# ---- design 1 ----
`config.mk`:
```
export PLATFORM = sky130hd
export DESIGN_NAME = ddr_cmd_scheduler
export DESIGN_NICKNAME = d
export VERILOG_FILES = /design/src/rtl/ddr_pkg.sv /design/src/rtl/ddr_delay_counter.sv /design/src/rtl/ddr_cmd_scheduler.sv
export SDC_FILE = /design/constraint.sdc
export NUM_CORES = 1
export LEC_CHECK = 0
export CORE_UTILIZATION = 41
export DETAILED_ROUTE_END_ITERATION = 8
export PLACE_DENSITY = 0.77
export SYNTH_ARGS = -nofsm -noshare
export SYNTH_HDL_FRONTEND = slang
export SYNTH_SLANG_ARGS = --single-unit
```
`constraint.sdc`:
```
create_clock -name clk -period 1.9 [get_ports clk]
set_clock_uncertainty 0.2 [all_clocks]
set_input_delay 0.475 -clock clk [delete_from_list [all_inputs] [get_ports clk]]
set_output_delay 0.475 -clock clk [all_outputs]
set_load 0.01 [all_outputs]
```
`src/rtl/ddr_pkg.sv`:
```
// Shared types for the DDR command scheduler: command encoding, FSM states, beat-counter width.
package ddr_pkg;

  localparam int BEAT_CNT_W = 4;

  typedef enum logic [2:0] {
    CMD_NOP = 3'd0,
    CMD_ACT = 3'd1,
    CMD_RD  = 3'd2,
    CMD_WR  = 3'd3,
    CMD_PRE = 3'd4
  } cmd_t;

  typedef enum logic [2:0] {
    S_IDLE,
    S_ACT,
    S_TRCD_WAIT,
    S_RW,
    S_BURST,
    S_PRE,
    S_TRP_WAIT
  } sched_state_t;

  // Index of the final beat, N-1, for a burst of N = 1 << size beats.
  function automatic logic [BEAT_CNT_W-1:0] burst_last_idx(input logic [1:0] size);
    logic [BEAT_CNT_W-1:0] one;
    one = {{(BEAT_CNT_W-1){1'b0}}, 1'b1};
    return (one << size) - one;
  endfunction

endpackage

```
`src/rtl/ddr_delay_counter.sv`:
```
// Loadable down-counter timing the TRCD and TRP waits; holds at zero once expired.
module ddr_delay_counter
  import ddr_pkg::*;
(
  input  logic                  clk,
  input  logic                  n_rst,
  input  logic                  i_load,
  input  logic [BEAT_CNT_W-1:0] i_load_val,
  output logic [BEAT_CNT_W-1:0] o_value,
  output logic                  o_done
);

  logic [BEAT_CNT_W-1:0] r_value;

  always_ff @(posedge clk or negedge n_rst) begin
    if (!n_rst) begin
      r_value <= '0;
    end else if (i_load) begin
      r_value <= i_load_val;
    end else if (r_value != '0) begin
      r_value <= r_value - BEAT_CNT_W'(1);
    end
  end

  assign o_value = r_value;
  assign o_done  = (r_value == '0);

endmodule

```
`src/rtl/ddr_cmd_scheduler.sv`:
```
// Single-bank DDR scheduler: host request -> ACT / RD|WR / beats / PRE, all outputs registered.
// Define DDR_OPEN_ROW_EN for the open-page policy; the default build closes the row after every burst.
module ddr_cmd_scheduler
  import ddr_pkg::*;
#(
  parameter int ROW_W = 14,
  parameter int COL_W = 10,
  parameter int TRCD  = 3,
  parameter int TRP   = 3
) (
  input  logic             clk,
  input  logic             n_rst,
  input  logic [1:0]       burst_size,
  input  logic             config_update,
  input  logic             req_valid,
  input  logic             req_write,
  input  logic [ROW_W-1:0] req_row,
  input  logic [COL_W-1:0] req_col,
  output logic             req_ready,
  output logic [2:0]       cmd,
  output logic [ROW_W-1:0] cmd_row,
  output logic [COL_W-1:0] cmd_col,
  output logic             beat_valid,
  output logic             beat_last,
  output logic             busy
);

  // The counter is loaded in ACT/PRE, so the wait states see TRCD-1 / TRP-1 cycles.
  localparam logic [BEAT_CNT_W-1:0] TRCD_LD = (TRCD > 1) ? BEAT_CNT_W'(TRCD - 2) : '0;
  localparam logic [BEAT_CNT_W-1:0] TRP_LD  = (TRP > 1)  ? BEAT_CNT_W'(TRP - 2)  : '0;

  sched_state_t          r_state, w_state_next;
  logic                  r_write;
  logic [ROW_W-1:0]      r_row;
  logic [COL_W-1:0]      r_col;
  logic [BEAT_CNT_W-1:0] r_beat_cnt, w_beat_cnt_next;
  cmd_t                  r_cmd, w_cmd_next;
  logic [ROW_W-1:0]      r_cmd_row, w_cmd_row_next;
  logic [COL_W-1:0]      r_cmd_col, w_cmd_col_next;
  logic                  r_beat_valid, r_beat_last, r_busy;
  logic                  w_accept, w_write_cur;
  logic [ROW_W-1:0]      w_row_cur;
  logic [COL_W-1:0]      w_col_cur;
  logic                  w_dly_load, w_dly_done;
  logic [BEAT_CNT_W-1:0] w_dly_load_val, w_dly_value_unused;
  logic                  w_row_open, w_row_hit, w_close_now, w_pending;

  assign req_ready = (r_state == S_IDLE) && !config_update;
  assign w_accept  = req_valid && req_ready;

  // On the accept cycle the host fields are not yet latched, so forward them.
  assign w_write_cur = w_accept ? req_write : r_write;
  assign w_row_cur   = w_accept ? req_row   : r_row;
  assign w_col_cur   = w_accept ? req_col   : r_col;

`ifdef DDR_OPEN_ROW_EN
  localparam bit OPEN_PAGE = 1'b1;
  logic r_row_open, r_close_req, r_pending;

  always_ff @(posedge clk or negedge n_rst) begin
    if (!n_rst) begin
      r_row_open  <= 1'b0;
      r_close_req <= 1'b0;
      r_pending   <= 1'b0;
    end else begin
      if (w_state_next == S_PRE) begin
        r_row_open  <= 1'b0;
        r_close_req <= 1'b0;
      end else begin
        if (r_state == S_BURST && w_state_next == S_IDLE) r_row_open <= 1'b1;
        if (config_update && (r_row_open || r_state inside {S_ACT, S_TRCD_WAIT, S_RW, S_BURST}))
          r_close_req <= 1'b1;
      end
      // A miss on an open row parks the request until the row is precharged.
      if (w_accept) r_pending <= r_row_open && !w_row_hit;
      else if (w_state_next == S_ACT) r_pending <= 1'b0;
    end
  end

  assign w_row_open  = r_row_open;
  assign w_row_hit   = r_row_open && !r_close_req && (req_row == r_row);
  assign w_close_now = r_row_open && (r_close_req || config_update);
  assign w_pending   = r_pending;
`else
  localparam bit OPEN_PAGE = 1'b0;
  assign w_row_open  = 1'b0;
  assign w_row_hit   = 1'b0;
  assign w_close_now = 1'b0;
  assign w_pending   = 1'b0;
`endif

  assign w_dly_load     = (r_state == S_ACT) || (r_state == S_PRE);
  assign w_dly_load_val = (r_state == S_ACT) ? TRCD_LD : TRP_LD;

  ddr_delay_counter u_delay (
    .clk        (clk),
    .n_rst      (n_rst),
    .i_load     (w_dly_load),
    .i_load_val (w_dly_load_val),
    .o_value    (w_dly_value_unused),
    .o_done     (w_dly_done)
  );

  always_ff @(posedge clk or negedge n_rst) begin
    if (!n_rst) r_state <= S_IDLE;
    else        r_state <= w_state_next;
  end

  always_comb begin
    w_state_next = r_state;
    case (r_state)
      S_IDLE: begin
        if (w_accept) begin
          if (w_row_hit)       w_state_next = S_RW;
          else if (w_row_open) w_state_next = S_PRE;
          else                 w_state_next = S_ACT;
        end else if (w_close_now) begin
          w_state_next = S_PRE;
        end
      end
      S_ACT:       w_state_next = (TRCD > 1) ? S_TRCD_WAIT : S_RW;
      S_TRCD_WAIT: if (w_dly_done) w_state_next = S_RW;
      S_RW:        w_state_next = S_BURST;
      S_BURST:     if (r_beat_cnt == '0) w_state_next = OPEN_PAGE ? S_IDLE : S_PRE;
      S_PRE:       w_state_next = (TRP > 1) ? S_TRP_WAIT : (w_pending ? S_ACT : S_IDLE);
      S_TRP_WAIT:  if (w_dly_done) w_state_next = w_pending ? S_ACT : S_IDLE;
      default:     w_state_next = S_IDLE;
    endcase
  end

  always_ff @(posedge clk or negedge n_rst) begin
    if (!n_rst) begin
      r_write    <= 1'b0;
      r_row      <= '0;
      r_col      <= '0;
      r_beat_cnt <= '0;
    end else begin
      if (w_accept) begin
        r_write <= req_write;
        r_row   <= req_row;
        r_col   <= req_col;
      end
      r_beat_cnt <= w_beat_cnt_next;
    end
  end

  always_comb begin
    w_beat_cnt_next = r_beat_cnt;
    if (w_accept)                w_beat_cnt_next = burst_last_idx(burst_size);
    else if (r_state == S_BURST) w_beat_cnt_next = r_beat_cnt - BEAT_CNT_W'(1);
  end

  // Outputs are decoded from the next state and registered, so they line up with r_state.
  always_comb begin
    w_cmd_next     = CMD_NOP;
    w_cmd_row_next = '0;
    w_cmd_col_next = '0;
    case (w_state_next)
      S_ACT: begin
        w_cmd_next     = CMD_ACT;
        w_cmd_row_next = w_row_cur;
      end
      S_RW: begin
        w_cmd_next     = w_write_cur ? CMD_WR : CMD_RD;
        w_cmd_col_next = w_col_cur;
      end
      S_PRE:   w_cmd_next = CMD_PRE;
      default: w_cmd_next = CMD_NOP;
    endcase
  end

  always_ff @(posedge clk or negedge n_rst) begin
    if (!n_rst) begin
      r_cmd        <= CMD_NOP;
      r_cmd_row    <= '0;
      r_cmd_col    <= '0;
      r_beat_valid <= 1'b0;
      r_beat_last  <= 1'b0;
      r_busy       <= 1'b0;
    end else begin
      r_cmd        <= w_cmd_next;
      r_cmd_row    <= w_cmd_row_next;
      r_cmd_col    <= w_cmd_col_next;
      r_beat_valid <= (w_state_next == S_BURST);
      r_beat_last  <= (w_state_next == S_BURST) && (w_beat_cnt_next == '0);
      r_busy       <= (w_state_next != S_IDLE);
    end
  end

  assign cmd        = r_cmd;
  assign cmd_row    = r_cmd_row;
  assign cmd_col    = r_cmd_col;
  assign beat_valid = r_beat_valid;
  assign beat_last  = r_beat_last;
  assign busy       = r_busy;

endmodule

```
==> design_1/met1.png <==
Bar = 20 µm. Supply wires on this layer in gray.
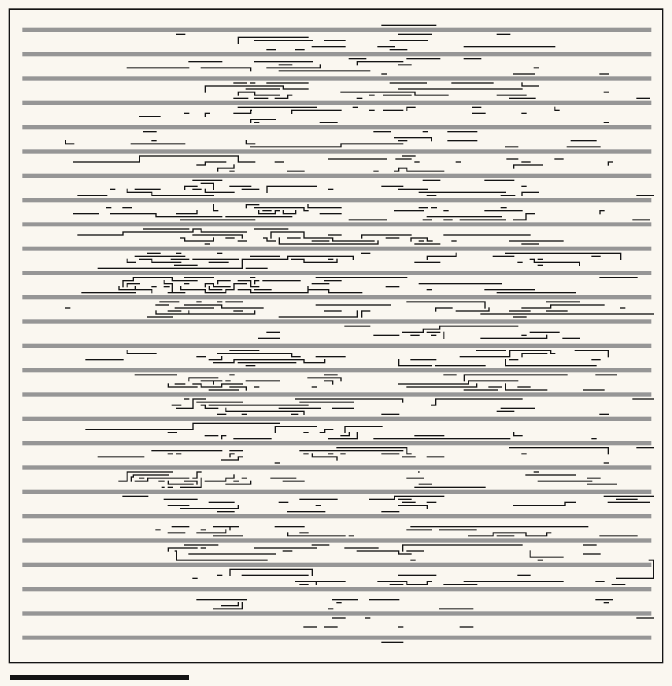
The longest straight run is 19.8 µm. 242 nets have wire on it. The layer holds 43% of the routed length. The wires run mostly horizontal.

==> design_1/met2.png <==
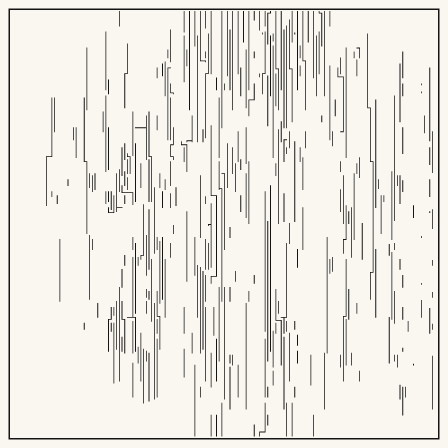
The longest straight run is 28.2 µm. The layer holds 53% of the routed length. 241 nets have wire on it.

==> flow_metrics.tcl <==
# place-and-route summary
set metrics [dict create \
    syn_avg_cell_area_um2 12.9 \
    clk_pin_slew_ns 0.09 \
    met2_usage_pct 27.1 \
    timing.final.ws_setup_ns -0.0643 \
    setup_viol 8 \
    status "finished, violations left" \
    cts_root_buf "clkbuf_8" \
    comb_power_share_pct 39.8 \
    common_cells "dfrtp_1, and3_1, and2_1" \
    diodes 0 \
    r2r_end "beat_last" \
    synth_top_area_share_pct 63.1 \
    core_area_um2 4790 \
    clockPowerShare_pct 19.1 \
    hp-start "r_write" \
    violations "negative setup slack" \
]
[what timing repair did]
item	4_1_cts	5_1_grt
hold buffers	1	0
cloned	1	0
endpoints found under the hold margin	52	0
gates resized	10	4
setup endpoints to repair	25	15
buffers inserted	2	3
pin swaps	3	2
[state kept, by name, summed over array words and instances, names as in the netlist, 3 cells and up]
| signal | count |
|---|---|
| u_delay.o_value | 4 |
| cmd | 3 |
| r_col | 10 |
| cmd_col | 10 |
| cmd_row | 14 |
| r_state | 3 |
| r_beat_cnt | 4 |
[critical path, delay by kind of cell, from the launching register on]
| family | cells | cell delay (ns) |
|---|---|---|
| flops | 1 | 0.42 |
| simple gates | 1 | 0.37 |
| buf+inv | 1 | 0.20 |
[final cells by class]
type	count	area (µm²)
tap	67	83.8
clock buffer	5	68.8
inverter	6	27.5
multi-input combinational	93	723
fill	351	1760
timing repair buffer	82	776
sequential	52	1300
timing repair inverter	1	7.51
clock inverter	3	42.5
[cell families after synthesis]
group,share of synthesized area [%]
muxes,6.49
and+or+nand+nor,20.1
AOI/OAI and AO/OA,4.37
buffers and inverters,3.52
adders and majority gates,1.21
xor gates and xnor gates,1.27
DFF,63.1

# ---- design 2 ----
$ cat src/rtl/ram8_bank.sv
// Eight 16-bit words with combinational read, self-clearing sweep after reset/clear, ready flag, dirty mask.
// Optional write-through forward of the write data when RAM8_BYPASS_EN is defined.

module mux8way16 (
  input  logic [15:0] i_a,
  input  logic [15:0] i_b,
  input  logic [15:0] i_c,
  input  logic [15:0] i_d,
  input  logic [15:0] i_e,
  input  logic [15:0] i_f,
  input  logic [15:0] i_g,
  input  logic [15:0] i_h,
  input  logic [2:0]  i_sel,
  output logic [15:0] o_out
);
  always_comb begin
    o_out = i_a;
    case (i_sel)
      3'd0: o_out = i_a;
      3'd1: o_out = i_b;
      3'd2: o_out = i_c;
      3'd3: o_out = i_d;
      3'd4: o_out = i_e;
      3'd5: o_out = i_f;
      3'd6: o_out = i_g;
      3'd7: o_out = i_h;
      default: o_out = i_a;
    endcase
  end
endmodule

module ram8_bank #(
  parameter logic [15:0] CLEAR_VALUE = 16'h0000
) (
  input  logic        clk,
  input  logic        rst_n,
  input  logic [15:0] in,
  input  logic        load,
  input  logic [2:0]  address,
  input  logic        clear,
  output logic [15:0] out,
  output logic        ready,
  output logic [7:0]  dirty
);
  localparam logic S_CLEAR = 1'b0;
  localparam logic S_IDLE  = 1'b1;

  logic        r_state;
  logic [2:0]  r_sweep_idx;
  logic [7:0]  r_dirty;
  logic [15:0] r_word [0:7];

  logic        w_ready;
  logic        w_do_clear;
  logic        w_do_load;
  logic [15:0] w_mux_out;

  assign w_ready    = (r_state == S_IDLE);
  assign w_do_clear = w_ready && clear;
  // clear has priority over load in the same cycle
  assign w_do_load  = w_ready && !clear && load;

  always_ff @(posedge clk) begin
    if (!rst_n) begin
      r_state     <= S_CLEAR;
      r_sweep_idx <= 3'd0;
      r_dirty     <= 8'h00;
    end else if (r_state == S_CLEAR) begin
      r_sweep_idx <= r_sweep_idx + 3'd1;
      if (r_sweep_idx == 3'd7) begin
        r_state <= S_IDLE;
      end
    end else if (w_do_clear) begin
      r_state     <= S_CLEAR;
      r_sweep_idx <= 3'd0;
      r_dirty     <= 8'h00;
    end else if (w_do_load) begin
      r_dirty[address] <= 1'b1;
    end
  end

  // Storage is not reset; the sweep initialises it and out is gated until then
  always_ff @(posedge clk) begin
    if (rst_n) begin
      if (r_state == S_CLEAR) begin
        r_word[r_sweep_idx] <= CLEAR_VALUE;
      end else if (w_do_load) begin
        r_word[address] <= in;
      end
    end
  end

  mux8way16 u_mux (
    .i_a   (r_word[0]),
    .i_b   (r_word[1]),
    .i_c   (r_word[2]),
    .i_d   (r_word[3]),
    .i_e   (r_word[4]),
    .i_f   (r_word[5]),
    .i_g   (r_word[6]),
    .i_h   (r_word[7]),
    .i_sel (address),
    .o_out (w_mux_out)
  );

`ifdef RAM8_BYPASS_EN
  assign out = !w_ready ? 16'h0000 : (load ? in : w_mux_out);
`else
  assign out = w_ready ? w_mux_out : 16'h0000;
`endif

  assign ready = w_ready;
  assign dirty = r_dirty;
endmodule
$ cat config.mk
export PLATFORM = sky130hd
export DESIGN_NAME = ram8_bank
export DESIGN_NICKNAME = d
export VERILOG_FILES = /design/src/rtl/ram8_bank.sv
export SDC_FILE = /design/constraint.sdc
export NUM_CORES = 1
export LEC_CHECK = 0
export ABC_AREA = 1
export CORE_ASPECT_RATIO = 0.9
export CORE_MARGIN = 4
export CORE_UTILIZATION = 39
export CTS_BUF_LIST = sky130_fd_sc_hd__clkbuf_8 sky130_fd_sc_hd__clkbuf_16
export CTS_CLUSTER_SIZE = 10
export DETAILED_ROUTE_END_ITERATION = 8
export PLACE_DENSITY = 0.7
export SETUP_SLACK_MARGIN = 0.2
export SYNTH_ARGS = -nofsm -noshare
export SYNTH_HDL_FRONTEND = slang
export SYNTH_SLANG_ARGS = --single-unit
$ cat constraint.sdc
create_clock -name clk -period 2.2 [get_ports clk]
set_input_delay 0.44 -clock clk [delete_from_list [all_inputs] [get_ports clk]]
set_output_delay 0.44 -clock clk [all_outputs]
set_load 0.01 [all_outputs]
==> design_2/met1.png <==
Bar = 50 µm. Supply wires on this layer in gray.
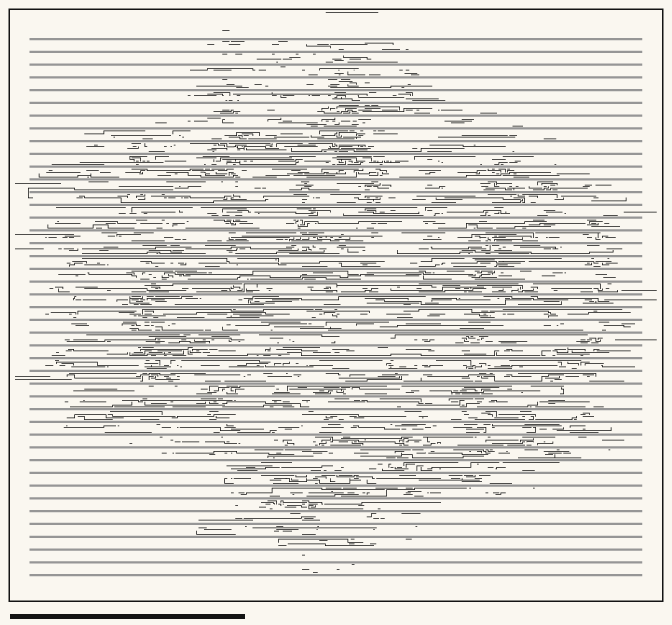
The longest straight run is 54.3 µm. 597 nets have wire on it. The wires run mostly horizontal. The layer carries 6720 µm of wire. The layer holds 42% of the routed length.

==> flow_metrics.tcl <==
# place-and-route summary
set metrics [dict create \
    cts-resized-gates 68 \
    clk_share_pct 7.66 \
    final_cell_area_um2 7840 \
    ios 48 \
    cts.sinks 140 \
    relSlewSlack_pct 60.4 \
    startpoint_type "flop" \
    wl_met1_um 6720 \
    gr-total-overflow 0 \
    syn_avg_cell_area_um2 11.2 \
    fin_worst_skew_ns 0.00946 \
    layout.cells.most_common "edfxtp_1" \
    nets 643 \
    grtUsageTotal_pct 18.1 \
    cp.required_ns 1.76 \
    first_pass_iters 5 \
    dieHeight_um 126 \
    clkbuf_count 17 \
    nMultiInputCombCells 321 \
    status "finished clean" \
]
==> design_2/met2.png <==
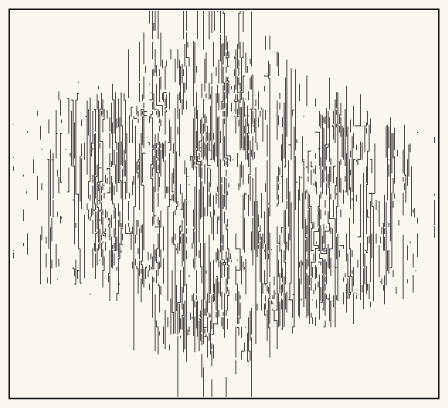
The longest straight run is 64.9 µm. The layer carries 7660 µm of wire. The wires run mostly vertical. 519 nets have wire on it.

## power groups by stage
stage               combinational (mW)  sequential (mW)  clock, mW
CTS                              0.491             2.98       2.89
finish                           0.511             2.98       2.87
global route                     0.554             2.99       3.03
global placement                 0.440             3.03          0
floorplan                        0.259             3.03          0
detailed placement               0.449             3.04          0
## registers in the layout, indices dropped and copies added, names as in the netlist
signal,count
r_word,128
ready,1
r_sweep_idx,3
dirty,8
## per-layer routing
metal  global-route usage [%]  up-vias
li1                         -     2131
met1                     24.2     2265
met2                     28.3      212
met3                     5.16       35
met4                     6.39        0
met5                        0        -
## worst min-delay path by stage
| stage | start | endpoint | slack, ns | cells after the start |
|---|---|---|---|---|
| after detailed placement | dirty[5] | dirty[5] | 0.45 | 2 |
| after floorplan | r_sweep_idx[0] | r_sweep_idx[0] | 0.45 | 1 |
| after global placement | dirty[5] | dirty[5] | 0.45 | 2 |
| after global routing | dirty[6] | dirty[6] | 0.48 | 2 |
| final | dirty[5] | dirty[5] | 0.46 | 2 |
| after CTS | dirty[5] | dirty[5] | 0.46 | 2 |
## critical path: cells and delay by family, from the launching register on
family,cells,cell delay [ns]
buffers and inverters,2,0.69
flip-flops,1,0.40

# ---- design 3 ----
==> design_3/met1.png <==
Bar = 50 µm. Supply wires on this layer in gray.
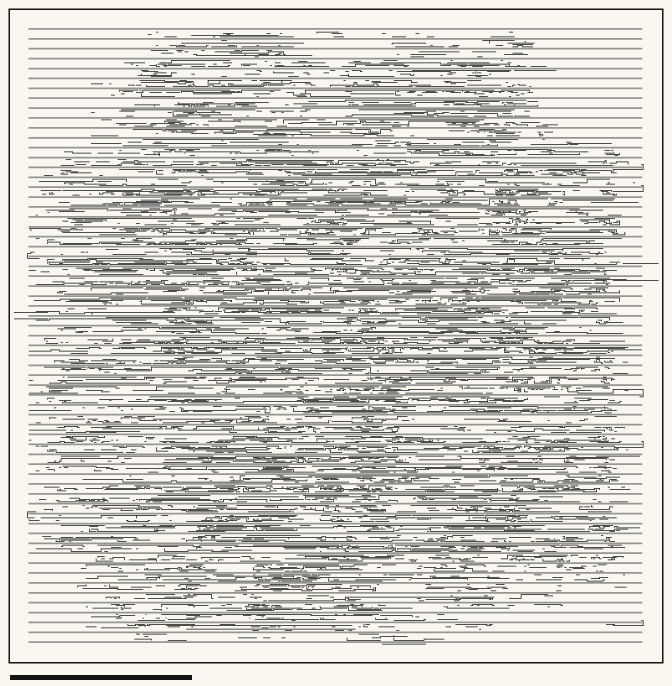
<file path="src/rtl/free_list.sv">
// Circular free list of physical-register tags with branch-recovery rollback to the retired state.
// Define FREE_LIST_DEBUG_EN to expose pointers, storage and a sticky protocol-error flag.
module free_list #(
    parameter int unsigned PREG_NUMBER    = 64,
    parameter int unsigned ARCHREG_NUMBER = 32,
    parameter int unsigned FL_SIZE        = PREG_NUMBER - ARCHREG_NUMBER,
    localparam int unsigned PW            = $clog2(PREG_NUMBER),
    localparam int unsigned FW            = $clog2(FL_SIZE)
) (
    input  logic                   clk,
    input  logic                   reset,
    input  logic [1:0]             dispatch_en_i,
    output logic [1:0][PW-1:0]     free_reg_o,
    output logic [1:0]             free_valid_o,
    input  logic [1:0]             retire_en_i,
    input  logic [1:0][PW-1:0]     T_old_i,
    input  logic                   branch_recover_i,
    output logic [FW:0]            free_count_o
`ifdef FREE_LIST_DEBUG_EN
    ,
    output logic [FW:0]            head_debug,
    output logic [FW:0]            tail_debug,
    output logic [FW:0]            arch_head_debug,
    output logic [FL_SIZE-1:0][PW-1:0] entries_debug,
    output logic                   error_o
`endif
);

    typedef logic [FW:0] ptr_t;

    logic [PW-1:0] entries_q [FL_SIZE];
    ptr_t head_q, head_d, tail_q, tail_d, arch_head_q, arch_head_d;
    ptr_t count, head_nxt, tail_w1, pop_cnt, push_cnt;
    logic push0, push1;

    // Outputs depend on registered state only; a tag reclaimed this cycle is not visible yet.
    always_comb begin
        count           = tail_q - head_q;
        free_count_o    = count;
        free_valid_o[0] = count > ptr_t'(0);
        free_valid_o[1] = count > ptr_t'(1);
        head_nxt        = head_q + ptr_t'(1);
        free_reg_o[0]   = entries_q[head_q[FW-1:0]];
        free_reg_o[1]   = entries_q[head_nxt[FW-1:0]];
    end

    always_comb begin
        // Preg 0 backs x0 and must never re-enter the pool.
        push0       = retire_en_i[0] && (T_old_i[0] != '0);
        push1       = retire_en_i[1] && (T_old_i[1] != '0);
        push_cnt    = ptr_t'(push0) + ptr_t'(push1);
        pop_cnt     = ptr_t'(dispatch_en_i[0] && free_valid_o[0])
                    + ptr_t'(dispatch_en_i[1] && free_valid_o[1]);
        tail_w1     = tail_q + ptr_t'(push0);
        tail_d      = tail_q + push_cnt;
        arch_head_d = arch_head_q + push_cnt;
        // On recovery every allocation younger than the retired point is handed back.
        head_d      = branch_recover_i ? arch_head_d : head_q + pop_cnt;
    end

    always_ff @(posedge clk or negedge reset) begin
        if (!reset) begin
            for (int unsigned i = 0; i < FL_SIZE; i++) begin
                entries_q[i] <= PW'(ARCHREG_NUMBER + i);
            end
            head_q      <= '0;
            tail_q      <= ptr_t'(FL_SIZE);
            arch_head_q <= '0;
        end else begin
            if (push0) entries_q[tail_q[FW-1:0]] <= T_old_i[0];
            if (push1) entries_q[tail_w1[FW-1:0]] <= T_old_i[1];
            head_q      <= head_d;
            tail_q      <= tail_d;
            arch_head_q <= arch_head_d;
        end
    end

`ifdef FREE_LIST_DEBUG_EN
    logic          error_q;
    logic [FW+1:0] fill;

    assign fill = {1'b0, count} + {1'b0, push_cnt};

    always_ff @(posedge clk or negedge reset) begin
        if (!reset) begin
            error_q <= 1'b0;
        end else begin
            error_q <= error_q | (fill > (FW+2)'(FL_SIZE)) | (dispatch_en_i == 2'b10);
        end
    end

    assign error_o         = error_q;
    assign head_debug      = head_q;
    assign tail_debug      = tail_q;
    assign arch_head_debug = arch_head_q;

    always_comb begin
        entries_debug = '0;
        for (int unsigned i = 0; i < FL_SIZE; i++) begin
            entries_debug[i] = entries_q[i];
        end
    end
`endif

endmodule

</file>
<file path="config.mk">
export PLATFORM = sky130hd
export DESIGN_NAME = free_list
export DESIGN_NICKNAME = d
export VERILOG_FILES = /design/src/rtl/free_list.sv
export SDC_FILE = /design/constraint.sdc
export NUM_CORES = 1
export LEC_CHECK = 0
export CAP_MARGIN = 10
export CORE_MARGIN = 5
export CORE_UTILIZATION = 50
export CTS_CLUSTER_SIZE = 28
export DETAILED_ROUTE_END_ITERATION = 8
export GPL_TIMING_DRIVEN = 0
export PLACE_DENSITY_LB_ADDON = 0.12
export RECOVER_POWER = 50
export SLEW_MARGIN = 20
export SYNTH_ARGS = -nofsm -noshare
export SYNTH_HDL_FRONTEND = slang
export SYNTH_SLANG_ARGS = --single-unit
</file>
<file path="constraint.sdc">
create_clock -name clk -period 4.95 [get_ports clk]
set_input_delay 0.495 -clock clk [delete_from_list [all_inputs] [get_ports clk]]
set_output_delay 0.495 -clock clk [all_outputs]
set_load 0.1 [all_outputs]
</file>
==> flow_metrics.tcl <==
# place-and-route summary
set metrics [dict create \
    routed.top_layer "met4" \
    max_freq_mhz 205 \
    dieHeight_um 179 \
    port_buffers 37 \
    edf_count 0 \
    hp-start "branch_recover_i" \
    yosysUniqueCellTypes 59 \
    cap_violations 2 \
    grt.met1_usage_pct 41.6 \
    top_area_cell "dfstp_2" \
    clock_path_buffers 3 \
    worst_path_max_delay_cell "clkdlybuf4s15_1" \
    rsz0062_at_grt "yes" \
    finalMaxSlewViolations 159 \
    r2r_slack_ns 0.75 \
    status "finished, violations left" \
    ys_sh_xor_pct 1.10 \
    drc_errors 0 \
    syn_inst 1208 \
    syn_area_um2 14300 \
    route.final.wire_length_um 49700 \
    violations "max-capacitance violations, max-slew violations" \
    placed_area_um2 15300 \
    cp.required_ns 4.45 \
    min_period_over_period_pct 98.7 \
]
## Picture notes: design_3/met1.png
The layer holds 40% of the routed length. The layer carries 19900 µm of wire. The wires run mostly horizontal. The longest straight run is 53.4 µm. 1225 nets have wire on it.

## how the worst max path moves through the flow
| stage | endpoint | slack, ns | cells past startpoint | start |
|---|---|---|---|---|
| floorplan | free_valid_o[0] | 0.27 | 8 | head_q[2] |
| global placement | entries_q[13] | -5.90 | 1 | reset |
| detailed placement | free_reg_o[8] | 0.06 | 8 | head_q[0] |
| CTS | free_reg_o[8] | 0.04 | 8 | head_q[0] |
| global route | free_reg_o[8] | -0.006 | 8 | head_q[0] |
| finish | free_reg_o[0] | 0.06 | 9 | head_q[0] |
## registers in the layout, summed over array words and instances, names as in the netlist
name / flops
arch_head_q: 6
entries_q: 192
head_q: 6
tail_q: 6
## repair_timing
action,CTS,global route
hold buffers,1,0
gates resized,30,16
endpoints found under the hold margin,5,0
endpoints found under the setup margin,12,14

# ---- design 4 ----
[config.mk]
export PLATFORM = sky130hd
export DESIGN_NAME = pulse_to_level_flat
export DESIGN_NICKNAME = d
export VERILOG_FILES = /design/src/rtl/pulse_to_level_pkg.sv /design/src/rtl/pulse_to_level_if.sv /design/src/rtl/pulse_to_level_sat_updown_counter.sv /design/src/rtl/pulse_to_level.sv /design/src/flat_wrapper.sv
export SDC_FILE = /design/constraint.sdc
export NUM_CORES = 1
export LEC_CHECK = 0
export ABC_AREA = 1
export CORE_AREA = 2 2 44 54
export CTS_BUF_LIST = sky130_fd_sc_hd__clkbuf_4
export CTS_CLUSTER_SIZE = 25
export DETAILED_ROUTE_END_ITERATION = 8
export DIE_AREA = 0 0 46 56
export PLACE_DENSITY_LB_ADDON = 0.1
export SLEW_MARGIN = 5
export SYNTH_ARGS = -nofsm -noshare
export SYNTH_HDL_FRONTEND = slang
export SYNTH_SLANG_ARGS = --single-unit
[constraint.sdc]
create_clock -name clk -period 2.35 [get_ports clk]
set_input_delay 0.47 -clock clk [delete_from_list [all_inputs] [get_ports clk]]
set_output_delay 0.47 -clock clk [all_outputs]
set_load 0.005 [all_outputs]
[src/rtl/pulse_to_level_pkg.sv]
// rtl/pulse_to_level_pkg.sv - shared types, defaults and width helper for pulse_to_level
package p2l_pkg;

  typedef enum logic [1:0] {
    IDLE     = 2'd0,
    HOLD     = 2'd1,
    WAIT_ACK = 2'd2,
    GAP      = 2'd3
  } p2l_state_e;

  localparam int P2L_DEF_MIN_HOLD = 4;
  localparam int P2L_DEF_CNT_W    = 4;
  localparam int P2L_DEF_TIMEOUT  = 1024;

  // Width of a counter that must be able to hold the value min_hold.
  function automatic int hold_w(input int min_hold);
    return $clog2(min_hold + 1);
  endfunction

endpackage

[src/rtl/pulse_to_level_if.sv]
// rtl/pulse_to_level_if.sv - event/level handshake bundle between producer, pulse_to_level and consumer
interface pulse_to_level_if
  import p2l_pkg::*;
#(
  parameter int CNT_W = P2L_DEF_CNT_W
);

  logic             pulse_in;
  logic             ack;
  logic             clr_ovf;
  logic             level_out;
  logic [CNT_W-1:0] pending;
  logic             busy;
  logic             overflow;
  logic             timeout_flag;

  modport master (
    output pulse_in, ack, clr_ovf,
    input  level_out, pending, busy, overflow, timeout_flag
  );

  modport slave (
    input  pulse_in, ack, clr_ovf,
    output level_out, pending, busy, overflow, timeout_flag
  );

endinterface

[src/rtl/pulse_to_level_sat_updown_counter.sv]
// rtl/pulse_to_level_sat_updown_counter.sv - saturating up/down counter holding queued events
module sat_updown_counter
  import p2l_pkg::*;
#(
  parameter int WIDTH = P2L_DEF_CNT_W
) (
  input  logic             clk,
  input  logic             rst,
  input  logic             inc,
  input  logic             dec,
  input  logic             clr,
  output logic [WIDTH-1:0] q,
  output logic             sat
);

  localparam logic [WIDTH-1:0] Q_MAX = '1;

  assign sat = (q == Q_MAX);

  // Simultaneous inc and dec cancel; inc at full scale and dec at zero are ignored.
  always_ff @(posedge clk or negedge rst) begin
    if (!rst) begin
      q <= '0;
    end else if (clr) begin
      q <= '0;
    end else if (inc && !dec && !sat) begin
      q <= q + 1'b1;
    end else if (dec && !inc && (q != '0)) begin
      q <= q - 1'b1;
    end
  end

endmodule

[src/rtl/pulse_to_level.sv]
// rtl/pulse_to_level.sv - event pulses to held, gap-separated levels; PULSE_TO_LEVEL_TIMEOUT_EN adds a WAIT_ACK timeout
module pulse_to_level
  import p2l_pkg::*;
#(
  parameter int MIN_HOLD = P2L_DEF_MIN_HOLD,
  parameter int CNT_W    = P2L_DEF_CNT_W,
  parameter int TIMEOUT  = P2L_DEF_TIMEOUT
) (
  input  logic              clk,
  input  logic              rst,
  pulse_to_level_if.slave   bus
);

  localparam int                HOLD_W    = hold_w(MIN_HOLD);
  localparam logic [HOLD_W-1:0] HOLD_LAST = HOLD_W'(MIN_HOLD - 1);

  if (MIN_HOLD < 1) begin : g_bad_min_hold
    $error("pulse_to_level: MIN_HOLD must be at least 1");
  end
  if (TIMEOUT < 1) begin : g_bad_timeout
    $error("pulse_to_level: TIMEOUT must be at least 1");
  end

  p2l_state_e        state, state_nxt;
  logic [HOLD_W-1:0] hold_cnt, hold_cnt_nxt;
  logic              ack_seen, ack_seen_nxt;
  logic              level_q, level_nxt;
  logic              busy_q, busy_nxt;
  logic              ovf_q;
  logic              pend_inc, pend_dec, pend_sat, ovf_set;
  logic [CNT_W-1:0]  pend_q;
  logic              to_expire;

  // Events arriving while an earlier one is still being presented are queued.
  assign pend_inc = bus.pulse_in && (state != IDLE);
  // A pulse is only lost when the queue is full and nothing drains this cycle.
  assign ovf_set  = pend_inc && pend_sat && !pend_dec;

  sat_updown_counter #(
    .WIDTH (CNT_W)
  ) u_pending (
    .clk (clk),
    .rst (rst),
    .inc (pend_inc),
    .dec (pend_dec),
    .clr (1'b0),
    .q   (pend_q),
    .sat (pend_sat)
  );

`ifdef PULSE_TO_LEVEL_TIMEOUT_EN
  localparam int              TO_W    = $clog2(TIMEOUT + 1);
  localparam logic [TO_W-1:0] TO_LAST = TO_W'(TIMEOUT - 1);

  logic [TO_W-1:0] to_cnt;
  logic            to_flag_q;

  // An ack on the final WAIT_ACK cycle wins over the timeout.
  assign to_expire = (state == WAIT_ACK) && !bus.ack && (to_cnt == TO_LAST);

  // Cycles spent in WAIT_ACK; restarts from zero on every visit.
  always_ff @(posedge clk or negedge rst) begin
    if (!rst) begin
      to_cnt <= '0;
    end else if (state == WAIT_ACK) begin
      to_cnt <= to_cnt + 1'b1;
    end else begin
      to_cnt <= '0;
    end
  end

  // One-cycle strobe aligned with the GAP entered on timeout.
  always_ff @(posedge clk or negedge rst) begin
    if (!rst) begin
      to_flag_q <= 1'b0;
    end else begin
      to_flag_q <= to_expire;
    end
  end

  assign bus.timeout_flag = to_flag_q;
`else
  assign to_expire        = 1'b0;
  assign bus.timeout_flag = 1'b0;
`endif

  // State, hold counter and early-ack memory.
  always_ff @(posedge clk or negedge rst) begin
    if (!rst) begin
      state    <= IDLE;
      hold_cnt <= '0;
      ack_seen <= 1'b0;
    end else begin
      state    <= state_nxt;
      hold_cnt <= hold_cnt_nxt;
      ack_seen <= ack_seen_nxt;
    end
  end

  // Next state, queue drain and next output values.
  always_comb begin
    state_nxt    = state;
    hold_cnt_nxt = '0;
    ack_seen_nxt = ack_seen;
    pend_dec     = 1'b0;
    case (state)
      IDLE: begin
        ack_seen_nxt = 1'b0;
        if (bus.pulse_in) begin
          state_nxt = HOLD;
        end
      end
      HOLD: begin
        hold_cnt_nxt = hold_cnt + 1'b1;
        if (bus.ack) begin
          ack_seen_nxt = 1'b1;
        end
        if (hold_cnt == HOLD_LAST) begin
          hold_cnt_nxt = '0;
          state_nxt    = (ack_seen || bus.ack) ? GAP : WAIT_ACK;
        end
      end
      WAIT_ACK: begin
        if (bus.ack || to_expire) begin
          state_nxt = GAP;
        end
      end
      GAP: begin
        ack_seen_nxt = 1'b0;
        if (pend_q != '0) begin
          state_nxt = HOLD;
          pend_dec  = 1'b1;
        end else begin
          state_nxt = IDLE;
        end
      end
      default: begin
        state_nxt = IDLE;
      end
    endcase
    level_nxt = (state_nxt == HOLD) || (state_nxt == WAIT_ACK);
    busy_nxt  = (state_nxt != IDLE);
  end

  // Registered outputs; a coincident overflow beats clr_ovf.
  always_ff @(posedge clk or negedge rst) begin
    if (!rst) begin
      level_q <= 1'b0;
      busy_q  <= 1'b0;
      ovf_q   <= 1'b0;
    end else begin
      level_q <= level_nxt;
      busy_q  <= busy_nxt;
      if (ovf_set) begin
        ovf_q <= 1'b1;
      end else if (bus.clr_ovf) begin
        ovf_q <= 1'b0;
      end
    end
  end

  assign bus.level_out = level_q;
  assign bus.busy      = busy_q;
  assign bus.overflow  = ovf_q;
  assign bus.pending   = pend_q;

endmodule

[src/flat_wrapper.sv]
// flat-port wrapper written by rule: the top's interface ports become plain ports
module pulse_to_level_flat import p2l_pkg::*;
#(
  parameter int MIN_HOLD = P2L_DEF_MIN_HOLD,
  parameter int CNT_W    = P2L_DEF_CNT_W,
  parameter int TIMEOUT  = P2L_DEF_TIMEOUT
)
  (clk, rst, bus_pulse_in, bus_ack, bus_clr_ovf, bus_level_out, bus_pending, bus_busy, bus_overflow, bus_timeout_flag);
  pulse_to_level_if #(.CNT_W(CNT_W)) bus_i ();
  input  logic clk;
  input  logic rst;
  input wire logic [$bits(bus_i.pulse_in)-1:0] bus_pulse_in;
  input wire logic [$bits(bus_i.ack)-1:0] bus_ack;
  input wire logic [$bits(bus_i.clr_ovf)-1:0] bus_clr_ovf;
  output wire logic [$bits(bus_i.level_out)-1:0] bus_level_out;
  output wire logic [$bits(bus_i.pending)-1:0] bus_pending;
  output wire logic [$bits(bus_i.busy)-1:0] bus_busy;
  output wire logic [$bits(bus_i.overflow)-1:0] bus_overflow;
  output wire logic [$bits(bus_i.timeout_flag)-1:0] bus_timeout_flag;
  assign bus_i.pulse_in = bus_pulse_in;
  assign bus_i.ack = bus_ack;
  assign bus_i.clr_ovf = bus_clr_ovf;
  assign bus_level_out = bus_i.level_out;
  assign bus_pending = bus_i.pending;
  assign bus_busy = bus_i.busy;
  assign bus_overflow = bus_i.overflow;
  assign bus_timeout_flag = bus_i.timeout_flag;
  pulse_to_level #(.MIN_HOLD(MIN_HOLD), .CNT_W(CNT_W), .TIMEOUT(TIMEOUT)) u_core (.clk(clk), .rst(rst), .bus(bus_i));
endmodule
==> flow_metrics.tcl <==
# place-and-route summary
set metrics [dict create \
    status "finished clean" \
    port_buffers 11 \
    ys_top_logic_family "simple AND/OR/NAND/NOR gates" \
    timing.reg2reg.worst_path_depth 12 \
    ys_warn_count 0 \
    h-tree-depth 1 \
    lay_top_cells "nand2_1, inv_1, dfrtp_1, clkdlybuf4s50_1" \
    ios 13 \
    dieWidth_um 46 \
    fillCellCount 213 \
    synth.area.top_cells "dfrtp_1, ha_1, nand2_1" \
    synth_top_area_share_pct 40.8 \
    ys_cells 94 \
    relSlewSlack_pct 58.8 \
    yosysUniqueCellTypes 22 \
    seq_share_pct 34.1 \
    cp_common_cell "nand2_1" \
    comb_area_share_pct 41.9 \
    initial_utilization_pct 39.3 \
    postCtsHoldBufs 0 \
    crit_type "flop to flop" \
    ys_seq_share_pct 40.8 \
    setup_viol 0 \
    reg_top3 "u_core.u_pending.q x4, u_core.hold_cnt x3, u_core.state x2" \
    post-route-util_pct 47.1 \
    clk_pin_slew_ns 0.08 \
]
==> Yosys cell counts (all sizes together) <==
master / n
a31oi: 1
o22ai: 2
dfrtp: 13
inv: 17
nand2: 25
nand3: 6
nor3: 2
buf: 1
xor2: 1
fa: 1
nand3b: 1
a21oi: 1
nand4: 1
nor2: 10
conb: 1
ha: 8
a21o: 1
o21ai: 2
==> per-layer routing <==
metal  vias to the layer above  track usage, %  part of all wire (%)
met1                       281            14.5                    43
met2                         6            23.0                    53
met4                         0            9.80                   1.9
met3                         2            1.95                   2.1
met5                         -               0                     0
li1                        319               -                     -
==> metrics by stage <==
stage               hold slack (ns)  power, mW  cell area (µm²)  setup slack [ns]
floorplan                     0.174      0.944              797             0.453
global placement              0.437       1.16              925             0.110
detailed placement            0.441       1.18              925            0.0694
CTS                           0.453       1.34              955             0.236
global route                  0.477       1.48              955            0.0724
finish                        0.446       1.31              955             0.271
==> power by group <==
group | internal, mW | switching, mW | leakage (nW)
logic | 0.357 | 0.379 | 0.314
registers | 0.322 | 0.0995 | 0.163
clock network | 0.0773 | 0.0734 | 0.0184
==> design_4/density.png <==
Bar = 10 µm. The die is cut into 9 by 11 equal tiles; white is low, dark blue is high, 0 to 100% covered.
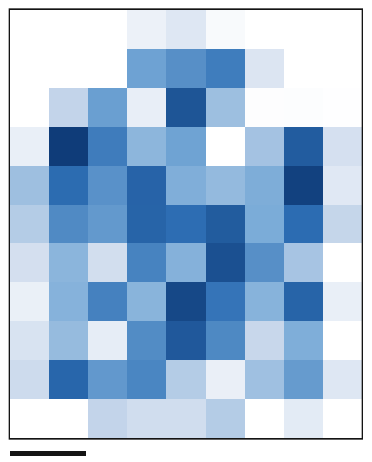
The mean over all tiles is 36%. 22% of the tiles are nearly empty. The densest ninth of the die: center.

==> design_4/gate_families.png <==
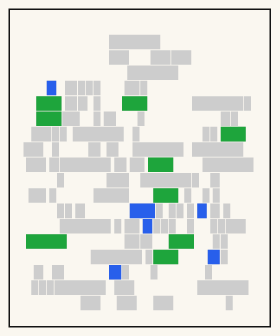
Key: blue = inverting AOI/OAI gates [cells 6]; green = adder and majority cells [cells 9, most used ha_1]


# ---- design 5 ----
===== src/rtl/regfile_mp.sv =====
`default_nettype none
// regfile_mp: NREAD combinational read ports, one synchronous write port, an
// optional hardwired-zero register and a sweep that defines every register after reset.
module regfile_mp #(
    parameter int DATA_W    = 64,
    parameter int ADDR_W    = 5,
    parameter int NREAD     = 2,
    parameter int ZERO_EN   = 1,
    parameter int ZERO_IDX  = 31,
    parameter int INIT_MODE = 1,
    parameter int BYPASS    = 1
) (
    input  logic                    clk,
    input  logic                    rst_n,
    input  logic [NREAD*ADDR_W-1:0] raddr,
    output logic [NREAD*DATA_W-1:0] rdata,
    input  logic                    we,
    input  logic [ADDR_W-1:0]       waddr,
    input  logic [DATA_W-1:0]       wdata,
    input  logic                    init_req,
    output logic                    ready,
    output logic                    wr_drop
);

    localparam int                DEPTH     = 2**ADDR_W;
    localparam logic [ADDR_W-1:0] PTR_LAST  = ADDR_W'(DEPTH-1);
    localparam logic [ADDR_W-1:0] ZERO_ADDR = ADDR_W'(ZERO_IDX);

    typedef enum logic {
        S_INIT = 1'b0,
        S_RUN  = 1'b1
    } state_t;

    state_t              state_q;
    logic [ADDR_W-1:0]   ptr_q;
    logic                ready_q;
    logic                wr_drop_q;
    logic [DATA_W-1:0]   mem_q [DEPTH];
    logic [DATA_W-1:0]   init_val;
    logic                wr_ok;

    always_ff @(posedge clk or negedge rst_n) begin
        if (!rst_n) begin
            state_q   <= S_INIT;
            ptr_q     <= '0;
            ready_q   <= 1'b0;
            wr_drop_q <= 1'b0;
        end else begin
            case (state_q)
                S_INIT: begin
                    // ptr wraps to zero on the final sweep write
                    ptr_q     <= ptr_q + 1'b1;
                    wr_drop_q <= we;
                    if (ptr_q == PTR_LAST) begin
                        state_q <= S_RUN;
                        ready_q <= 1'b1;
                    end
                end
                default: begin
                    wr_drop_q <= 1'b0;
                    if (init_req) begin
                        state_q <= S_INIT;
                        ptr_q   <= '0;
                        ready_q <= 1'b0;
                    end
                end
            endcase
        end
    end

    assign init_val = (INIT_MODE != 0) ? DATA_W'(ptr_q) : '0;
    assign wr_ok    = we && !((ZERO_EN != 0) && (waddr == ZERO_ADDR));

    // Storage is deliberately unreset; the sweep defines its contents.
    always_ff @(posedge clk) begin
        if (state_q == S_INIT) begin
            mem_q[ptr_q] <= init_val;
        end else if (wr_ok) begin
            mem_q[waddr] <= wdata;
        end
    end

    for (genvar i = 0; i < NREAD; i++) begin : g_rd
        logic [ADDR_W-1:0] ra;
        logic [DATA_W-1:0] rd;

        assign ra = raddr[i*ADDR_W +: ADDR_W];

        always_comb begin
            rd = mem_q[ra];
            if (!ready_q) begin
                rd = '0;
            end else if ((ZERO_EN != 0) && (ra == ZERO_ADDR)) begin
                rd = '0;
            end else if ((BYPASS != 0) && we && (waddr == ra)) begin
                rd = wdata;
            end
        end

        assign rdata[i*DATA_W +: DATA_W] = rd;
    end

    assign ready   = ready_q;
    assign wr_drop = wr_drop_q;

endmodule
`default_nettype wire

===== config.mk =====
export PLATFORM = sky130hd
export DESIGN_NAME = regfile_mp
export DESIGN_NICKNAME = d
export VERILOG_FILES = /design/src/rtl/regfile_mp.sv
export SDC_FILE = /design/constraint.sdc
export NUM_CORES = 2
export LEC_CHECK = 0
export ABC_AREA = 1
export CELL_PAD_IN_SITES_DETAIL_PLACEMENT = 1
export CELL_PAD_IN_SITES_GLOBAL_PLACEMENT = 1
export CORE_MARGIN = 5
export CORE_UTILIZATION = 30
export CTS_BUF_LIST = sky130_fd_sc_hd__clkbuf_16
export CTS_CLUSTER_SIZE = 12
export DETAILED_ROUTE_END_ITERATION = 10
export PLACE_DENSITY_LB_ADDON = 0.1
export SKIP_LAST_GASP = 1
export SLEW_MARGIN = 20
export SYNTH_ARGS = -nofsm -noshare
export SYNTH_HDL_FRONTEND = slang
export SYNTH_SLANG_ARGS = --single-unit

===== constraint.sdc =====
create_clock -name clk -period 7.9 [get_ports clk]
set_input_delay 1.58 -clock clk [delete_from_list [all_inputs] [get_ports clk]]
set_output_delay 1.58 -clock clk [all_outputs]
set_load 0.03 [all_outputs]

==> design_5/met1.png <==
Bar = 200 µm. Supply wires on this layer in gray.
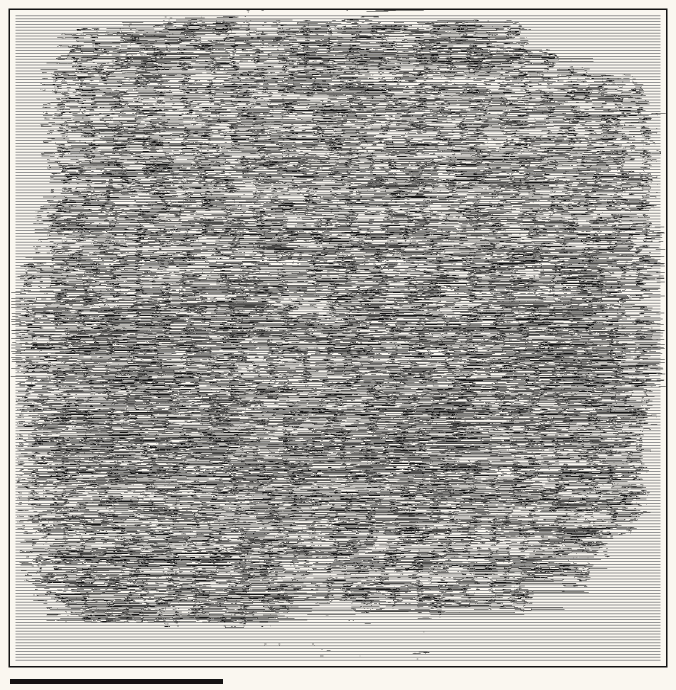
The layer carries 230 mm of wire. 12039 nets have wire on it. The wires run mostly horizontal. The layer holds 45% of the routed length.

==> design_5/met2.png <==
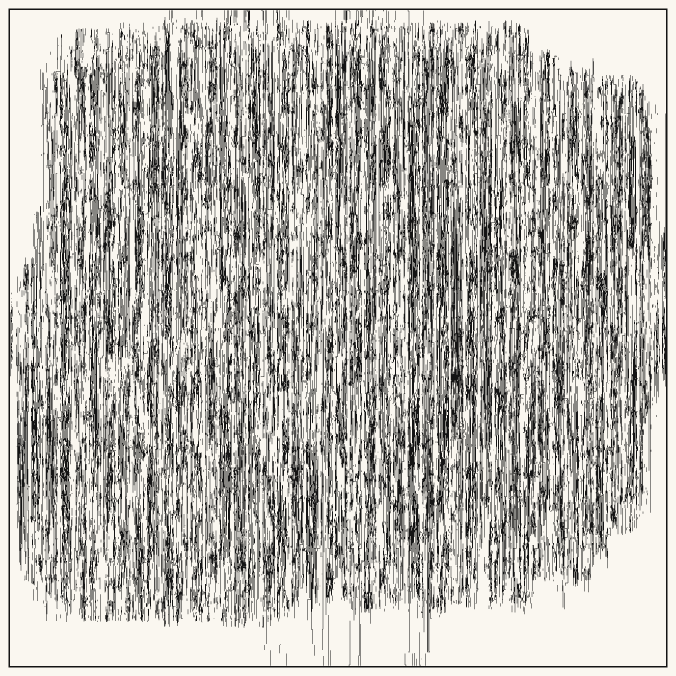
The layer holds 47% of the routed length. The layer carries 243 mm of wire. The wires run mostly vertical. The longest straight run is 147 µm. 10205 nets have wire on it.

==> design_5/met3.png <==
Bar = 200 µm.
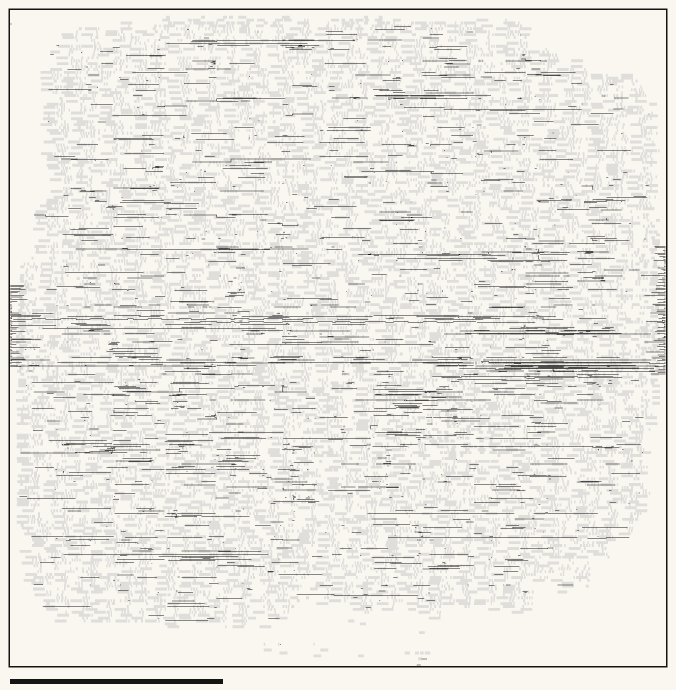
The wires run mostly horizontal. The longest straight run is 218 µm.

## power by group
part	total, mW	internal, mW	leakage (nW)	switching (mW)
clock network	11.7	6.72	4.24	5.00
logic	7.87	2.04	28.7	5.83
registers	14.0	13.6	19.5	0.432
total	33.6	22.3	52.4	11.3
## registers in the layout, summed over array words and instances (netlist names)
name / count
mem_q: 2048
ptr_q: 5
state_q: 1
ready: 1
wr_drop: 1
## per-stage QoR
step | hold slack, ns | area [µm²] | utilization [%]
floorplan | 0.472 | 110000 | -
global placement | 0.509 | 119000 | 32.5
detailed placement | 0.528 | 119000 | 32.5
CTS | 0.535 | 127000 | 34.7
global route | 0.581 | 127000 | 34.7
finish | 0.550 | 127000 | 34.7
## per-layer routing
metal  vias up  global-route usage (%)
met3       754                    2.98
met5         -                       0
li1      42700                       -
met2      2587                    44.4
met4         2                    7.73
met1     49100                    35.5
## final cells by class
class	instances	area, µm²	area share [%]
Antenna cell	12	30.0	0.0237
Clock buffer	281	7030	5.55
Clock inverter	182	1090	0.858
Inverter	1442	5510	4.35
Multi-Input combinational cell	8587	38600	30.4
Sequential cell	2056	61700	48.7
Tap cell	4816	6030	4.76
Timing Repair Buffer	518	6750	5.32
==> flow_metrics.tcl <==
# place-and-route summary
set metrics [dict create \
    cp.depth 11 \
    finalSetupTns_ns 0 \
    wl_per_cell_um 28.8 \
    relSlewSlack_pct 22.3 \
    min_period_ns 7.19 \
    drt_iter0_markers 7732 \
    ys_top_logic_family "simple AND/OR/NAND/NOR gates" \
    die_area_um2 378000 \
    fin_cells 17900 \
    syn_avg_cell_area_um2 8.45 \
    timing.reg2reg.worst_path_depth 5 \
    syn_area_um2 110000 \
    top_area_cell "edfxtp_1" \
    ys_ff 2056 \
    area_growth_pct 15.5 \
    ys_sh_aoi_pct 7.24 \
    num_rows 222 \
    postCtsHoldBufs 0 \
    crit_end "rdata[124]" \
    worstHoldPathType "flop to flop" \
    gr-total-overflow 0 \
    status "finished clean" \
    endpoint_kind "output port" \
    core_area_um2 365000 \
    r2r_end "mem_q[3][39]" \
    nets 13000 \
    worst_path_max_delay_cell "clkdlybuf4s50_1" \
    crit_start "raddr[7]" \
    dr_wl_met3_um 25900 \
]

# ---- design 6 ----
==> design_6/final_clocks.png <==
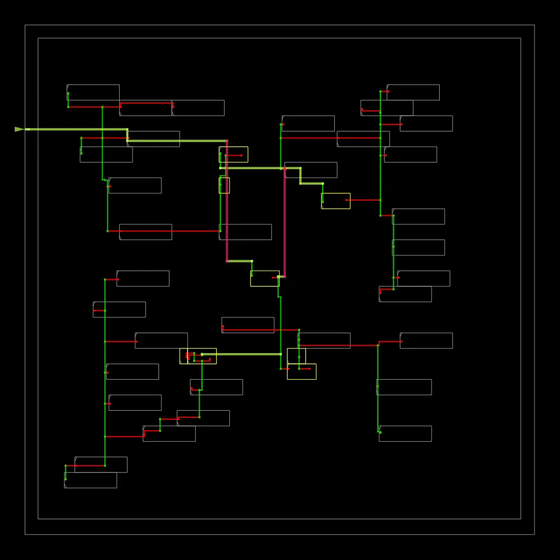
==> design_6/met2.png <==
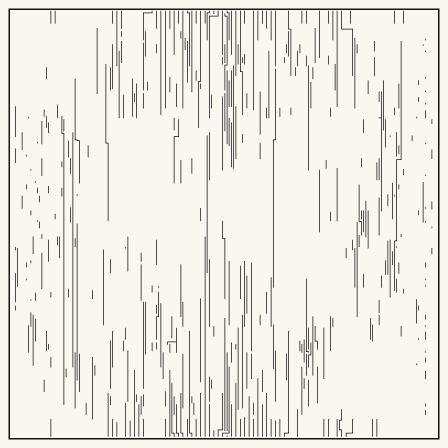
$ cat config.mk
export PLATFORM = sky130hd
export DESIGN_NAME = mpte_fetch_stage
export DESIGN_NICKNAME = d
export VERILOG_FILES = /design/src/rtl/mpt_pkg.sv /design/src/rtl/mpte_fetch_stage.sv
export SDC_FILE = /design/constraint.sdc
export NUM_CORES = 1
export LEC_CHECK = 0
export CAP_MARGIN = 20
export CORE_MARGIN = 2
export CORE_UTILIZATION = 32
export DETAILED_ROUTE_END_ITERATION = 10
export PLACE_DENSITY_LB_ADDON = 0.3
export SLEW_MARGIN = 20
export SYNTH_ARGS = -nofsm -noshare
export SYNTH_HDL_FRONTEND = slang
export SYNTH_SLANG_ARGS = --single-unit
$ cat constraint.sdc
create_clock -name clk_i -period 1.98 [get_ports clk_i]
set_clock_uncertainty 0.2 [all_clocks]
set_input_delay 0.198 -clock clk_i [delete_from_list [all_inputs] [get_ports clk_i]]
set_output_delay 0.198 -clock clk_i [all_outputs]
set_load 0.02 [all_outputs]
$ cat src/rtl/mpt_pkg.sv
// Shared MPT walker types: walk transaction bundle and fetch FSM states.
// XLEN and the default fetch timeout live here for all walk stages.
package mpt_pkg;

  localparam int XLEN = 64;
  localparam int MPT_FETCH_TIMEOUT = 64;

  typedef enum logic [1:0] {
    MPT_WALKING_ACTIVE = 2'd0,
    MPT_WALKING_SKIP   = 2'd1,
    MPT_WALKING_DONE   = 2'd2,
    MPT_WALKING_RSVD   = 2'd3
  } mpt_walking_e;

  typedef enum logic [1:0] {
    FETCH_IDLE = 2'd0,
    FETCH_REQ  = 2'd1,
    FETCH_WAIT = 2'd2,
    FETCH_HOLD = 2'd3
  } mpte_fetch_state_e;

  typedef struct packed {
    logic [7:0]      id;
    logic            valid;
    logic            completed;
    logic            access_error;
    mpt_walking_e    walking;
    logic [XLEN-1:0] mpte_ptr;
    logic [XLEN-1:0] mpte;
  } mptw_transaction_t;

endpackage

$ cat src/rtl/mpte_fetch_stage.sv
// MPT walk stage: fetches one MPTE over a read-only memory port.
// Define MPTE_FETCH_TIMEOUT_EN to turn a missing response into an error.
module mpte_fetch_stage
  import mpt_pkg::*;
#(
  parameter int PIPELINE_SLAVE_DATA_WIDTH  = 32,
  parameter int PIPELINE_MASTER_DATA_WIDTH = 32,
  parameter int WALKING_LEVEL              = 0,
  parameter int TIMEOUT_CYCLES             = MPT_FETCH_TIMEOUT
) (
  input  logic                                  clk_i,
  input  logic                                  rst_ni,
  input  logic [PIPELINE_SLAVE_DATA_WIDTH-1:0]  stage_slave_data,
  input  logic                                  stage_slave_valid,
  output logic                                  stage_slave_ready,
  output logic [PIPELINE_MASTER_DATA_WIDTH-1:0] stage_master_data,
  output logic                                  stage_master_valid,
  input  logic                                  stage_master_ready,
  output logic                                  mem_req_o,
  output logic [XLEN-1:0]                       mem_addr_o,
  input  logic                                  mem_gnt_i,
  input  logic                                  mem_rvalid_i,
  input  logic [XLEN-1:0]                       mem_rdata_i,
  input  logic                                  mem_err_i,
  output logic                                  bus_error_o
);

  localparam int TW = $bits(mptw_transaction_t);
  localparam int SW = PIPELINE_SLAVE_DATA_WIDTH;
  localparam int MW = PIPELINE_MASTER_DATA_WIDTH;

  mptw_transaction_t in_txn;
  mptw_transaction_t txn_q;
  mptw_transaction_t txn_d;
  mpte_fetch_state_e state_q;
  mpte_fetch_state_e state_d;
  logic              rsp_ok;
  logic              rsp_err;
  logic              timeout;
  logic              unused_cfg;

  // Bus widths are free parameters; truncate or zero-extend at the edges.
  if (SW > TW) begin : g_in_wide
    logic unused_in;
    assign in_txn = stage_slave_data[TW-1:0];
    assign unused_in = ^stage_slave_data[SW-1:TW];
  end else if (SW == TW) begin : g_in_eq
    assign in_txn = stage_slave_data;
  end else begin : g_in_narrow
    assign in_txn = {{(TW-SW){1'b0}}, stage_slave_data};
  end

  if (MW > TW) begin : g_out_wide
    assign stage_master_data = {{(MW-TW){1'b0}}, txn_q};
  end else if (MW == TW) begin : g_out_eq
    assign stage_master_data = txn_q;
  end else begin : g_out_narrow
    logic unused_out;
    assign stage_master_data = txn_q[MW-1:0];
    assign unused_out = ^txn_q[TW-1:MW];
  end

`ifdef MPTE_FETCH_TIMEOUT_EN
  localparam int CW = $clog2(TIMEOUT_CYCLES + 1);
  logic [CW-1:0] tmo_q;

  always_ff @(posedge clk_i or negedge rst_ni) begin
    if (!rst_ni) begin
      tmo_q <= '0;
    end else if (state_q != FETCH_WAIT) begin
      tmo_q <= '0;
    end else begin
      tmo_q <= tmo_q + 1'b1;
    end
  end

  assign timeout = (state_q == FETCH_WAIT)
                && (tmo_q == CW'(TIMEOUT_CYCLES - 1));
`else
  assign timeout = 1'b0;
`endif

  assign unused_cfg = WALKING_LEVEL[0] ^ TIMEOUT_CYCLES[0];

  assign rsp_ok  = (state_q == FETCH_WAIT)
                && mem_rvalid_i && !mem_err_i;
  assign rsp_err = (state_q == FETCH_WAIT)
                && ((mem_rvalid_i && mem_err_i)
                 || (timeout && !mem_rvalid_i));

  always_comb begin
    state_d = state_q;
    txn_d   = txn_q;
    unique case (state_q)
      FETCH_IDLE: begin
        if (stage_slave_valid) begin
          txn_d = in_txn;
          if (!in_txn.valid || in_txn.walking == MPT_WALKING_SKIP) begin
            state_d = FETCH_HOLD;
          end else begin
            state_d = FETCH_REQ;
          end
        end
      end
      FETCH_REQ: begin
        if (mem_gnt_i) state_d = FETCH_WAIT;
      end
      FETCH_WAIT: begin
        if (rsp_ok) begin
          txn_d.mpte = mem_rdata_i;
          state_d    = FETCH_HOLD;
        end else if (rsp_err) begin
          txn_d.access_error = 1'b1;
          txn_d.completed    = 1'b1;
          txn_d.walking      = MPT_WALKING_SKIP;
          state_d            = FETCH_HOLD;
        end
      end
      FETCH_HOLD: begin
        if (stage_master_ready) state_d = FETCH_IDLE;
      end
    endcase
  end

  always_ff @(posedge clk_i or negedge rst_ni) begin
    if (!rst_ni) begin
      state_q <= FETCH_IDLE;
      txn_q   <= '0;
    end else begin
      state_q <= state_d;
      txn_q   <= txn_d;
    end
  end

  assign stage_slave_ready  = (state_q == FETCH_IDLE);
  assign stage_master_valid = (state_q == FETCH_HOLD);
  assign mem_req_o          = (state_q == FETCH_REQ);
  assign mem_addr_o         = txn_q.mpte_ptr;
  assign bus_error_o        = rsp_err;

endmodule

==> flow_metrics.tcl <==
# place-and-route summary
set metrics [dict create \
    cts-resized-gates 3 \
    finalSetupTns_ns 0 \
    route.final.wire_length_um 4710 \
    clkLatencyLatePin_ns 0.28 \
    status "finished clean" \
    ys_seq_share_pct 36.5 \
    drc_errors 0 \
    min_period_over_period_pct 94.0 \
    yosysMostFrequentCell "buf_4" \
    rsz0062_at_grt "no" \
    antenna_found_initial 0 \
    max_freq_mhz 538 \
    h-tree-depth 2 \
    max-vdd-ir-drop_uv 581 \
    crit_end "mem_req_o" \
    grt_pass1_wl_um 6920 \
    first_pass_iters 3 \
    postCtsHoldBufs 1 \
    ys_sh_xor_pct 0 \
    syn_inst 186 \
    dieWidth_um 89.4 \
]
About design_6/final_clocks.png:
clkbuf count: 6
Clock group: 497 µW

About design_6/met2.png:
The layer holds 52% of the routed length. The wires run mostly vertical.

[metal layers]
metal | global-route usage, % | wire length, µm | up-vias
met5 | 0 | 0 | -
met4 | 3.80 | 40 | 0
met3 | 3.23 | 421 | 4
met2 | 20.1 | 2470 | 87
met1 | 13.6 | 1780 | 718
li1 | - | - | 715
[layout make-up]
cell class                 instances  area (µm²)  area share [%]
sequential                        34         852            25.4
timing repair buffer             112        1130            33.5
inverter                           1        3.75           0.112
tap                               99         124            3.69
multi-input combinational        142        1160            34.7
clock inverter                     2        13.8           0.410
clock buffer                       6        72.6            2.16
[cells by family after synthesis]
group / count (synthesis)
flip-flops: 34
AND-OR/OR-AND: 5
other: 1
buffers and inverters: 73
AND/OR/NAND/NOR: 8
multiplexers: 65
[metrics by stage]
stage | worst slack, ns | instance area, µm² | instances
floorplan | 0.0907 | 2570 | 249
global placement | 0.0846 | 3260 | 387
detailed placement | 0.0781 | 3260 | 387
CTS | 0.0975 | 3360 | 396
global route | 0.0484 | 3360 | 396
finish | 0.120 | 3360 | 396
[power breakdown]
part	total, mW	switching [mW]	internal, mW
clock network	0.497	0.249	0.248
logic	3.02	1.28	1.75
registers	1.28	0.214	1.06

# ---- design 7 ----
==> design_7/met1.png <==
Bar = 20 µm. Supply wires on this layer in gray.
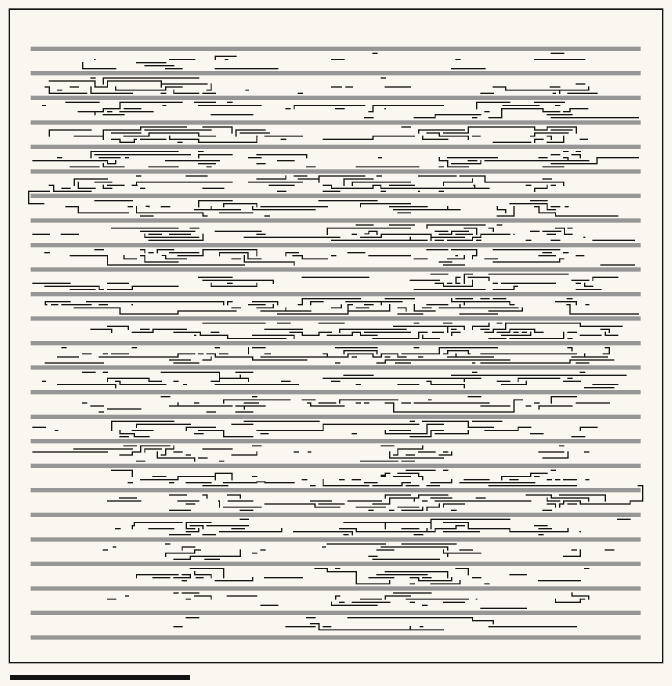
**src/rtl/satatb_hostshake.sv**
```systemverilog
// Host-side SATA OOB sequencer: COMRESET bursts, wait for COMINIT, COMWAKE bursts,
// wait for the device COMWAKE, then forward i_tx to the line with o_link_up high.
module satatb_hostshake #(
  parameter int NUM_BURSTS     = 6,
  parameter int COMRESET_IDLES = 480,
  parameter int COMWAKE_IDLES  = 160,
  parameter int TIMEOUT        = 16384
) (
  input  logic       i_txclk,
  input  logic       i_reset,
  input  logic       i_start,
  input  logic       i_cominit,
  input  logic       i_comwake,
  input  logic       i_tx,
  output logic       o_tx_p,
  output logic       o_tx_n,
  output logic       o_link_up,
  output logic [3:0] o_retries,
  output logic [2:0] o_state
);

  typedef enum logic [2:0] {
    IDLE         = 3'd0,
    SEND_RESET   = 3'd1,
    WAIT_INIT    = 3'd2,
    SEND_WAKE    = 3'd3,
    WAIT_WAKE    = 3'd4,
    WAIT_RELEASE = 3'd5,
    ACTIVE       = 3'd6
  } state_e;

  localparam int MAX_IDLES = (COMRESET_IDLES > COMWAKE_IDLES) ? COMRESET_IDLES : COMWAKE_IDLES;
  localparam int IDLE_W    = (MAX_IDLES > 0) ? $clog2(MAX_IDLES + 1) : 1;
  localparam int TIMER_W   = $clog2(TIMEOUT + 1);
  localparam int BURST_W   = (NUM_BURSTS > 1) ? $clog2(NUM_BURSTS) : 1;

  localparam logic [9:0]         D24_3      = 10'b1100110011;
  localparam logic [39:0]        COM_SEQ    = {D24_3, ~D24_3, D24_3, ~D24_3};
  localparam logic [IDLE_W-1:0]  RESET_GAP  = IDLE_W'(COMRESET_IDLES);
  localparam logic [IDLE_W-1:0]  WAKE_GAP   = IDLE_W'(COMWAKE_IDLES);
  localparam logic [BURST_W-1:0] LAST_BURST = BURST_W'(NUM_BURSTS - 1);
  localparam logic [TIMER_W-1:0] TIMER_LAST = TIMER_W'(TIMEOUT - 1);

  state_e               state_q, state_d;
  logic                 tx_q, tx_d;
  logic [5:0]           bitCnt_q, bitCnt_d;
  logic [1:0]           subCnt_q, subCnt_d;
  logic [BURST_W-1:0]   burstCnt_q, burstCnt_d;
  logic [IDLE_W-1:0]    idleCnt_q, idleCnt_d;
  logic                 inGap_q, inGap_d;
  logic [TIMER_W-1:0]   timer_q, timer_d;
  logic                 seenInit_q, seenInit_d;
  logic [3:0]           retries_q, retries_d;

  logic [IDLE_W-1:0]    gapLen;
  logic [5:0]           seqIdx;
  logic                 timeoutHit;
  logic [3:0]           retriesInc;

  assign gapLen     = (state_q == SEND_RESET) ? RESET_GAP : WAKE_GAP;
  assign seqIdx     = 6'd39 - bitCnt_q;
  assign timeoutHit = (timer_q == TIMER_LAST);
  assign retriesInc = (retries_q == 4'hF) ? 4'hF : retries_q + 4'd1;

  always_ff @(posedge i_txclk) begin
    if (i_reset) begin
      state_q    <= IDLE;
      tx_q       <= 1'b0;
      bitCnt_q   <= '0;
      subCnt_q   <= '0;
      burstCnt_q <= '0;
      idleCnt_q  <= '0;
      inGap_q    <= 1'b0;
      timer_q    <= '0;
      seenInit_q <= 1'b0;
      retries_q  <= '0;
    end else begin
      state_q    <= state_d;
      tx_q       <= tx_d;
      bitCnt_q   <= bitCnt_d;
      subCnt_q   <= subCnt_d;
      burstCnt_q <= burstCnt_d;
      idleCnt_q  <= idleCnt_d;
      inGap_q    <= inGap_d;
      timer_q    <= timer_d;
      seenInit_q <= seenInit_d;
      retries_q  <= retries_d;
    end
  end

  always_comb begin
    state_d    = state_q;
    tx_d       = 1'b0;
    bitCnt_d   = bitCnt_q;
    subCnt_d   = subCnt_q;
    burstCnt_d = burstCnt_q;
    idleCnt_d  = idleCnt_q;
    inGap_d    = inGap_q;
    timer_d    = timer_q;
    seenInit_d = seenInit_q;
    retries_d  = retries_q;

    case (state_q)
      IDLE: begin
        if (i_start) state_d = SEND_RESET;
      end

      SEND_RESET, SEND_WAKE: begin
        if (!inGap_q) begin
          tx_d = COM_SEQ[seqIdx];
          if (bitCnt_q == 6'd39) begin
            bitCnt_d = '0;
            subCnt_d = subCnt_q + 2'd1;
            // Last bit of the last burst hands over directly, with no trailing gap.
            if (subCnt_q == 2'd3) begin
              if (burstCnt_q == LAST_BURST) begin
                state_d = (state_q == SEND_RESET) ? WAIT_INIT : WAIT_WAKE;
              end else if (gapLen == '0) begin
                burstCnt_d = burstCnt_q + 1'b1;
              end else begin
                inGap_d   = 1'b1;
                idleCnt_d = '0;
              end
            end
          end else begin
            bitCnt_d = bitCnt_q + 6'd1;
          end
        end else begin
          if (idleCnt_q == gapLen - 1'b1) begin
            inGap_d    = 1'b0;
            idleCnt_d  = '0;
            burstCnt_d = burstCnt_q + 1'b1;
          end else begin
            idleCnt_d = idleCnt_q + 1'b1;
          end
        end
      end

      WAIT_INIT: begin
        if (!timeoutHit) timer_d = timer_q + 1'b1;
        // Once COMINIT has been seen only its release matters, never the timer.
        if (i_cominit) begin
          seenInit_d = 1'b1;
        end else if (seenInit_q) begin
          state_d = SEND_WAKE;
        end else if (timeoutHit) begin
          state_d   = SEND_RESET;
          retries_d = retriesInc;
        end
      end

      WAIT_WAKE: begin
        if (!timeoutHit) timer_d = timer_q + 1'b1;
        if (i_comwake) begin
          state_d = WAIT_RELEASE;
        end else if (timeoutHit) begin
          state_d   = SEND_RESET;
          retries_d = retriesInc;
        end
      end

      WAIT_RELEASE: begin
        if (!timeoutHit) timer_d = timer_q + 1'b1;
        if (!i_comwake) begin
          state_d = ACTIVE;
        end else if (timeoutHit) begin
          state_d   = SEND_RESET;
          retries_d = retriesInc;
        end
      end

      ACTIVE: begin
        tx_d = i_tx;
        if (i_cominit || i_start) state_d = SEND_RESET;
      end

      default: state_d = IDLE;
    endcase

    // Any state change restarts burst generation and the response timer.
    if (state_d != state_q) begin
      bitCnt_d   = '0;
      subCnt_d   = '0;
      burstCnt_d = '0;
      idleCnt_d  = '0;
      inGap_d    = 1'b0;
      timer_d    = '0;
      seenInit_d = 1'b0;
    end
  end

  assign o_tx_p    = tx_q;
  assign o_tx_n    = ~tx_q;
  assign o_link_up = (state_q == ACTIVE);
  assign o_retries = retries_q;
  assign o_state   = state_q;

endmodule
```
**config.mk**
```make
export PLATFORM = sky130hd
export DESIGN_NAME = satatb_hostshake
export DESIGN_NICKNAME = d
export VERILOG_FILES = /design/src/rtl/satatb_hostshake.sv
export SDC_FILE = /design/constraint.sdc
export NUM_CORES = 1
export LEC_CHECK = 0
export CAP_MARGIN = 20
export CORE_MARGIN = 2
export CORE_UTILIZATION = 60
export DETAILED_ROUTE_END_ITERATION = 6
export PLACE_DENSITY = 0.77
export SYNTH_ARGS = -nofsm -noshare
export SYNTH_HDL_FRONTEND = slang
export SYNTH_SLANG_ARGS = --single-unit
export TNS_END_PERCENT = 20
```
**constraint.sdc**
```tcl
create_clock -name i_txclk -period 2.6 [get_ports i_txclk]
set_input_delay 0.26 -clock i_txclk [delete_from_list [all_inputs] [get_ports i_txclk]]
set_output_delay 0.26 -clock i_txclk [all_outputs]
set_load 0.02 [all_outputs]
```
==> flow_metrics.tcl <==
# place-and-route summary
set metrics [dict create \
    ios 16 \
    place_congestion 0.773 \
    num-nonclk-buffers 27 \
    grt_max_degree 29 \
    path_cells "nor3b_1, clkdlybuf4s50_1" \
    status "finished clean" \
    clkLatencyLatePin_ns 0.30 \
    final_cell_area_um2 3110 \
    ys_seq_share_pct 32.2 \
    post_cts.repair.setup_buffers 0 \
    clk_share_pct 2.65 \
    fillCellCount 363 \
    setup_viol 0 \
    antenna_found_initial 0 \
    crit_start "o_state[2]" \
    syn_inst 297 \
    ys_top_logic_family "simple AND/OR/NAND/NOR gates" \
    switching_share_pct 25.2 \
    power.switching_uw 315 \
    synth_top_area_share_pct 32.2 \
    p_leak_nw 1.01 \
    worst_path_max_delay_cell "clkdlybuf4s50_1" \
    cp.required_ns 2.34 \
    power_per_cell_area_nw_per_um2 401 \
    pwr-share-seq_pct 55.9 \
    largest_register_ffs 15 \
    cts.sinks 45 \
    mux_share_pct 1.43 \
    finalSetupTns_ns 0 \
]
About design_7/met1.png:
The longest straight run is 19.3 µm. 302 nets have wire on it. The wires run mostly horizontal.

[metal layers]
layer  GRT usage (%)  share of wire [%]
met4            7.97                1.1
met3            3.89                2.9
met5               0                  0
met1            28.2                 44
met2            40.2                 52
[worst register-to-register path: stages, from the launching register on]
cell      delay, ns
dfxtp_1        0.34
inv_1          0.06
ha_1           0.18
a21boi_0       0.30
a31oi_2        0.25
or2_2          0.37
o21ai_1        0.43
nor3_1         0.11
[synth_stat cells (4+ instances only)]
cell type,n
a21oi_1,10
a22oi_1,5
buf_2,4
buf_6,4
clkbuf_1,7
dfxtp_1,45
ha_1,7
inv_1,10
mux2i_1,4
nand2_1,13
nand3_1,12
nand3b_1,5
nor2_1,21
nor3_1,18
nor3b_1,14
nor3b_2,17
nor4_1,7
o21ai_0,5
xnor2_1,21
[power by group through the flow]
stage | Clock [mW] | Sequential [mW] | Combinational (mW)
2_1_floorplan | 0 | 0.713 | 0.0935
5_1_grt | 0.460 | 0.699 | 0.143
3_3_place_gp | 0 | 0.714 | 0.133
3_5_place_dp | 0 | 0.715 | 0.134
4_1_cts | 0.435 | 0.698 | 0.135
6_report | 0.418 | 0.698 | 0.133

# ---- design 8 ----
==> design_8/met1.png <==
Bar = 20 µm. Supply wires on this layer in gray.
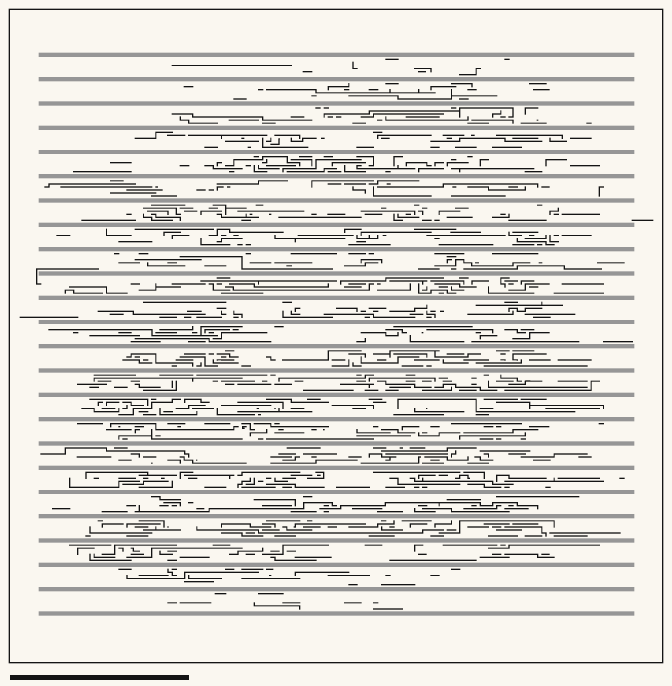
==> design_8/met2.png <==
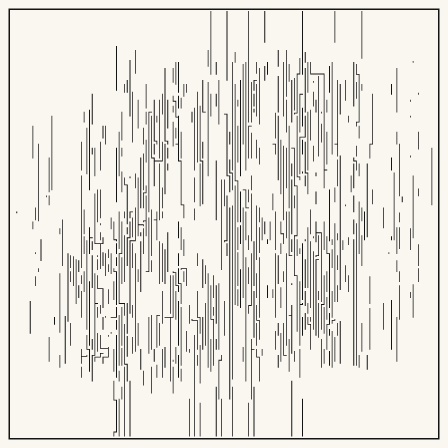
===== src/rtl/ramb4_s1_byte_reader.sv =====
// Bit-serial reader for a 4096x1 block RAM port, packing bits LSB-first into bytes.
// Optional even-parity output DOUT_PAR when RAMB4_S1_BYTE_READER_PARITY_EN is defined.
module ramb4_s1_byte_reader #(
   parameter int ADDR_W = 12,
   parameter int CNT_W  = 10
) (
   input  logic              CLK,
   input  logic              RST_N,
   input  logic              START,
   input  logic [ADDR_W-1:0] START_ADDR,
   input  logic [CNT_W-1:0]  BYTE_COUNT,
   output logic              BUSY,
   output logic              DONE,
   output logic [ADDR_W-1:0] RAM_ADDR,
   output logic              RAM_EN,
   output logic              RAM_WE,
   output logic              RAM_RST,
   output logic              RAM_DI,
   input  logic              RAM_DO,
   output logic [7:0]        DOUT,
`ifdef RAMB4_S1_BYTE_READER_PARITY_EN
   output logic              DOUT_PAR,
`endif
   output logic              DOUT_VALID,
   input  logic              DOUT_READY
);

   typedef enum logic [1:0] {
      S_IDLE,
      S_READ,
      S_OUT,
      S_FIN
   } state_t;

   state_t              state;
   state_t              state_nx;
   logic [ADDR_W-1:0]   addr;
   logic [CNT_W-1:0]    cnt;
   logic [3:0]          bitk;
   logic [6:0]          sreg;
   logic [7:0]          dout_r;
   logic                last_k;
   logic                hs;

   assign last_k = (bitk == 4'd8);
   assign hs     = DOUT_READY;

   always_ff @(posedge CLK) begin
      if (!RST_N) begin
         state <= S_IDLE;
      end else begin
         state <= state_nx;
      end
   end

   always_comb begin
      state_nx = state;
      unique case (state)
         S_IDLE: begin
            if (START) begin
               state_nx = (BYTE_COUNT == '0) ? S_FIN : S_READ;
            end
         end
         S_READ: begin
            if (last_k) begin
               state_nx = S_OUT;
            end
         end
         S_OUT: begin
            if (hs) begin
               state_nx = (cnt == CNT_W'(1)) ? S_FIN : S_READ;
            end
         end
         S_FIN: begin
            state_nx = S_IDLE;
         end
         default: begin
            state_nx = S_IDLE;
         end
      endcase
   end

   always_comb begin
      BUSY       = 1'b0;
      DONE       = 1'b0;
      DOUT_VALID = 1'b0;
      RAM_EN     = 1'b0;
      unique case (state)
         S_IDLE: begin
         end
         S_READ: begin
            BUSY   = 1'b1;
            RAM_EN = !bitk[3];
         end
         S_OUT: begin
            BUSY       = 1'b1;
            DOUT_VALID = 1'b1;
         end
         S_FIN: begin
            DONE = 1'b1;
         end
         default: begin
         end
      endcase
   end

   assign RAM_ADDR = addr;
   assign RAM_WE   = 1'b0;
   assign RAM_RST  = 1'b0;
   assign RAM_DI   = 1'b0;
   assign DOUT     = dout_r;

   // RAM_DO lags the address by one cycle, so bit k-1 arrives in step k
   always_ff @(posedge CLK) begin
      if (!RST_N) begin
         addr   <= '0;
         cnt    <= '0;
         bitk   <= '0;
         sreg   <= '0;
         dout_r <= '0;
      end else begin
         unique case (state)
            S_IDLE: begin
               if (START) begin
                  addr <= START_ADDR;
                  cnt  <= BYTE_COUNT;
                  bitk <= '0;
               end
            end
            S_READ: begin
               if (!bitk[3]) begin
                  addr <= addr + ADDR_W'(1);
               end
               if (bitk != 4'd0 && !last_k) begin
                  sreg <= {RAM_DO, sreg[6:1]};
               end
               if (last_k) begin
                  dout_r <= {RAM_DO, sreg};
                  bitk   <= '0;
               end else begin
                  bitk <= bitk + 4'd1;
               end
            end
            S_OUT: begin
               if (hs) begin
                  cnt <= cnt - CNT_W'(1);
               end
            end
            S_FIN: begin
            end
            default: begin
            end
         endcase
      end
   end

`ifdef RAMB4_S1_BYTE_READER_PARITY_EN
   logic par_r;

   always_ff @(posedge CLK) begin
      if (!RST_N) begin
         par_r <= 1'b0;
      end else if (state == S_READ && last_k) begin
         par_r <= ^{RAM_DO, sreg};
      end
   end

   assign DOUT_PAR = par_r;
`endif

endmodule


===== config.mk =====
export PLATFORM = sky130hd
export DESIGN_NAME = ramb4_s1_byte_reader
export DESIGN_NICKNAME = d
export VERILOG_FILES = /design/src/rtl/ramb4_s1_byte_reader.sv
export SDC_FILE = /design/constraint.sdc
export NUM_CORES = 1
export LEC_CHECK = 0
export CAP_MARGIN = 20
export CORE_MARGIN = 3
export CORE_UTILIZATION = 54
export DETAILED_ROUTE_END_ITERATION = 10
export PLACE_DENSITY = 0.9
export SYNTH_ARGS = -nofsm -noshare
export SYNTH_HDL_FRONTEND = slang
export SYNTH_SLANG_ARGS = --single-unit

===== constraint.sdc =====
create_clock -name CLK -period 5.09 [get_ports CLK]
set_clock_uncertainty 0.05 [all_clocks]
set_input_delay 1.527 -clock CLK [delete_from_list [all_inputs] [get_ports CLK]]
set_output_delay 1.527 -clock CLK [all_outputs]
set_load 0.02 [all_outputs]

==> flow_metrics.tcl <==
# place-and-route summary
set metrics [dict create \
    fillCellCount 316 \
    status "finished clean" \
    drc_errors 0 \
    diodes 0 \
    top_area_cell "dfxtp_1" \
    hpwl_um 4220 \
    cts-resized-gates 0 \
    routed.top_layer "met4" \
    min_period_over_period_pct 73.3 \
    comb_power_share_pct 53.1 \
    post_cts.repair.setup_buffers 0 \
    path_cells "inv_1, ha_1, buf_4, nor2b_1, clkdlybuf4s50_1" \
    route.final.wire_length_um 5970 \
    finalSetupTns_ns 0 \
    die_area_um2 5330 \
    max_freq_mhz 268 \
    use_met3_pct 5.51 \
    ff_type "dfxtp_1" \
    layout.cells.most_common "clkdlybuf4s50_1" \
    post-route-util_pct 71.8 \
    power_per_cell_area_nw_per_um2 525 \
    powerComb_uw 834 \
    grt.met1_usage_pct 29.0 \
    num-nonclk-buffers 53 \
]
About design_8/met1.png:
The layer carries 2510 µm of wire. The wires run mostly horizontal. 339 nets have wire on it.

About design_8/met2.png:
316 nets have wire on it. The wires run mostly vertical. The layer holds 48% of the routed length. The layer carries 2880 µm of wire. The longest straight run is 32.6 µm.

-- synthesized netlist by cell type (2+ instances only) --
master / number
a311oi_1: 2
buf_4: 4
or2_2: 2
a31oi_1: 4
dfxtp_1: 43
mux2i_1: 8
a211oi_1: 5
nor2_1: 18
or3_1: 3
o21ai_0: 9
inv_1: 15
clkbuf_1: 10
ha_1: 10
buf_2: 2
o221a_2: 4
buf_6: 3
nor4_1: 8
nand2_1: 40
nand3b_1: 2
o22ai_1: 4
nor4b_1: 2
o211ai_1: 2
nand4_1: 4
nor3_1: 11
nor2b_1: 4
nand3_1: 24
a21oi_1: 30
and3_1: 2
o21a_1: 2
nand2b_1: 5
-- critical path: cells and delay by family, from the launching register on --
kind,cells,cell delay [ns]
buffers and inverters,3,1.09
DFF,1,0.34
and+or+nand+nor,1,0.27
adders and majority gates,1,0.14
-- worst max-delay path by stage --
stage	start	to
floorplan	state[1]	RAM_EN
global placement	RST_N	bitk[2]
detailed placement	RST_N	bitk[2]
CTS	state[1]	RAM_EN
global route	state[1]	RAM_EN
finish	state[1]	RAM_EN

# ---- design 9 ----
==> design_9/met1.png <==
Bar = 20 µm. Supply wires on this layer in gray.
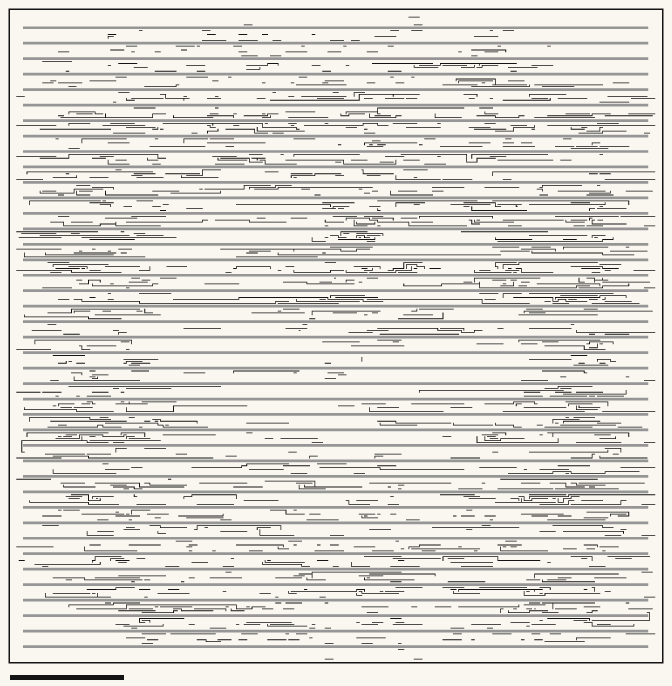
==> design_9/met2.png <==
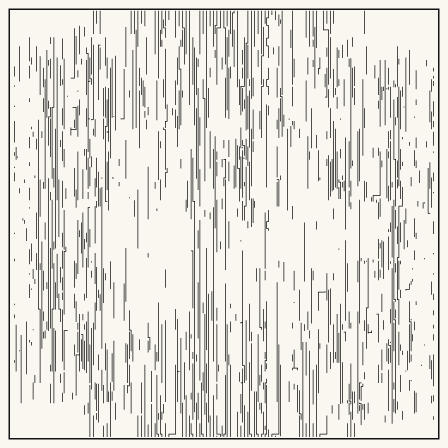
==> design_9/met3.png <==
Bar = 20 µm.
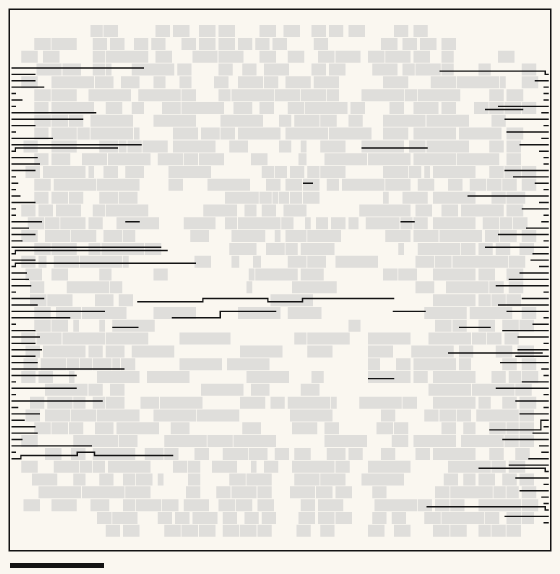
<file path="src/rtl/pc_fetch_unit.sv">
// Instruction fetch stage: owns the architectural PC, fetches one word at a time
// over req/gnt/rvalid and presents {pc, instr} to decode; flush redirects the PC.
`timescale 1ns/1ps

module pc_fetch_unit #(
    parameter logic [31:0] RESET_PC    = 32'h0000_3000,
    parameter bit          ALIGN_CHECK = 1'b1
) (
    input  logic        clk,
    input  logic        rst,
    output logic [31:0] pc,
    input  logic [31:0] npc_in,
    input  logic        flush,
    input  logic [31:0] flush_pc,
    output logic        imem_req,
    output logic [31:0] imem_addr,
    input  logic        imem_gnt,
    input  logic        imem_rvalid,
    input  logic [31:0] imem_rdata,
    output logic        if_valid,
    output logic [31:0] if_pc,
    output logic [31:0] if_instr,
    output logic        if_excp,
    input  logic        id_ready,
    output logic [1:0]  dbg_state
);

    typedef enum logic [1:0] {
        S_REQ  = 2'd0,
        S_WAIT = 2'd1,
        S_HOLD = 2'd2
    } state_t;

    state_t      state_q, state_d;
    logic [31:0] pc_q, pc_d;
    logic        drop_q, drop_d;
    logic        armed_q;
    logic [31:0] ipc_q, iinstr_q;
    logic        iexcp_q;
    logic        cap_data, cap_excp;
    logic        misaligned;

    assign misaligned = ALIGN_CHECK && (pc_q[1:0] != 2'b00);

    // Handshakes: a request is granted on a clk edge with imem_req && imem_gnt;
    // a decode slot transfers on a clk edge with if_valid && id_ready.
    // armed_q keeps imem_req low until the first edge after reset release.
    assign imem_req  = armed_q && (state_q == S_REQ) && !misaligned;
    assign imem_addr = pc_q;
    assign pc        = pc_q;
    assign if_valid  = (state_q == S_HOLD);
    assign if_pc     = ipc_q;
    assign if_instr  = iinstr_q;
    assign if_excp   = iexcp_q && (state_q == S_HOLD);
    assign dbg_state = state_q;

    always_comb begin
        state_d  = state_q;
        pc_d     = pc_q;
        drop_d   = drop_q;
        cap_data = 1'b0;
        cap_excp = 1'b0;
        case (state_q)
            S_REQ: begin
                if (flush) begin
                    pc_d = flush_pc;
                    if (imem_req && imem_gnt) begin
                        state_d = S_WAIT;
                        drop_d  = 1'b1;
                    end
                end else if (armed_q && misaligned) begin
                    state_d  = S_HOLD;
                    cap_excp = 1'b1;
                end else if (imem_req && imem_gnt) begin
                    state_d = S_WAIT;
                end
            end
            S_WAIT: begin
                if (flush) begin
                    pc_d = flush_pc;
                    if (imem_rvalid) begin
                        drop_d  = 1'b0;
                        state_d = S_REQ;
                    end else begin
                        drop_d = 1'b1;
                    end
                end else if (imem_rvalid) begin
                    if (drop_q) begin
                        drop_d  = 1'b0;
                        state_d = S_REQ;
                    end else begin
                        cap_data = 1'b1;
                        state_d  = S_HOLD;
                    end
                end
            end
            S_HOLD: begin
                // A flush squashes the presented slot even if decode takes it this cycle.
                if (flush) begin
                    pc_d    = flush_pc;
                    state_d = S_REQ;
                end else if (id_ready) begin
                    pc_d    = npc_in;
                    state_d = S_REQ;
                end
            end
            default: state_d = S_REQ;
        endcase
    end

    always_ff @(posedge clk or negedge rst) begin
        if (!rst) begin
            state_q  <= S_REQ;
            pc_q     <= RESET_PC;
            drop_q   <= 1'b0;
            armed_q  <= 1'b0;
            ipc_q    <= 32'h0;
            iinstr_q <= 32'h0;
            iexcp_q  <= 1'b0;
        end else begin
            state_q <= state_d;
            pc_q    <= pc_d;
            drop_q  <= drop_d;
            armed_q <= 1'b1;
            if (cap_data) begin
                ipc_q    <= pc_q;
                iinstr_q <= imem_rdata;
                iexcp_q  <= 1'b0;
            end else if (cap_excp) begin
                ipc_q    <= pc_q;
                iinstr_q <= 32'h0;
                iexcp_q  <= 1'b1;
            end
        end
    end

endmodule

</file>
<file path="config.mk">
export PLATFORM = sky130hd
export DESIGN_NAME = pc_fetch_unit
export DESIGN_NICKNAME = d
export VERILOG_FILES = /design/src/rtl/pc_fetch_unit.sv
export SDC_FILE = /design/constraint.sdc
export NUM_CORES = 1
export LEC_CHECK = 0
export CAP_MARGIN = 0
export CORE_MARGIN = 2
export CORE_UTILIZATION = 36
export DETAILED_ROUTE_END_ITERATION = 10
export PLACE_DENSITY_LB_ADDON = 0.25
export RECOVER_POWER = 100
export SETUP_SLACK_MARGIN = 0.1
export SYNTH_ARGS = -nofsm -noshare
export SYNTH_HDL_FRONTEND = slang
export SYNTH_SLANG_ARGS = --single-unit
</file>
<file path="constraint.sdc">
create_clock -name clk -period 1.6 [get_ports clk]
set_input_delay 0.32 -clock clk [delete_from_list [all_inputs] [get_ports clk]]
set_output_delay 0.32 -clock clk [all_outputs]
set_load 0.005 [all_outputs]
</file>
==> flow_metrics.tcl <==
# place-and-route summary
set metrics [dict create \
    fillCellCount 964 \
    ys_cells 301 \
    core_area_um2 12000 \
    setup_viol 98 \
    violations "negative setup slack" \
    finalSetupTns_ns -11.11 \
    synth_top_area_share_pct 56.2 \
    post-route-util_pct 65.1 \
    crit_type "input port to flop" \
    common_cells "dfrtp_1, mux2_2, a22o_1, buf_4, buf_2" \
    clkbuf_count 10 \
    timing.final.ws_setup_ns -0.182 \
    cp_top_family "buffers and inverters" \
    cts_root_buf "clkbuf_16" \
    seq_share_pct 32.5 \
    cts.sinks 101 \
    status "finished, violations left" \
    comb_area_share_pct 23.3 \
]
Notes on design_9/met1.png above:
The longest straight run is 39.1 µm. 602 nets have wire on it.

Notes on design_9/met2.png above:
The wires run mostly vertical. 643 nets have wire on it. The layer carries 6450 µm of wire.

Notes on design_9/met3.png above:
The layer holds 8.3% of the routed length. The layer carries 1070 µm of wire. The longest straight run is 38.2 µm. 138 nets have wire on it.

==> report_power, final <==
part	leakage [nW]	internal (mW)	switching, mW	total [mW]
Combinational	2.44	2.41	1.27	3.68
Sequential	1.25	3.27	0.398	3.67
Clock	0.153	1.37	0.935	2.31
==> cells in the final DEF (no fill, tap or decap), drive strengths merged, types with 3 or more instances in the layout <==
cell type      instances
mux2                  96
dlygate4sd2          125
a22o                  32
clkdlybuf4s50         99
clkbuf                35
buf                   66
inv                    3
nor2                   3
dfrtp                 99
==> sequential cells by signal (all words and copies together) (netlist names) <==
signal,flops
dbg_state,2
imem_addr,32
armed_q,1
drop_q,1
if_instr,32
if_pc,32
iexcp_q,1
==> cell families after synthesis <==
| family | Yosys count | synth area share (%) |
|---|---|---|
| AND/OR/NAND/NOR | 11 | 1.76 |
| other | 1 | 0.0851 |
| multiplexers | 96 | 25.1 |
| buffers and inverters | 50 | 7.75 |
| AND-OR/OR-AND | 42 | 7.87 |
| flip-flops | 101 | 57.4 |
==> metal layers <==
layer	routed length, µm	track usage [%]	up-vias
met4	100	4.80	0
met5	0	0	-
met3	1070	6.19	9
li1	-	-	1623
met1	5360	23.1	1753
met2	6450	32.4	152

# ---- design 10 ----
==> design_10/met1.png <==
Bar = 10 µm. Supply wires on this layer in gray.
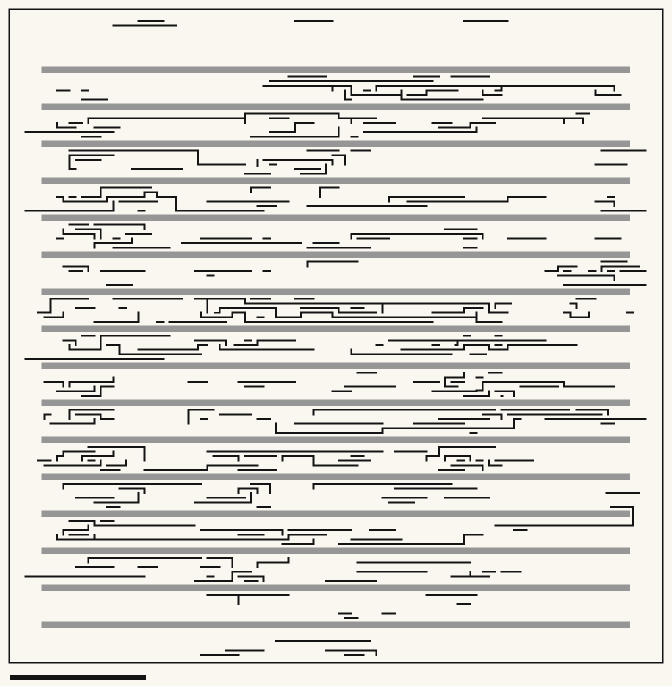
==> design_10/final_clocks.png <==
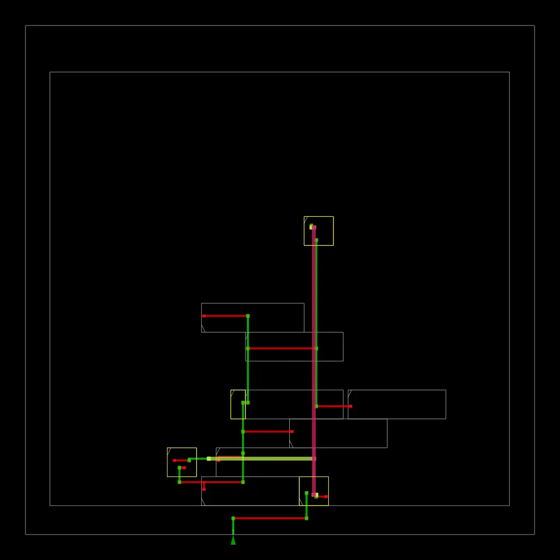
$ cat src/rtl/mem_arbiter.sv
// Two-client round-robin arbiter in front of a single-clock memory with
// separate write/read ports; optional lock keeps ownership for a bounded burst.
module mem_arbiter #(
  parameter int ADDR_W    = 6,
  parameter int DATA_W    = 10,
  parameter int BURST_MAX = 4
) (
  input  logic              clk,
  input  logic              rst_n,
  input  logic              req0,
  input  logic              req1,
  input  logic              we0,
  input  logic              we1,
  input  logic              lock0,
  input  logic              lock1,
  input  logic [ADDR_W-1:0] addr0,
  input  logic [ADDR_W-1:0] addr1,
  input  logic [DATA_W-1:0] wdata0,
  input  logic [DATA_W-1:0] wdata1,
  output logic              gnt0,
  output logic              gnt1,
  output logic              rvalid0,
  output logic              rvalid1,
  output logic [DATA_W-1:0] rdata0,
  output logic [DATA_W-1:0] rdata1,
  output logic              mem_write,
  output logic              mem_read,
  output logic [ADDR_W-1:0] mem_addr_w,
  output logic [ADDR_W-1:0] mem_addr_r,
  output logic [DATA_W-1:0] mem_datain,
  input  logic [DATA_W-1:0] mem_dataout
);

  localparam int CNT_W = $clog2(BURST_MAX + 1);
  localparam logic [CNT_W-1:0] CNT_MAX = CNT_W'(BURST_MAX);

  typedef enum logic {
    CLIENT0 = 1'b0,
    CLIENT1 = 1'b1
  } client_e;

  client_e           last_q;
  client_e           winner;
  logic [CNT_W-1:0]  cnt_q;
  logic              locked_q;
  logic              grant_any;
  logic              sel_we;
  logic              sel_lock;
  logic [ADDR_W-1:0] sel_addr;
  logic [DATA_W-1:0] sel_wdata;

  always_comb begin
    grant_any = 1'b0;
    winner    = last_q;
    if (rst_n) begin
      unique case ({req1, req0})
        2'b01: begin
          grant_any = 1'b1;
          winner    = CLIENT0;
        end
        2'b10: begin
          grant_any = 1'b1;
          winner    = CLIENT1;
        end
        2'b11: begin
          grant_any = 1'b1;
          // A locked owner keeps the memory until it has used its burst quota.
          if (locked_q && (cnt_q < CNT_MAX)) winner = last_q;
          else winner = (last_q == CLIENT0) ? CLIENT1 : CLIENT0;
        end
        default: grant_any = 1'b0;
      endcase
    end
  end

  always_comb begin
    sel_we    = (winner == CLIENT0) ? we0    : we1;
    sel_lock  = (winner == CLIENT0) ? lock0  : lock1;
    sel_addr  = (winner == CLIENT0) ? addr0  : addr1;
    sel_wdata = (winner == CLIENT0) ? wdata0 : wdata1;
  end

  assign gnt0 = grant_any && (winner == CLIENT0);
  assign gnt1 = grant_any && (winner == CLIENT1);

  assign mem_write  = grant_any && sel_we;
  assign mem_read   = grant_any && !sel_we;
  assign mem_addr_w = mem_write ? sel_addr  : '0;
  assign mem_datain = mem_write ? sel_wdata : '0;
  assign mem_addr_r = mem_read  ? sel_addr  : '0;

  assign rdata0 = mem_dataout;
  assign rdata1 = mem_dataout;

  always_ff @(posedge clk or negedge rst_n) begin
    if (!rst_n) begin
      last_q   <= CLIENT1;
      cnt_q    <= '0;
      locked_q <= 1'b0;
      rvalid0  <= 1'b0;
      rvalid1  <= 1'b0;
    end else begin
      rvalid0 <= mem_read && (winner == CLIENT0);
      rvalid1 <= mem_read && (winner == CLIENT1);
      if (grant_any) begin
        if (winner == last_q) begin
          if (cnt_q < CNT_MAX) cnt_q <= cnt_q + CNT_W'(1);
        end else begin
          cnt_q <= CNT_W'(1);
        end
        last_q   <= winner;
        locked_q <= sel_lock;
      end else begin
        cnt_q    <= '0;
        locked_q <= 1'b0;
      end
    end
  end

endmodule

$ cat config.mk
export PLATFORM = sky130hd
export DESIGN_NAME = mem_arbiter
export DESIGN_NICKNAME = d
export VERILOG_FILES = /design/src/rtl/mem_arbiter.sv
export SDC_FILE = /design/constraint.sdc
export NUM_CORES = 1
export LEC_CHECK = 0
export CAP_MARGIN = 20
export CORE_MARGIN = 2
export CORE_UTILIZATION = 57
export CTS_CLUSTER_SIZE = 40
export DETAILED_ROUTE_END_ITERATION = 6
export DONT_BUFFER_PORTS = 1
export GPL_TIMING_DRIVEN = 1
export PLACE_DENSITY = 0.78
export RECOVER_POWER = 25
export SLEW_MARGIN = 20
export SYNTH_ARGS = -nofsm -noshare
export SYNTH_HDL_FRONTEND = slang
export SYNTH_SLANG_ARGS = --single-unit
$ cat constraint.sdc
create_clock -name clk -period 1.8 [get_ports clk]
set_input_delay 0.36 -clock clk [delete_from_list [all_inputs] [get_ports clk]]
set_output_delay 0.36 -clock clk [all_outputs]
set_load 0.01 [all_outputs]
==> flow_metrics.tcl <==
# place-and-route summary
set metrics [dict create \
    status "finished, violations left" \
    violations "negative setup slack" \
    use_met3_pct 3.77 \
    grtUsageTotal_pct 22.5 \
    finalMaxSlewViolations 0 \
    powerComb_uw 577 \
    syn_avg_cell_area_um2 7.85 \
    ys_sh_xor_pct 0.797 \
    grt_pass1_vias 844 \
    ff_type "dfrtp_1" \
    h-tree-depth 1 \
    setup_viol 25 \
    cts_tree "done" \
    syn_area_um2 1100 \
    hold_slack_ns 0.168 \
    ys_sh_aoi_pct 8.88 \
    finalSetupTns_ns -8.51 \
    first_pass_iters 4 \
    syn_inst 140 \
    gr-total-overflow 0 \
    placed_area_um2 1070 \
    switching_share_pct 39.4 \
    pre_cts_ws_ns -0.123 \
    timing.final.ws_setup_ns -0.395 \
    mux_share_pct 25.3 \
    dpl.cell_count 148 \
    min_period_ns 2.20 \
    grt_max_degree 18 \
]
Notes on design_10/met1.png above:
The wires run mostly horizontal. 146 nets have wire on it. The longest straight run is 17.9 µm. The layer carries 1030 µm of wire.

Notes on design_10/final_clocks.png above:
skew final: 0.00396 ns
Worst-Skew Late Latency: 0.26 ns
clk sink count: 7

==> synth_stat cells (2+ instances only) <==
master	instances	area, µm²
a211oi_1	2	15.0
a21oi_1	2	10.0
buf_4	21	158
buf_6	3	33.8
clkbuf_1	2	7.51
dfrtp_1	6	150
inv_1	3	11.3
mux2_2	2	22.5
mux2i_1	24	240
nand2_1	35	131
nand3b_1	13	97.6
nor2_1	4	15.0
nor2b_1	2	12.5
nor3_1	3	15.0
==> worst paths after layout <==
path	startpoint	end	slack (ns)	cells past startpoint
worst max register to register	locked_q	rvalid0	0.20	6
worst min-delay path	we0	rvalid0	0.17	1
min in group asynchronous	rst_n	cnt_q[2]	0.42	1
worst min register to register	cnt_q[1]	cnt_q[1]	0.59	2
worst max-delay path	locked_q	mem_read	-0.40	5
max in group asynchronous	rst_n	last_q	1.10	1
==> layout make-up <==
class	instances	area [µm²]	share of cell area (%)
inverters	4	22.5	1.85
flip-flops and latches	7	176	14.5
repair buffers	14	126	10.4
multi-input cells	101	835	68.6
well taps	25	31.3	2.57
clock buffers	4	26.3	2.16
==> sequential cells by signal (all words and copies together) (netlist names) <==
signal and flops:
locked_q 1, rvalid0 1, rvalid1 1, last_q 1
cnt_q 3

# ---- design 11 ----
===== src/rtl/bird_pkg.sv =====
// Shared types and defaults for the Flappy Bird bird-motion logic.
// Imported by the bird FSM and its row decoder.
package bird_pkg;

  typedef enum logic [1:0] {
    IDLE = 2'd0,
    FLY  = 2'd1,
    DEAD = 2'd2
  } bird_state_t;

  localparam int BIRD_ROWS      = 8;
  localparam int BIRD_START_ROW = 3;

endpackage


===== src/rtl/onehot_decoder.sv =====
// Binary index to one-hot vector, forced to all zeros when disabled.
// Used to light the bird's LED row.
module onehot_decoder #(
  parameter int WIDTH = 8
) (
  input  logic [$clog2(WIDTH)-1:0] index,
  input  logic                     en,
  output logic [WIDTH-1:0]         onehot
);

  always_comb begin
    onehot = '0;
    if (en) onehot = WIDTH'(1) << index;
  end

endmodule


===== src/rtl/bird_motion.sv =====
// Bird row tracker: IDLE until first flap, then flap/gravity motion
// with accelerating fall, dies on pipe hit or optional floor impact.
import bird_pkg::*;

module bird_motion #(
  parameter int ROWS        = BIRD_ROWS,
  parameter int START_ROW   = BIRD_START_ROW,
  parameter int FLAP_STEP   = 1,
  parameter int MAX_FALL    = 1,
  parameter int FLOOR_KILLS = 1
) (
  input  logic                          clk,
  input  logic                          reset,
  input  logic                          flap,
  input  logic                          fall_tick,
  input  logic                          hit,
  input  logic                          restart,
  output logic [ROWS-1:0]               row_onehot,
  output logic [$clog2(ROWS)-1:0]       pos,
  output logic [$clog2(MAX_FALL+1)-1:0] vel,
  output logic                          bird_dead
);

  localparam int PW = $clog2(ROWS);
  localparam int VW = $clog2(MAX_FALL + 1);

  localparam logic [PW:0]   TOP_ROW = (PW+1)'(ROWS - 1);
  localparam logic [PW:0]   STEP    = (PW+1)'(FLAP_STEP);
  localparam logic [PW-1:0] START   = PW'(START_ROW);
  localparam logic [VW:0]   VMAX    = (VW+1)'(MAX_FALL);
  localparam logic [VW-1:0] VONE    = VW'(1);

  if (ROWS < 2) begin : g_chk_rows
    $fatal(1, "bird_motion: ROWS must be >= 2");
  end
  if (START_ROW >= ROWS) begin : g_chk_start
    $fatal(1, "bird_motion: START_ROW must be < ROWS");
  end
  if (FLAP_STEP < 1) begin : g_chk_step
    $fatal(1, "bird_motion: FLAP_STEP must be >= 1");
  end
  if (MAX_FALL < 1 || MAX_FALL >= ROWS) begin : g_chk_fall
    $fatal(1, "bird_motion: need 1 <= MAX_FALL < ROWS");
  end

  bird_state_t   state, state_n;
  logic [PW-1:0] pos_q, pos_n;
  logic [VW-1:0] vel_q, vel_n;

  logic [PW:0]   up, dn, vel_w;
  logic [PW-1:0] up_sat;
  logic [VW:0]   vinc;
  logic [VW-1:0] vel_up;

  always_ff @(posedge clk) begin
    if (reset) begin
      state <= IDLE;
      pos_q <= START;
      vel_q <= VONE;
    end else begin
      state <= state_n;
      pos_q <= pos_n;
      vel_q <= vel_n;
    end
  end

  // Widened arithmetic so the climb and velocity bump cannot wrap.
  always_comb begin
    up     = {1'b0, pos_q} + STEP;
    up_sat = (up > TOP_ROW) ? TOP_ROW[PW-1:0] : up[PW-1:0];
    vel_w  = (PW+1)'(vel_q);
    dn     = {1'b0, pos_q} - vel_w;
    vinc   = {1'b0, vel_q} + (VW+1)'(1);
    vel_up = (vinc > VMAX) ? VMAX[VW-1:0] : vinc[VW-1:0];
  end

  always_comb begin
    state_n = state;
    pos_n   = pos_q;
    vel_n   = vel_q;
    if (restart) begin
      state_n = IDLE;
      pos_n   = START;
      vel_n   = VONE;
    end else begin
      unique case (state)
        IDLE: begin
          if (flap) begin
            state_n = FLY;
            pos_n   = up_sat;
            vel_n   = VONE;
          end
        end
        FLY: begin
          if (hit) begin
            state_n = DEAD;
          end else if (flap && fall_tick) begin
            vel_n = VONE;
          end else if (flap) begin
            pos_n = up_sat;
            vel_n = VONE;
          end else if (fall_tick) begin
            if ({1'b0, pos_q} >= vel_w) begin
              pos_n = dn[PW-1:0];
              vel_n = vel_up;
            end else if (FLOOR_KILLS != 0) begin
              state_n = DEAD;
              pos_n   = '0;
            end else begin
              pos_n = '0;
              vel_n = VONE;
            end
          end
        end
        DEAD: ;
        default: begin
          state_n = IDLE;
          pos_n   = START;
          vel_n   = VONE;
        end
      endcase
    end
  end

  onehot_decoder #(.WIDTH(ROWS)) u_dec (
    .index  (pos_q),
    .en     (state != DEAD),
    .onehot (row_onehot)
  );

  assign pos       = pos_q;
  assign vel       = vel_q;
  assign bird_dead = (state == DEAD);

endmodule

===== config.mk =====
export PLATFORM = sky130hd
export DESIGN_NAME = bird_motion
export DESIGN_NICKNAME = d
export VERILOG_FILES = /design/src/rtl/bird_pkg.sv /design/src/rtl/onehot_decoder.sv /design/src/rtl/bird_motion.sv
export SDC_FILE = /design/constraint.sdc
export NUM_CORES = 1
export LEC_CHECK = 0
export CORE_AREA = 4 4 41 43
export DETAILED_ROUTE_END_ITERATION = 8
export DIE_AREA = 0 0 45 47
export PLACE_DENSITY_LB_ADDON = 0.1
export SLEW_MARGIN = 20
export SYNTH_ARGS = -nofsm -noshare
export SYNTH_HDL_FRONTEND = slang
export SYNTH_SLANG_ARGS = --single-unit

===== constraint.sdc =====
create_clock -name clk -period 2.4 [get_ports clk]
set_input_delay 0.6 -clock clk [delete_from_list [all_inputs] [get_ports clk]]
set_output_delay 0.6 -clock clk [all_outputs]
set_load 0.05 [all_outputs]

==> design_11/met1.png <==
Bar = 10 µm. Supply wires on this layer in gray.
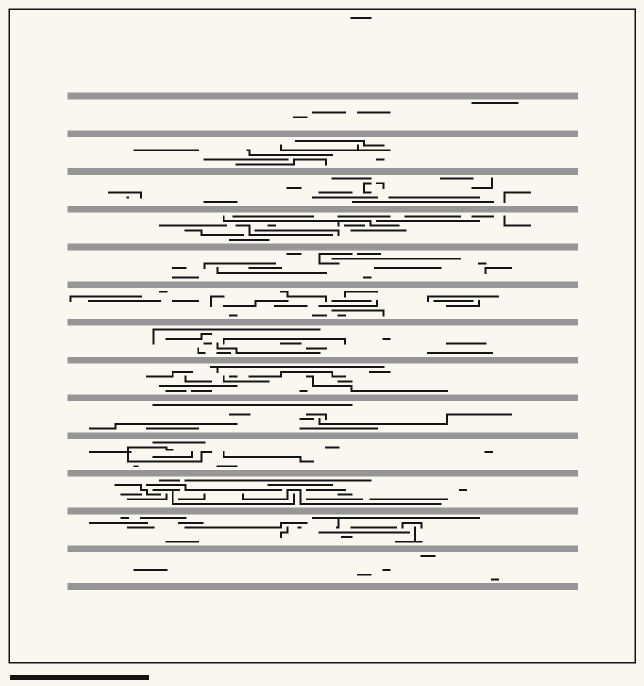
The layer carries 579 µm of wire. 79 nets have wire on it. The layer holds 49% of the routed length.

## power by group through the flow
stage	Sequential [mW]	Clock [mW]	Combinational, mW
global route	0.0978	0.112	0.139
detailed placement	0.0982	0	0.130
global placement	0.0982	0	0.129
finish	0.0968	0.0990	0.130
CTS	0.0966	0.105	0.131
floorplan	0.108	0	0.0742
## routing by layer
| layer | vias up | global-route usage [%] | wire length (µm) | part of all wire, % |
|---|---|---|---|---|
| met4 | 0 | 5.26 | 8 | 0.68 |
| li1 | 272 | - | - | - |
| met1 | 236 | 16.1 | 578 | 49 |
| met3 | 2 | 4.60 | 60 | 5.1 |
| met5 | - | 0 | 0 | 0 |
| met2 | 11 | 19.2 | 526 | 45 |
## cells by family after synthesis
logic type	after synthesis	share of synthesized area, %
buffers and inverters	8	7.66
AND/OR/NAND/NOR	25	30.4
adder cells (fa/ha/maj)	8	18.6
multiplexers	1	1.86
AND-OR/OR-AND	15	22.3
flip-flops	5	18.6
other	1	0.695
## flip-flops by register name (all words and copies together), names as in the netlist
register and cells:
state 2, pos 3
==> flow_metrics.tcl <==
# place-and-route summary
set metrics [dict create \
    comb_area_share_pct 53.7 \
    grt_pass1_vias 435 \
    status "finished clean" \
    place_congestion 0.794 \
    n_all_inverters 6 \
    grt_pass1_wl_um 1930 \
    timing.final.ws_setup_ns 0.138 \
    drc_errors 0 \
    taps 15 \
    hold_viol 0 \
    whs_path_depth 1 \
    drt_iter0_markers 9 \
    ys_cells 63 \
    dominant_cells "multi-input combinational cells" \
    cp_data_arrival_time_ns 1.66 \
    cts.sinks 5 \
    logic_area_um2 398 \
    seq_area_um2 100 \
    num_rows 13 \
    initial_utilization_pct 41.4 \
    synthArstFlopShare_pct 0 \
    bufAreaShareNonClock_pct 23.6 \
    first_pass_iters 4 \
    placed_area_um2 714 \
    clk_pin_slew_ns 0.04 \
    postCtsHoldBufs 0 \
]

# ---- design 12 ----
==> design_12/met1.png <==
Bar = 20 µm. Supply wires on this layer in gray.
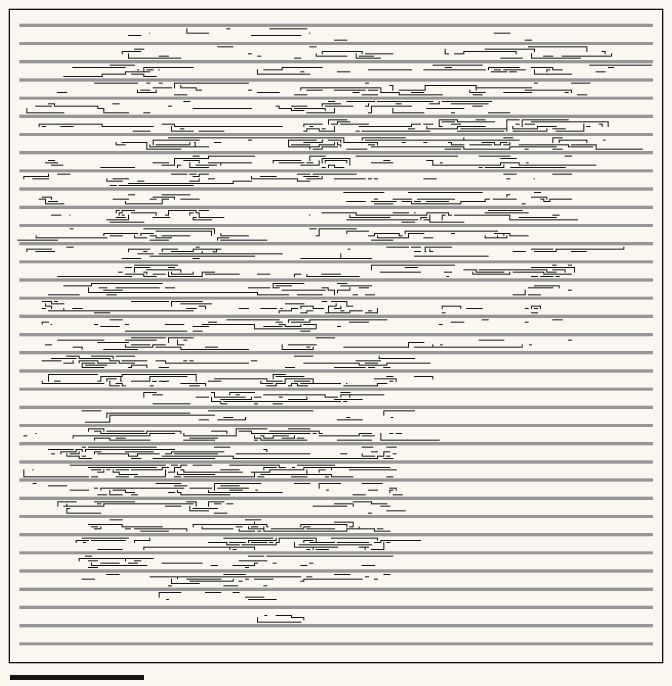
--- config.mk ---
export PLATFORM = sky130hd
export DESIGN_NAME = time_set_ctrl_flat
export DESIGN_NICKNAME = d
export VERILOG_FILES = /design/src/rtl/time_set_if.sv /design/src/rtl/time_set_ctrl.sv /design/src/flat_wrapper.sv
export SDC_FILE = /design/constraint.sdc
export NUM_CORES = 1
export LEC_CHECK = 0
export CAP_MARGIN = 10
export CORE_UTILIZATION = 35
export CTS_BUF_LIST = sky130_fd_sc_hd__clkbuf_2 sky130_fd_sc_hd__clkbuf_4 sky130_fd_sc_hd__clkbuf_8
export DETAILED_ROUTE_END_ITERATION = 8
export PLACE_DENSITY = 0.56
export SYNTH_ARGS = -nofsm -noshare
export SYNTH_HDL_FRONTEND = slang
export SYNTH_SLANG_ARGS = --single-unit
--- constraint.sdc ---
create_clock -name clk_i -period 5.31 [get_ports clk_i]
set_input_delay 0.7965 -clock clk_i [delete_from_list [all_inputs] [get_ports clk_i]]
set_output_delay 0.7965 -clock clk_i [all_outputs]
set_load 0.02 [all_outputs]
--- src/rtl/time_set_if.sv ---
// time_set_if: raw board buttons into the time-set controller, increment strobes and status back out.
interface time_set_if;
    logic button_hr;
    logic button_min;
    logic button_test;
    logic inc_hr;
    logic inc_min;
    logic hold_sec;
    logic test_mode;
    logic busy;
    modport master (
        output button_hr, button_min, button_test,
        input  inc_hr, inc_min, hold_sec, test_mode, busy
    );
    modport slave (
        input  button_hr, button_min, button_test,
        output inc_hr, inc_min, hold_sec, test_mode, busy
    );
endinterface

--- src/rtl/time_set_ctrl.sv ---
// time_set_ctrl: debounces/arbitrates hour+minute set buttons into one-cycle increment strobes and toggles test mode.
// Define TIME_SET_AUTOREPEAT_EN to build the auto-repeat (HOLD expiry and RPT); otherwise one strobe per press.
module time_set_ctrl #(
    parameter int DEB_CYCLES = 1000000,
    parameter int REP_DELAY  = 50000000,
    parameter int REP_PERIOD = 25000000,
    parameter int CNT_W      = 26
) (
    input  logic      clk_i,
    input  logic      rst_i,
    time_set_if.slave bus
);
    typedef enum logic [2:0] {IDLE, DEB, FIRST, HOLD, RPT, REL} state_t;
    localparam logic [CNT_W-1:0] DEB_LAST = CNT_W'(DEB_CYCLES - 1);
`ifdef TIME_SET_AUTOREPEAT_EN
    localparam logic [CNT_W-1:0] DLY_LAST = CNT_W'(REP_DELAY - 1);
    localparam logic [CNT_W-1:0] PER_LAST = CNT_W'(REP_PERIOD - 1);
`endif
    if (CNT_W < $clog2(DEB_CYCLES + 1) || CNT_W < $clog2(REP_DELAY + 1) ||
        CNT_W < $clog2(REP_PERIOD + 1)) begin : g_width_chk
        $error("time_set_ctrl: CNT_W too narrow for the configured cycle counts");
    end
    state_t           state_q, state_d;
    logic             sel_q, sel_d;
    logic [CNT_W-1:0] cnt_q, cnt_d;
    logic             inc_hr_q, inc_hr_d;
    logic             inc_min_q, inc_min_d;
    logic [1:0]       hr_sync_q, min_sync_q, test_sync_q;
    logic             tst_stable_q, tst_stable_d;
    logic [CNT_W-1:0] tst_cnt_q, tst_cnt_d;
    logic             test_mode_q, test_mode_d;
    logic             hr_s, min_s, test_s, btn, strobe;
    assign hr_s   = hr_sync_q[1];
    assign min_s  = min_sync_q[1];
    assign test_s = test_sync_q[1];
    always_ff @(posedge clk_i) begin
        if (!rst_i) begin
            state_q      <= IDLE;
            sel_q        <= 1'b0;
            cnt_q        <= '0;
            inc_hr_q     <= 1'b0;
            inc_min_q    <= 1'b0;
            hr_sync_q    <= '0;
            min_sync_q   <= '0;
            test_sync_q  <= '0;
            tst_stable_q <= 1'b0;
            tst_cnt_q    <= '0;
            test_mode_q  <= 1'b0;
        end else begin
            state_q      <= state_d;
            sel_q        <= sel_d;
            cnt_q        <= cnt_d;
            inc_hr_q     <= inc_hr_d;
            inc_min_q    <= inc_min_d;
            hr_sync_q    <= {hr_sync_q[0], bus.button_hr};
            min_sync_q   <= {min_sync_q[0], bus.button_min};
            test_sync_q  <= {test_sync_q[0], bus.button_test};
            tst_stable_q <= tst_stable_d;
            tst_cnt_q    <= tst_cnt_d;
            test_mode_q  <= test_mode_d;
        end
    end
    // Only the selected button is watched once DEB is entered; the other waits for IDLE.
    always_comb begin
        state_d = state_q;
        sel_d   = sel_q;
        cnt_d   = cnt_q;
        strobe  = 1'b0;
        btn     = sel_q ? hr_s : min_s;
        case (state_q)
            IDLE: begin
                if (hr_s || min_s) begin
                    sel_d   = hr_s;
                    cnt_d   = '0;
                    state_d = DEB;
                end
            end
            DEB: begin
                if (!btn) state_d = IDLE;
                else if (cnt_q == DEB_LAST) state_d = FIRST;
                else cnt_d = cnt_q + 1'b1;
            end
            FIRST: begin
                strobe  = 1'b1;
                cnt_d   = '0;
                state_d = HOLD;
            end
            HOLD: begin
                if (!btn) begin
                    cnt_d   = '0;
                    state_d = REL;
                end
`ifdef TIME_SET_AUTOREPEAT_EN
                else if (cnt_q == DLY_LAST) begin
                    strobe  = 1'b1;
                    cnt_d   = '0;
                    state_d = RPT;
                end else cnt_d = cnt_q + 1'b1;
`endif
            end
`ifdef TIME_SET_AUTOREPEAT_EN
            RPT: begin
                if (!btn) begin
                    cnt_d   = '0;
                    state_d = REL;
                end else if (cnt_q == PER_LAST) begin
                    strobe = 1'b1;
                    cnt_d  = '0;
                end else cnt_d = cnt_q + 1'b1;
            end
`endif
            REL: begin
                if (btn) cnt_d = '0;
                else if (cnt_q == DEB_LAST) state_d = IDLE;
                else cnt_d = cnt_q + 1'b1;
            end
            default: state_d = IDLE;
        endcase
        inc_hr_d  = strobe && sel_q;
        inc_min_d = strobe && !sel_q;
    end
    // Test debouncer tracks the accepted level; only an accepted 0->1 change toggles the mode.
    always_comb begin
        tst_stable_d = tst_stable_q;
        tst_cnt_d    = '0;
        test_mode_d  = test_mode_q;
        if (test_s != tst_stable_q) begin
            if (tst_cnt_q == DEB_LAST) begin
                tst_stable_d = test_s;
                test_mode_d  = test_mode_q ^ test_s;
            end else tst_cnt_d = tst_cnt_q + 1'b1;
        end
    end
    assign bus.inc_hr    = inc_hr_q;
    assign bus.inc_min   = inc_min_q;
    assign bus.hold_sec  = state_q inside {DEB, FIRST, HOLD, RPT};
    assign bus.busy      = state_q != IDLE;
    assign bus.test_mode = test_mode_q;
endmodule

--- src/flat_wrapper.sv ---
// flat-port wrapper written by rule: the top's interface ports become plain ports
module time_set_ctrl_flat 
#(
    parameter int DEB_CYCLES = 1000000,
    parameter int REP_DELAY  = 50000000,
    parameter int REP_PERIOD = 25000000,
    parameter int CNT_W      = 26
)
  (clk_i, rst_i, bus_button_hr, bus_button_min, bus_button_test, bus_inc_hr, bus_inc_min, bus_hold_sec, bus_test_mode, bus_busy);
  time_set_if bus_i ();
  input  logic clk_i;
  input  logic rst_i;
  input wire logic [$bits(bus_i.button_hr)-1:0] bus_button_hr;
  input wire logic [$bits(bus_i.button_min)-1:0] bus_button_min;
  input wire logic [$bits(bus_i.button_test)-1:0] bus_button_test;
  output wire logic [$bits(bus_i.inc_hr)-1:0] bus_inc_hr;
  output wire logic [$bits(bus_i.inc_min)-1:0] bus_inc_min;
  output wire logic [$bits(bus_i.hold_sec)-1:0] bus_hold_sec;
  output wire logic [$bits(bus_i.test_mode)-1:0] bus_test_mode;
  output wire logic [$bits(bus_i.busy)-1:0] bus_busy;
  assign bus_i.button_hr = bus_button_hr;
  assign bus_i.button_min = bus_button_min;
  assign bus_i.button_test = bus_button_test;
  assign bus_inc_hr = bus_i.inc_hr;
  assign bus_inc_min = bus_i.inc_min;
  assign bus_hold_sec = bus_i.hold_sec;
  assign bus_test_mode = bus_i.test_mode;
  assign bus_busy = bus_i.busy;
  time_set_ctrl #(.DEB_CYCLES(DEB_CYCLES), .REP_DELAY(REP_DELAY), .REP_PERIOD(REP_PERIOD), .CNT_W(CNT_W)) u_core (.clk_i(clk_i), .rst_i(rst_i), .bus(bus_i));
endmodule
==> flow_metrics.tcl <==
# place-and-route summary
set metrics [dict create \
    powerComb_uw 37.1 \
    dieWidth_um 97.5 \
    grt_pass1_wl_um 11600 \
    cts_made_buffers 9 \
    cts_root_buf "clkbuf_8" \
    min_period_over_period_pct 50.2 \
    endpoint_kind "output port" \
    nMultiInputCombCells 274 \
    cp_data_arrival_time_ns 1.87 \
    status "finished clean" \
    taps 108 \
    cp_max_fo 9 \
    num_rows 34 \
    placed_area_um2 3320 \
    power_mw 1.06 \
    setup_viol 0 \
    synth_chip_area_um2 3190 \
    worst_path_max_delay_cell "clkdlybuf4s50_1" \
    port_buffers 9 \
]
About design_12/met1.png:
The wires run mostly horizontal. The longest straight run is 26.2 µm. The layer holds 53% of the routed length. The layer carries 3440 µm of wire. 354 nets have wire on it.

==> per-layer routing <==
metal  track usage [%]  wire, µm  vias to the layer above
li1                  -         -                     1329
met1              19.8      3440                     1235
met2              23.1      2850                       23
met3              3.02       110                        8
met4              6.79       112                        0
met5                 0         0                        -
==> placed cells by master, fill, tap and decap left out, drive strengths merged, types with 3 or more instances in the layout <==
cell type / count
dfxtp: 66
nor2: 41
nand2: 23
nand3: 23
xor2: 22
a21oi: 18
nand4: 17
or4: 13
and2: 10
or3: 10
o31ai: 10
and3: 10
clkbuf: 10
clkdlybuf4s50: 9
o21ai: 9
nor3: 8
inv: 8
and4: 7
xnor2: 7
mux2i: 7
nor4: 7
nor4b: 5
o21a: 4
or2: 4
nand2b: 3
bufinv: 3
==> worst register-to-register path, delay by kind of cell, from the launching register on <==
family             cells  cell delay, ns
and+or+nand+nor        3            1.54
AOI/OAI and AO/OA      2            0.55
DFF                    1            0.39


==> layout pictures side by side <==
Metal 4.
Supply wires on this layer in gray.
Plate I
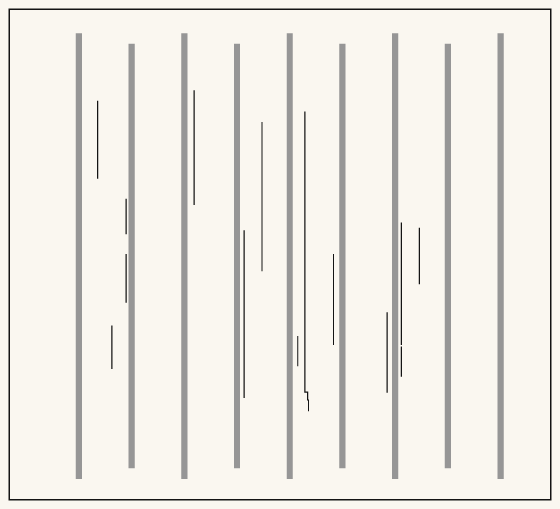
Plate II
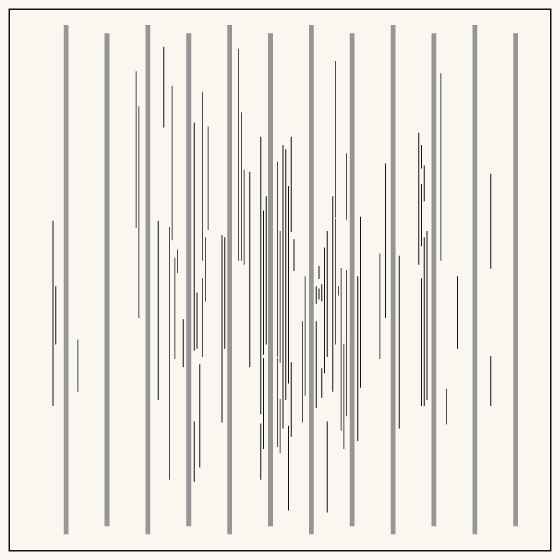
Plate III
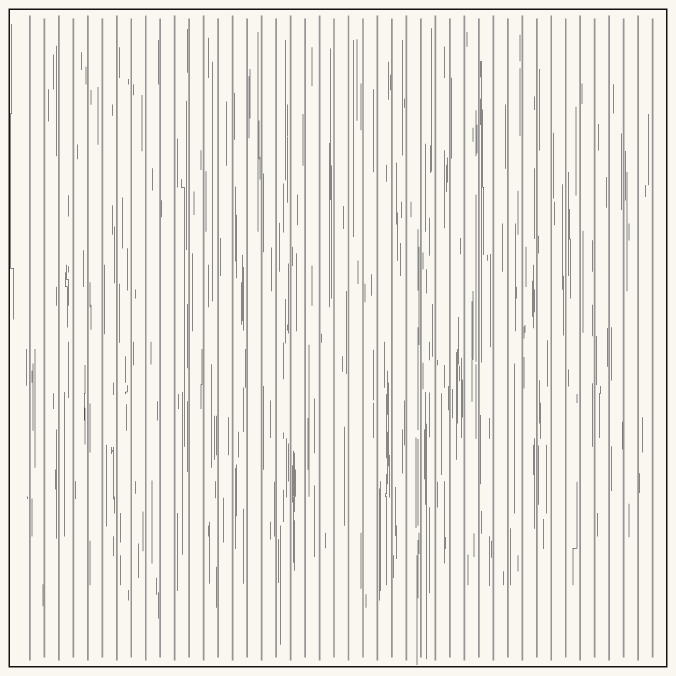
Design 3 is Plate II.
Design 5 is Plate III.
Design 2 is Plate I.


==> layout pictures side by side <==
Selected gate families.
picture 1
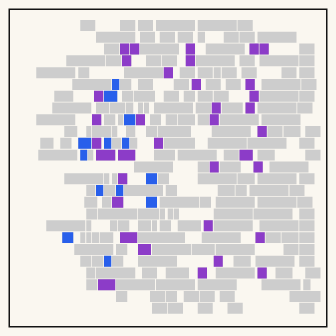
picture 2
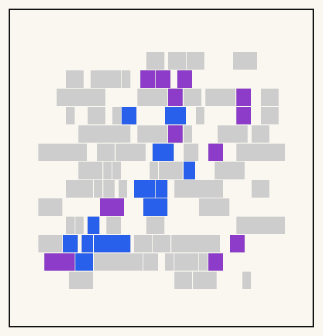
picture 3
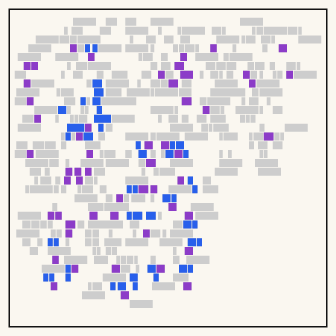
picture 4
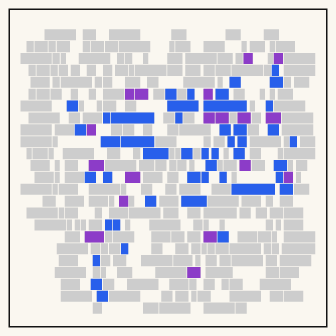
picture 5
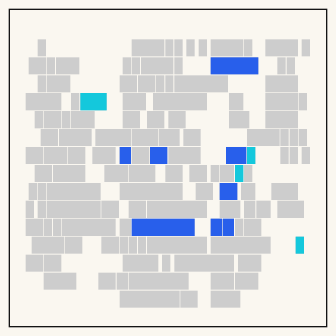
picture 6
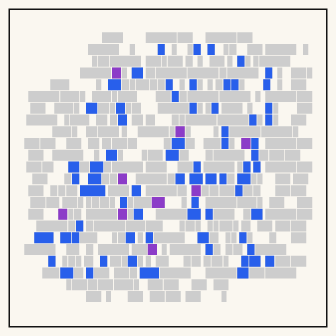
picture 5 -> design 10
picture 1 -> design 1
picture 6 -> design 8
picture 4 -> design 7
picture 2 -> design 11
picture 3 -> design 12
The one with the most cells is picture 3.

Key to picture 1:
Key: purple = AND and OR gates [cells 35, most used and3_1]; blue = inverting AOI/OAI gates [cells 13, most used o21ai_0]

Power figures rest on the tool's default switching activity, not on a simulated workload.
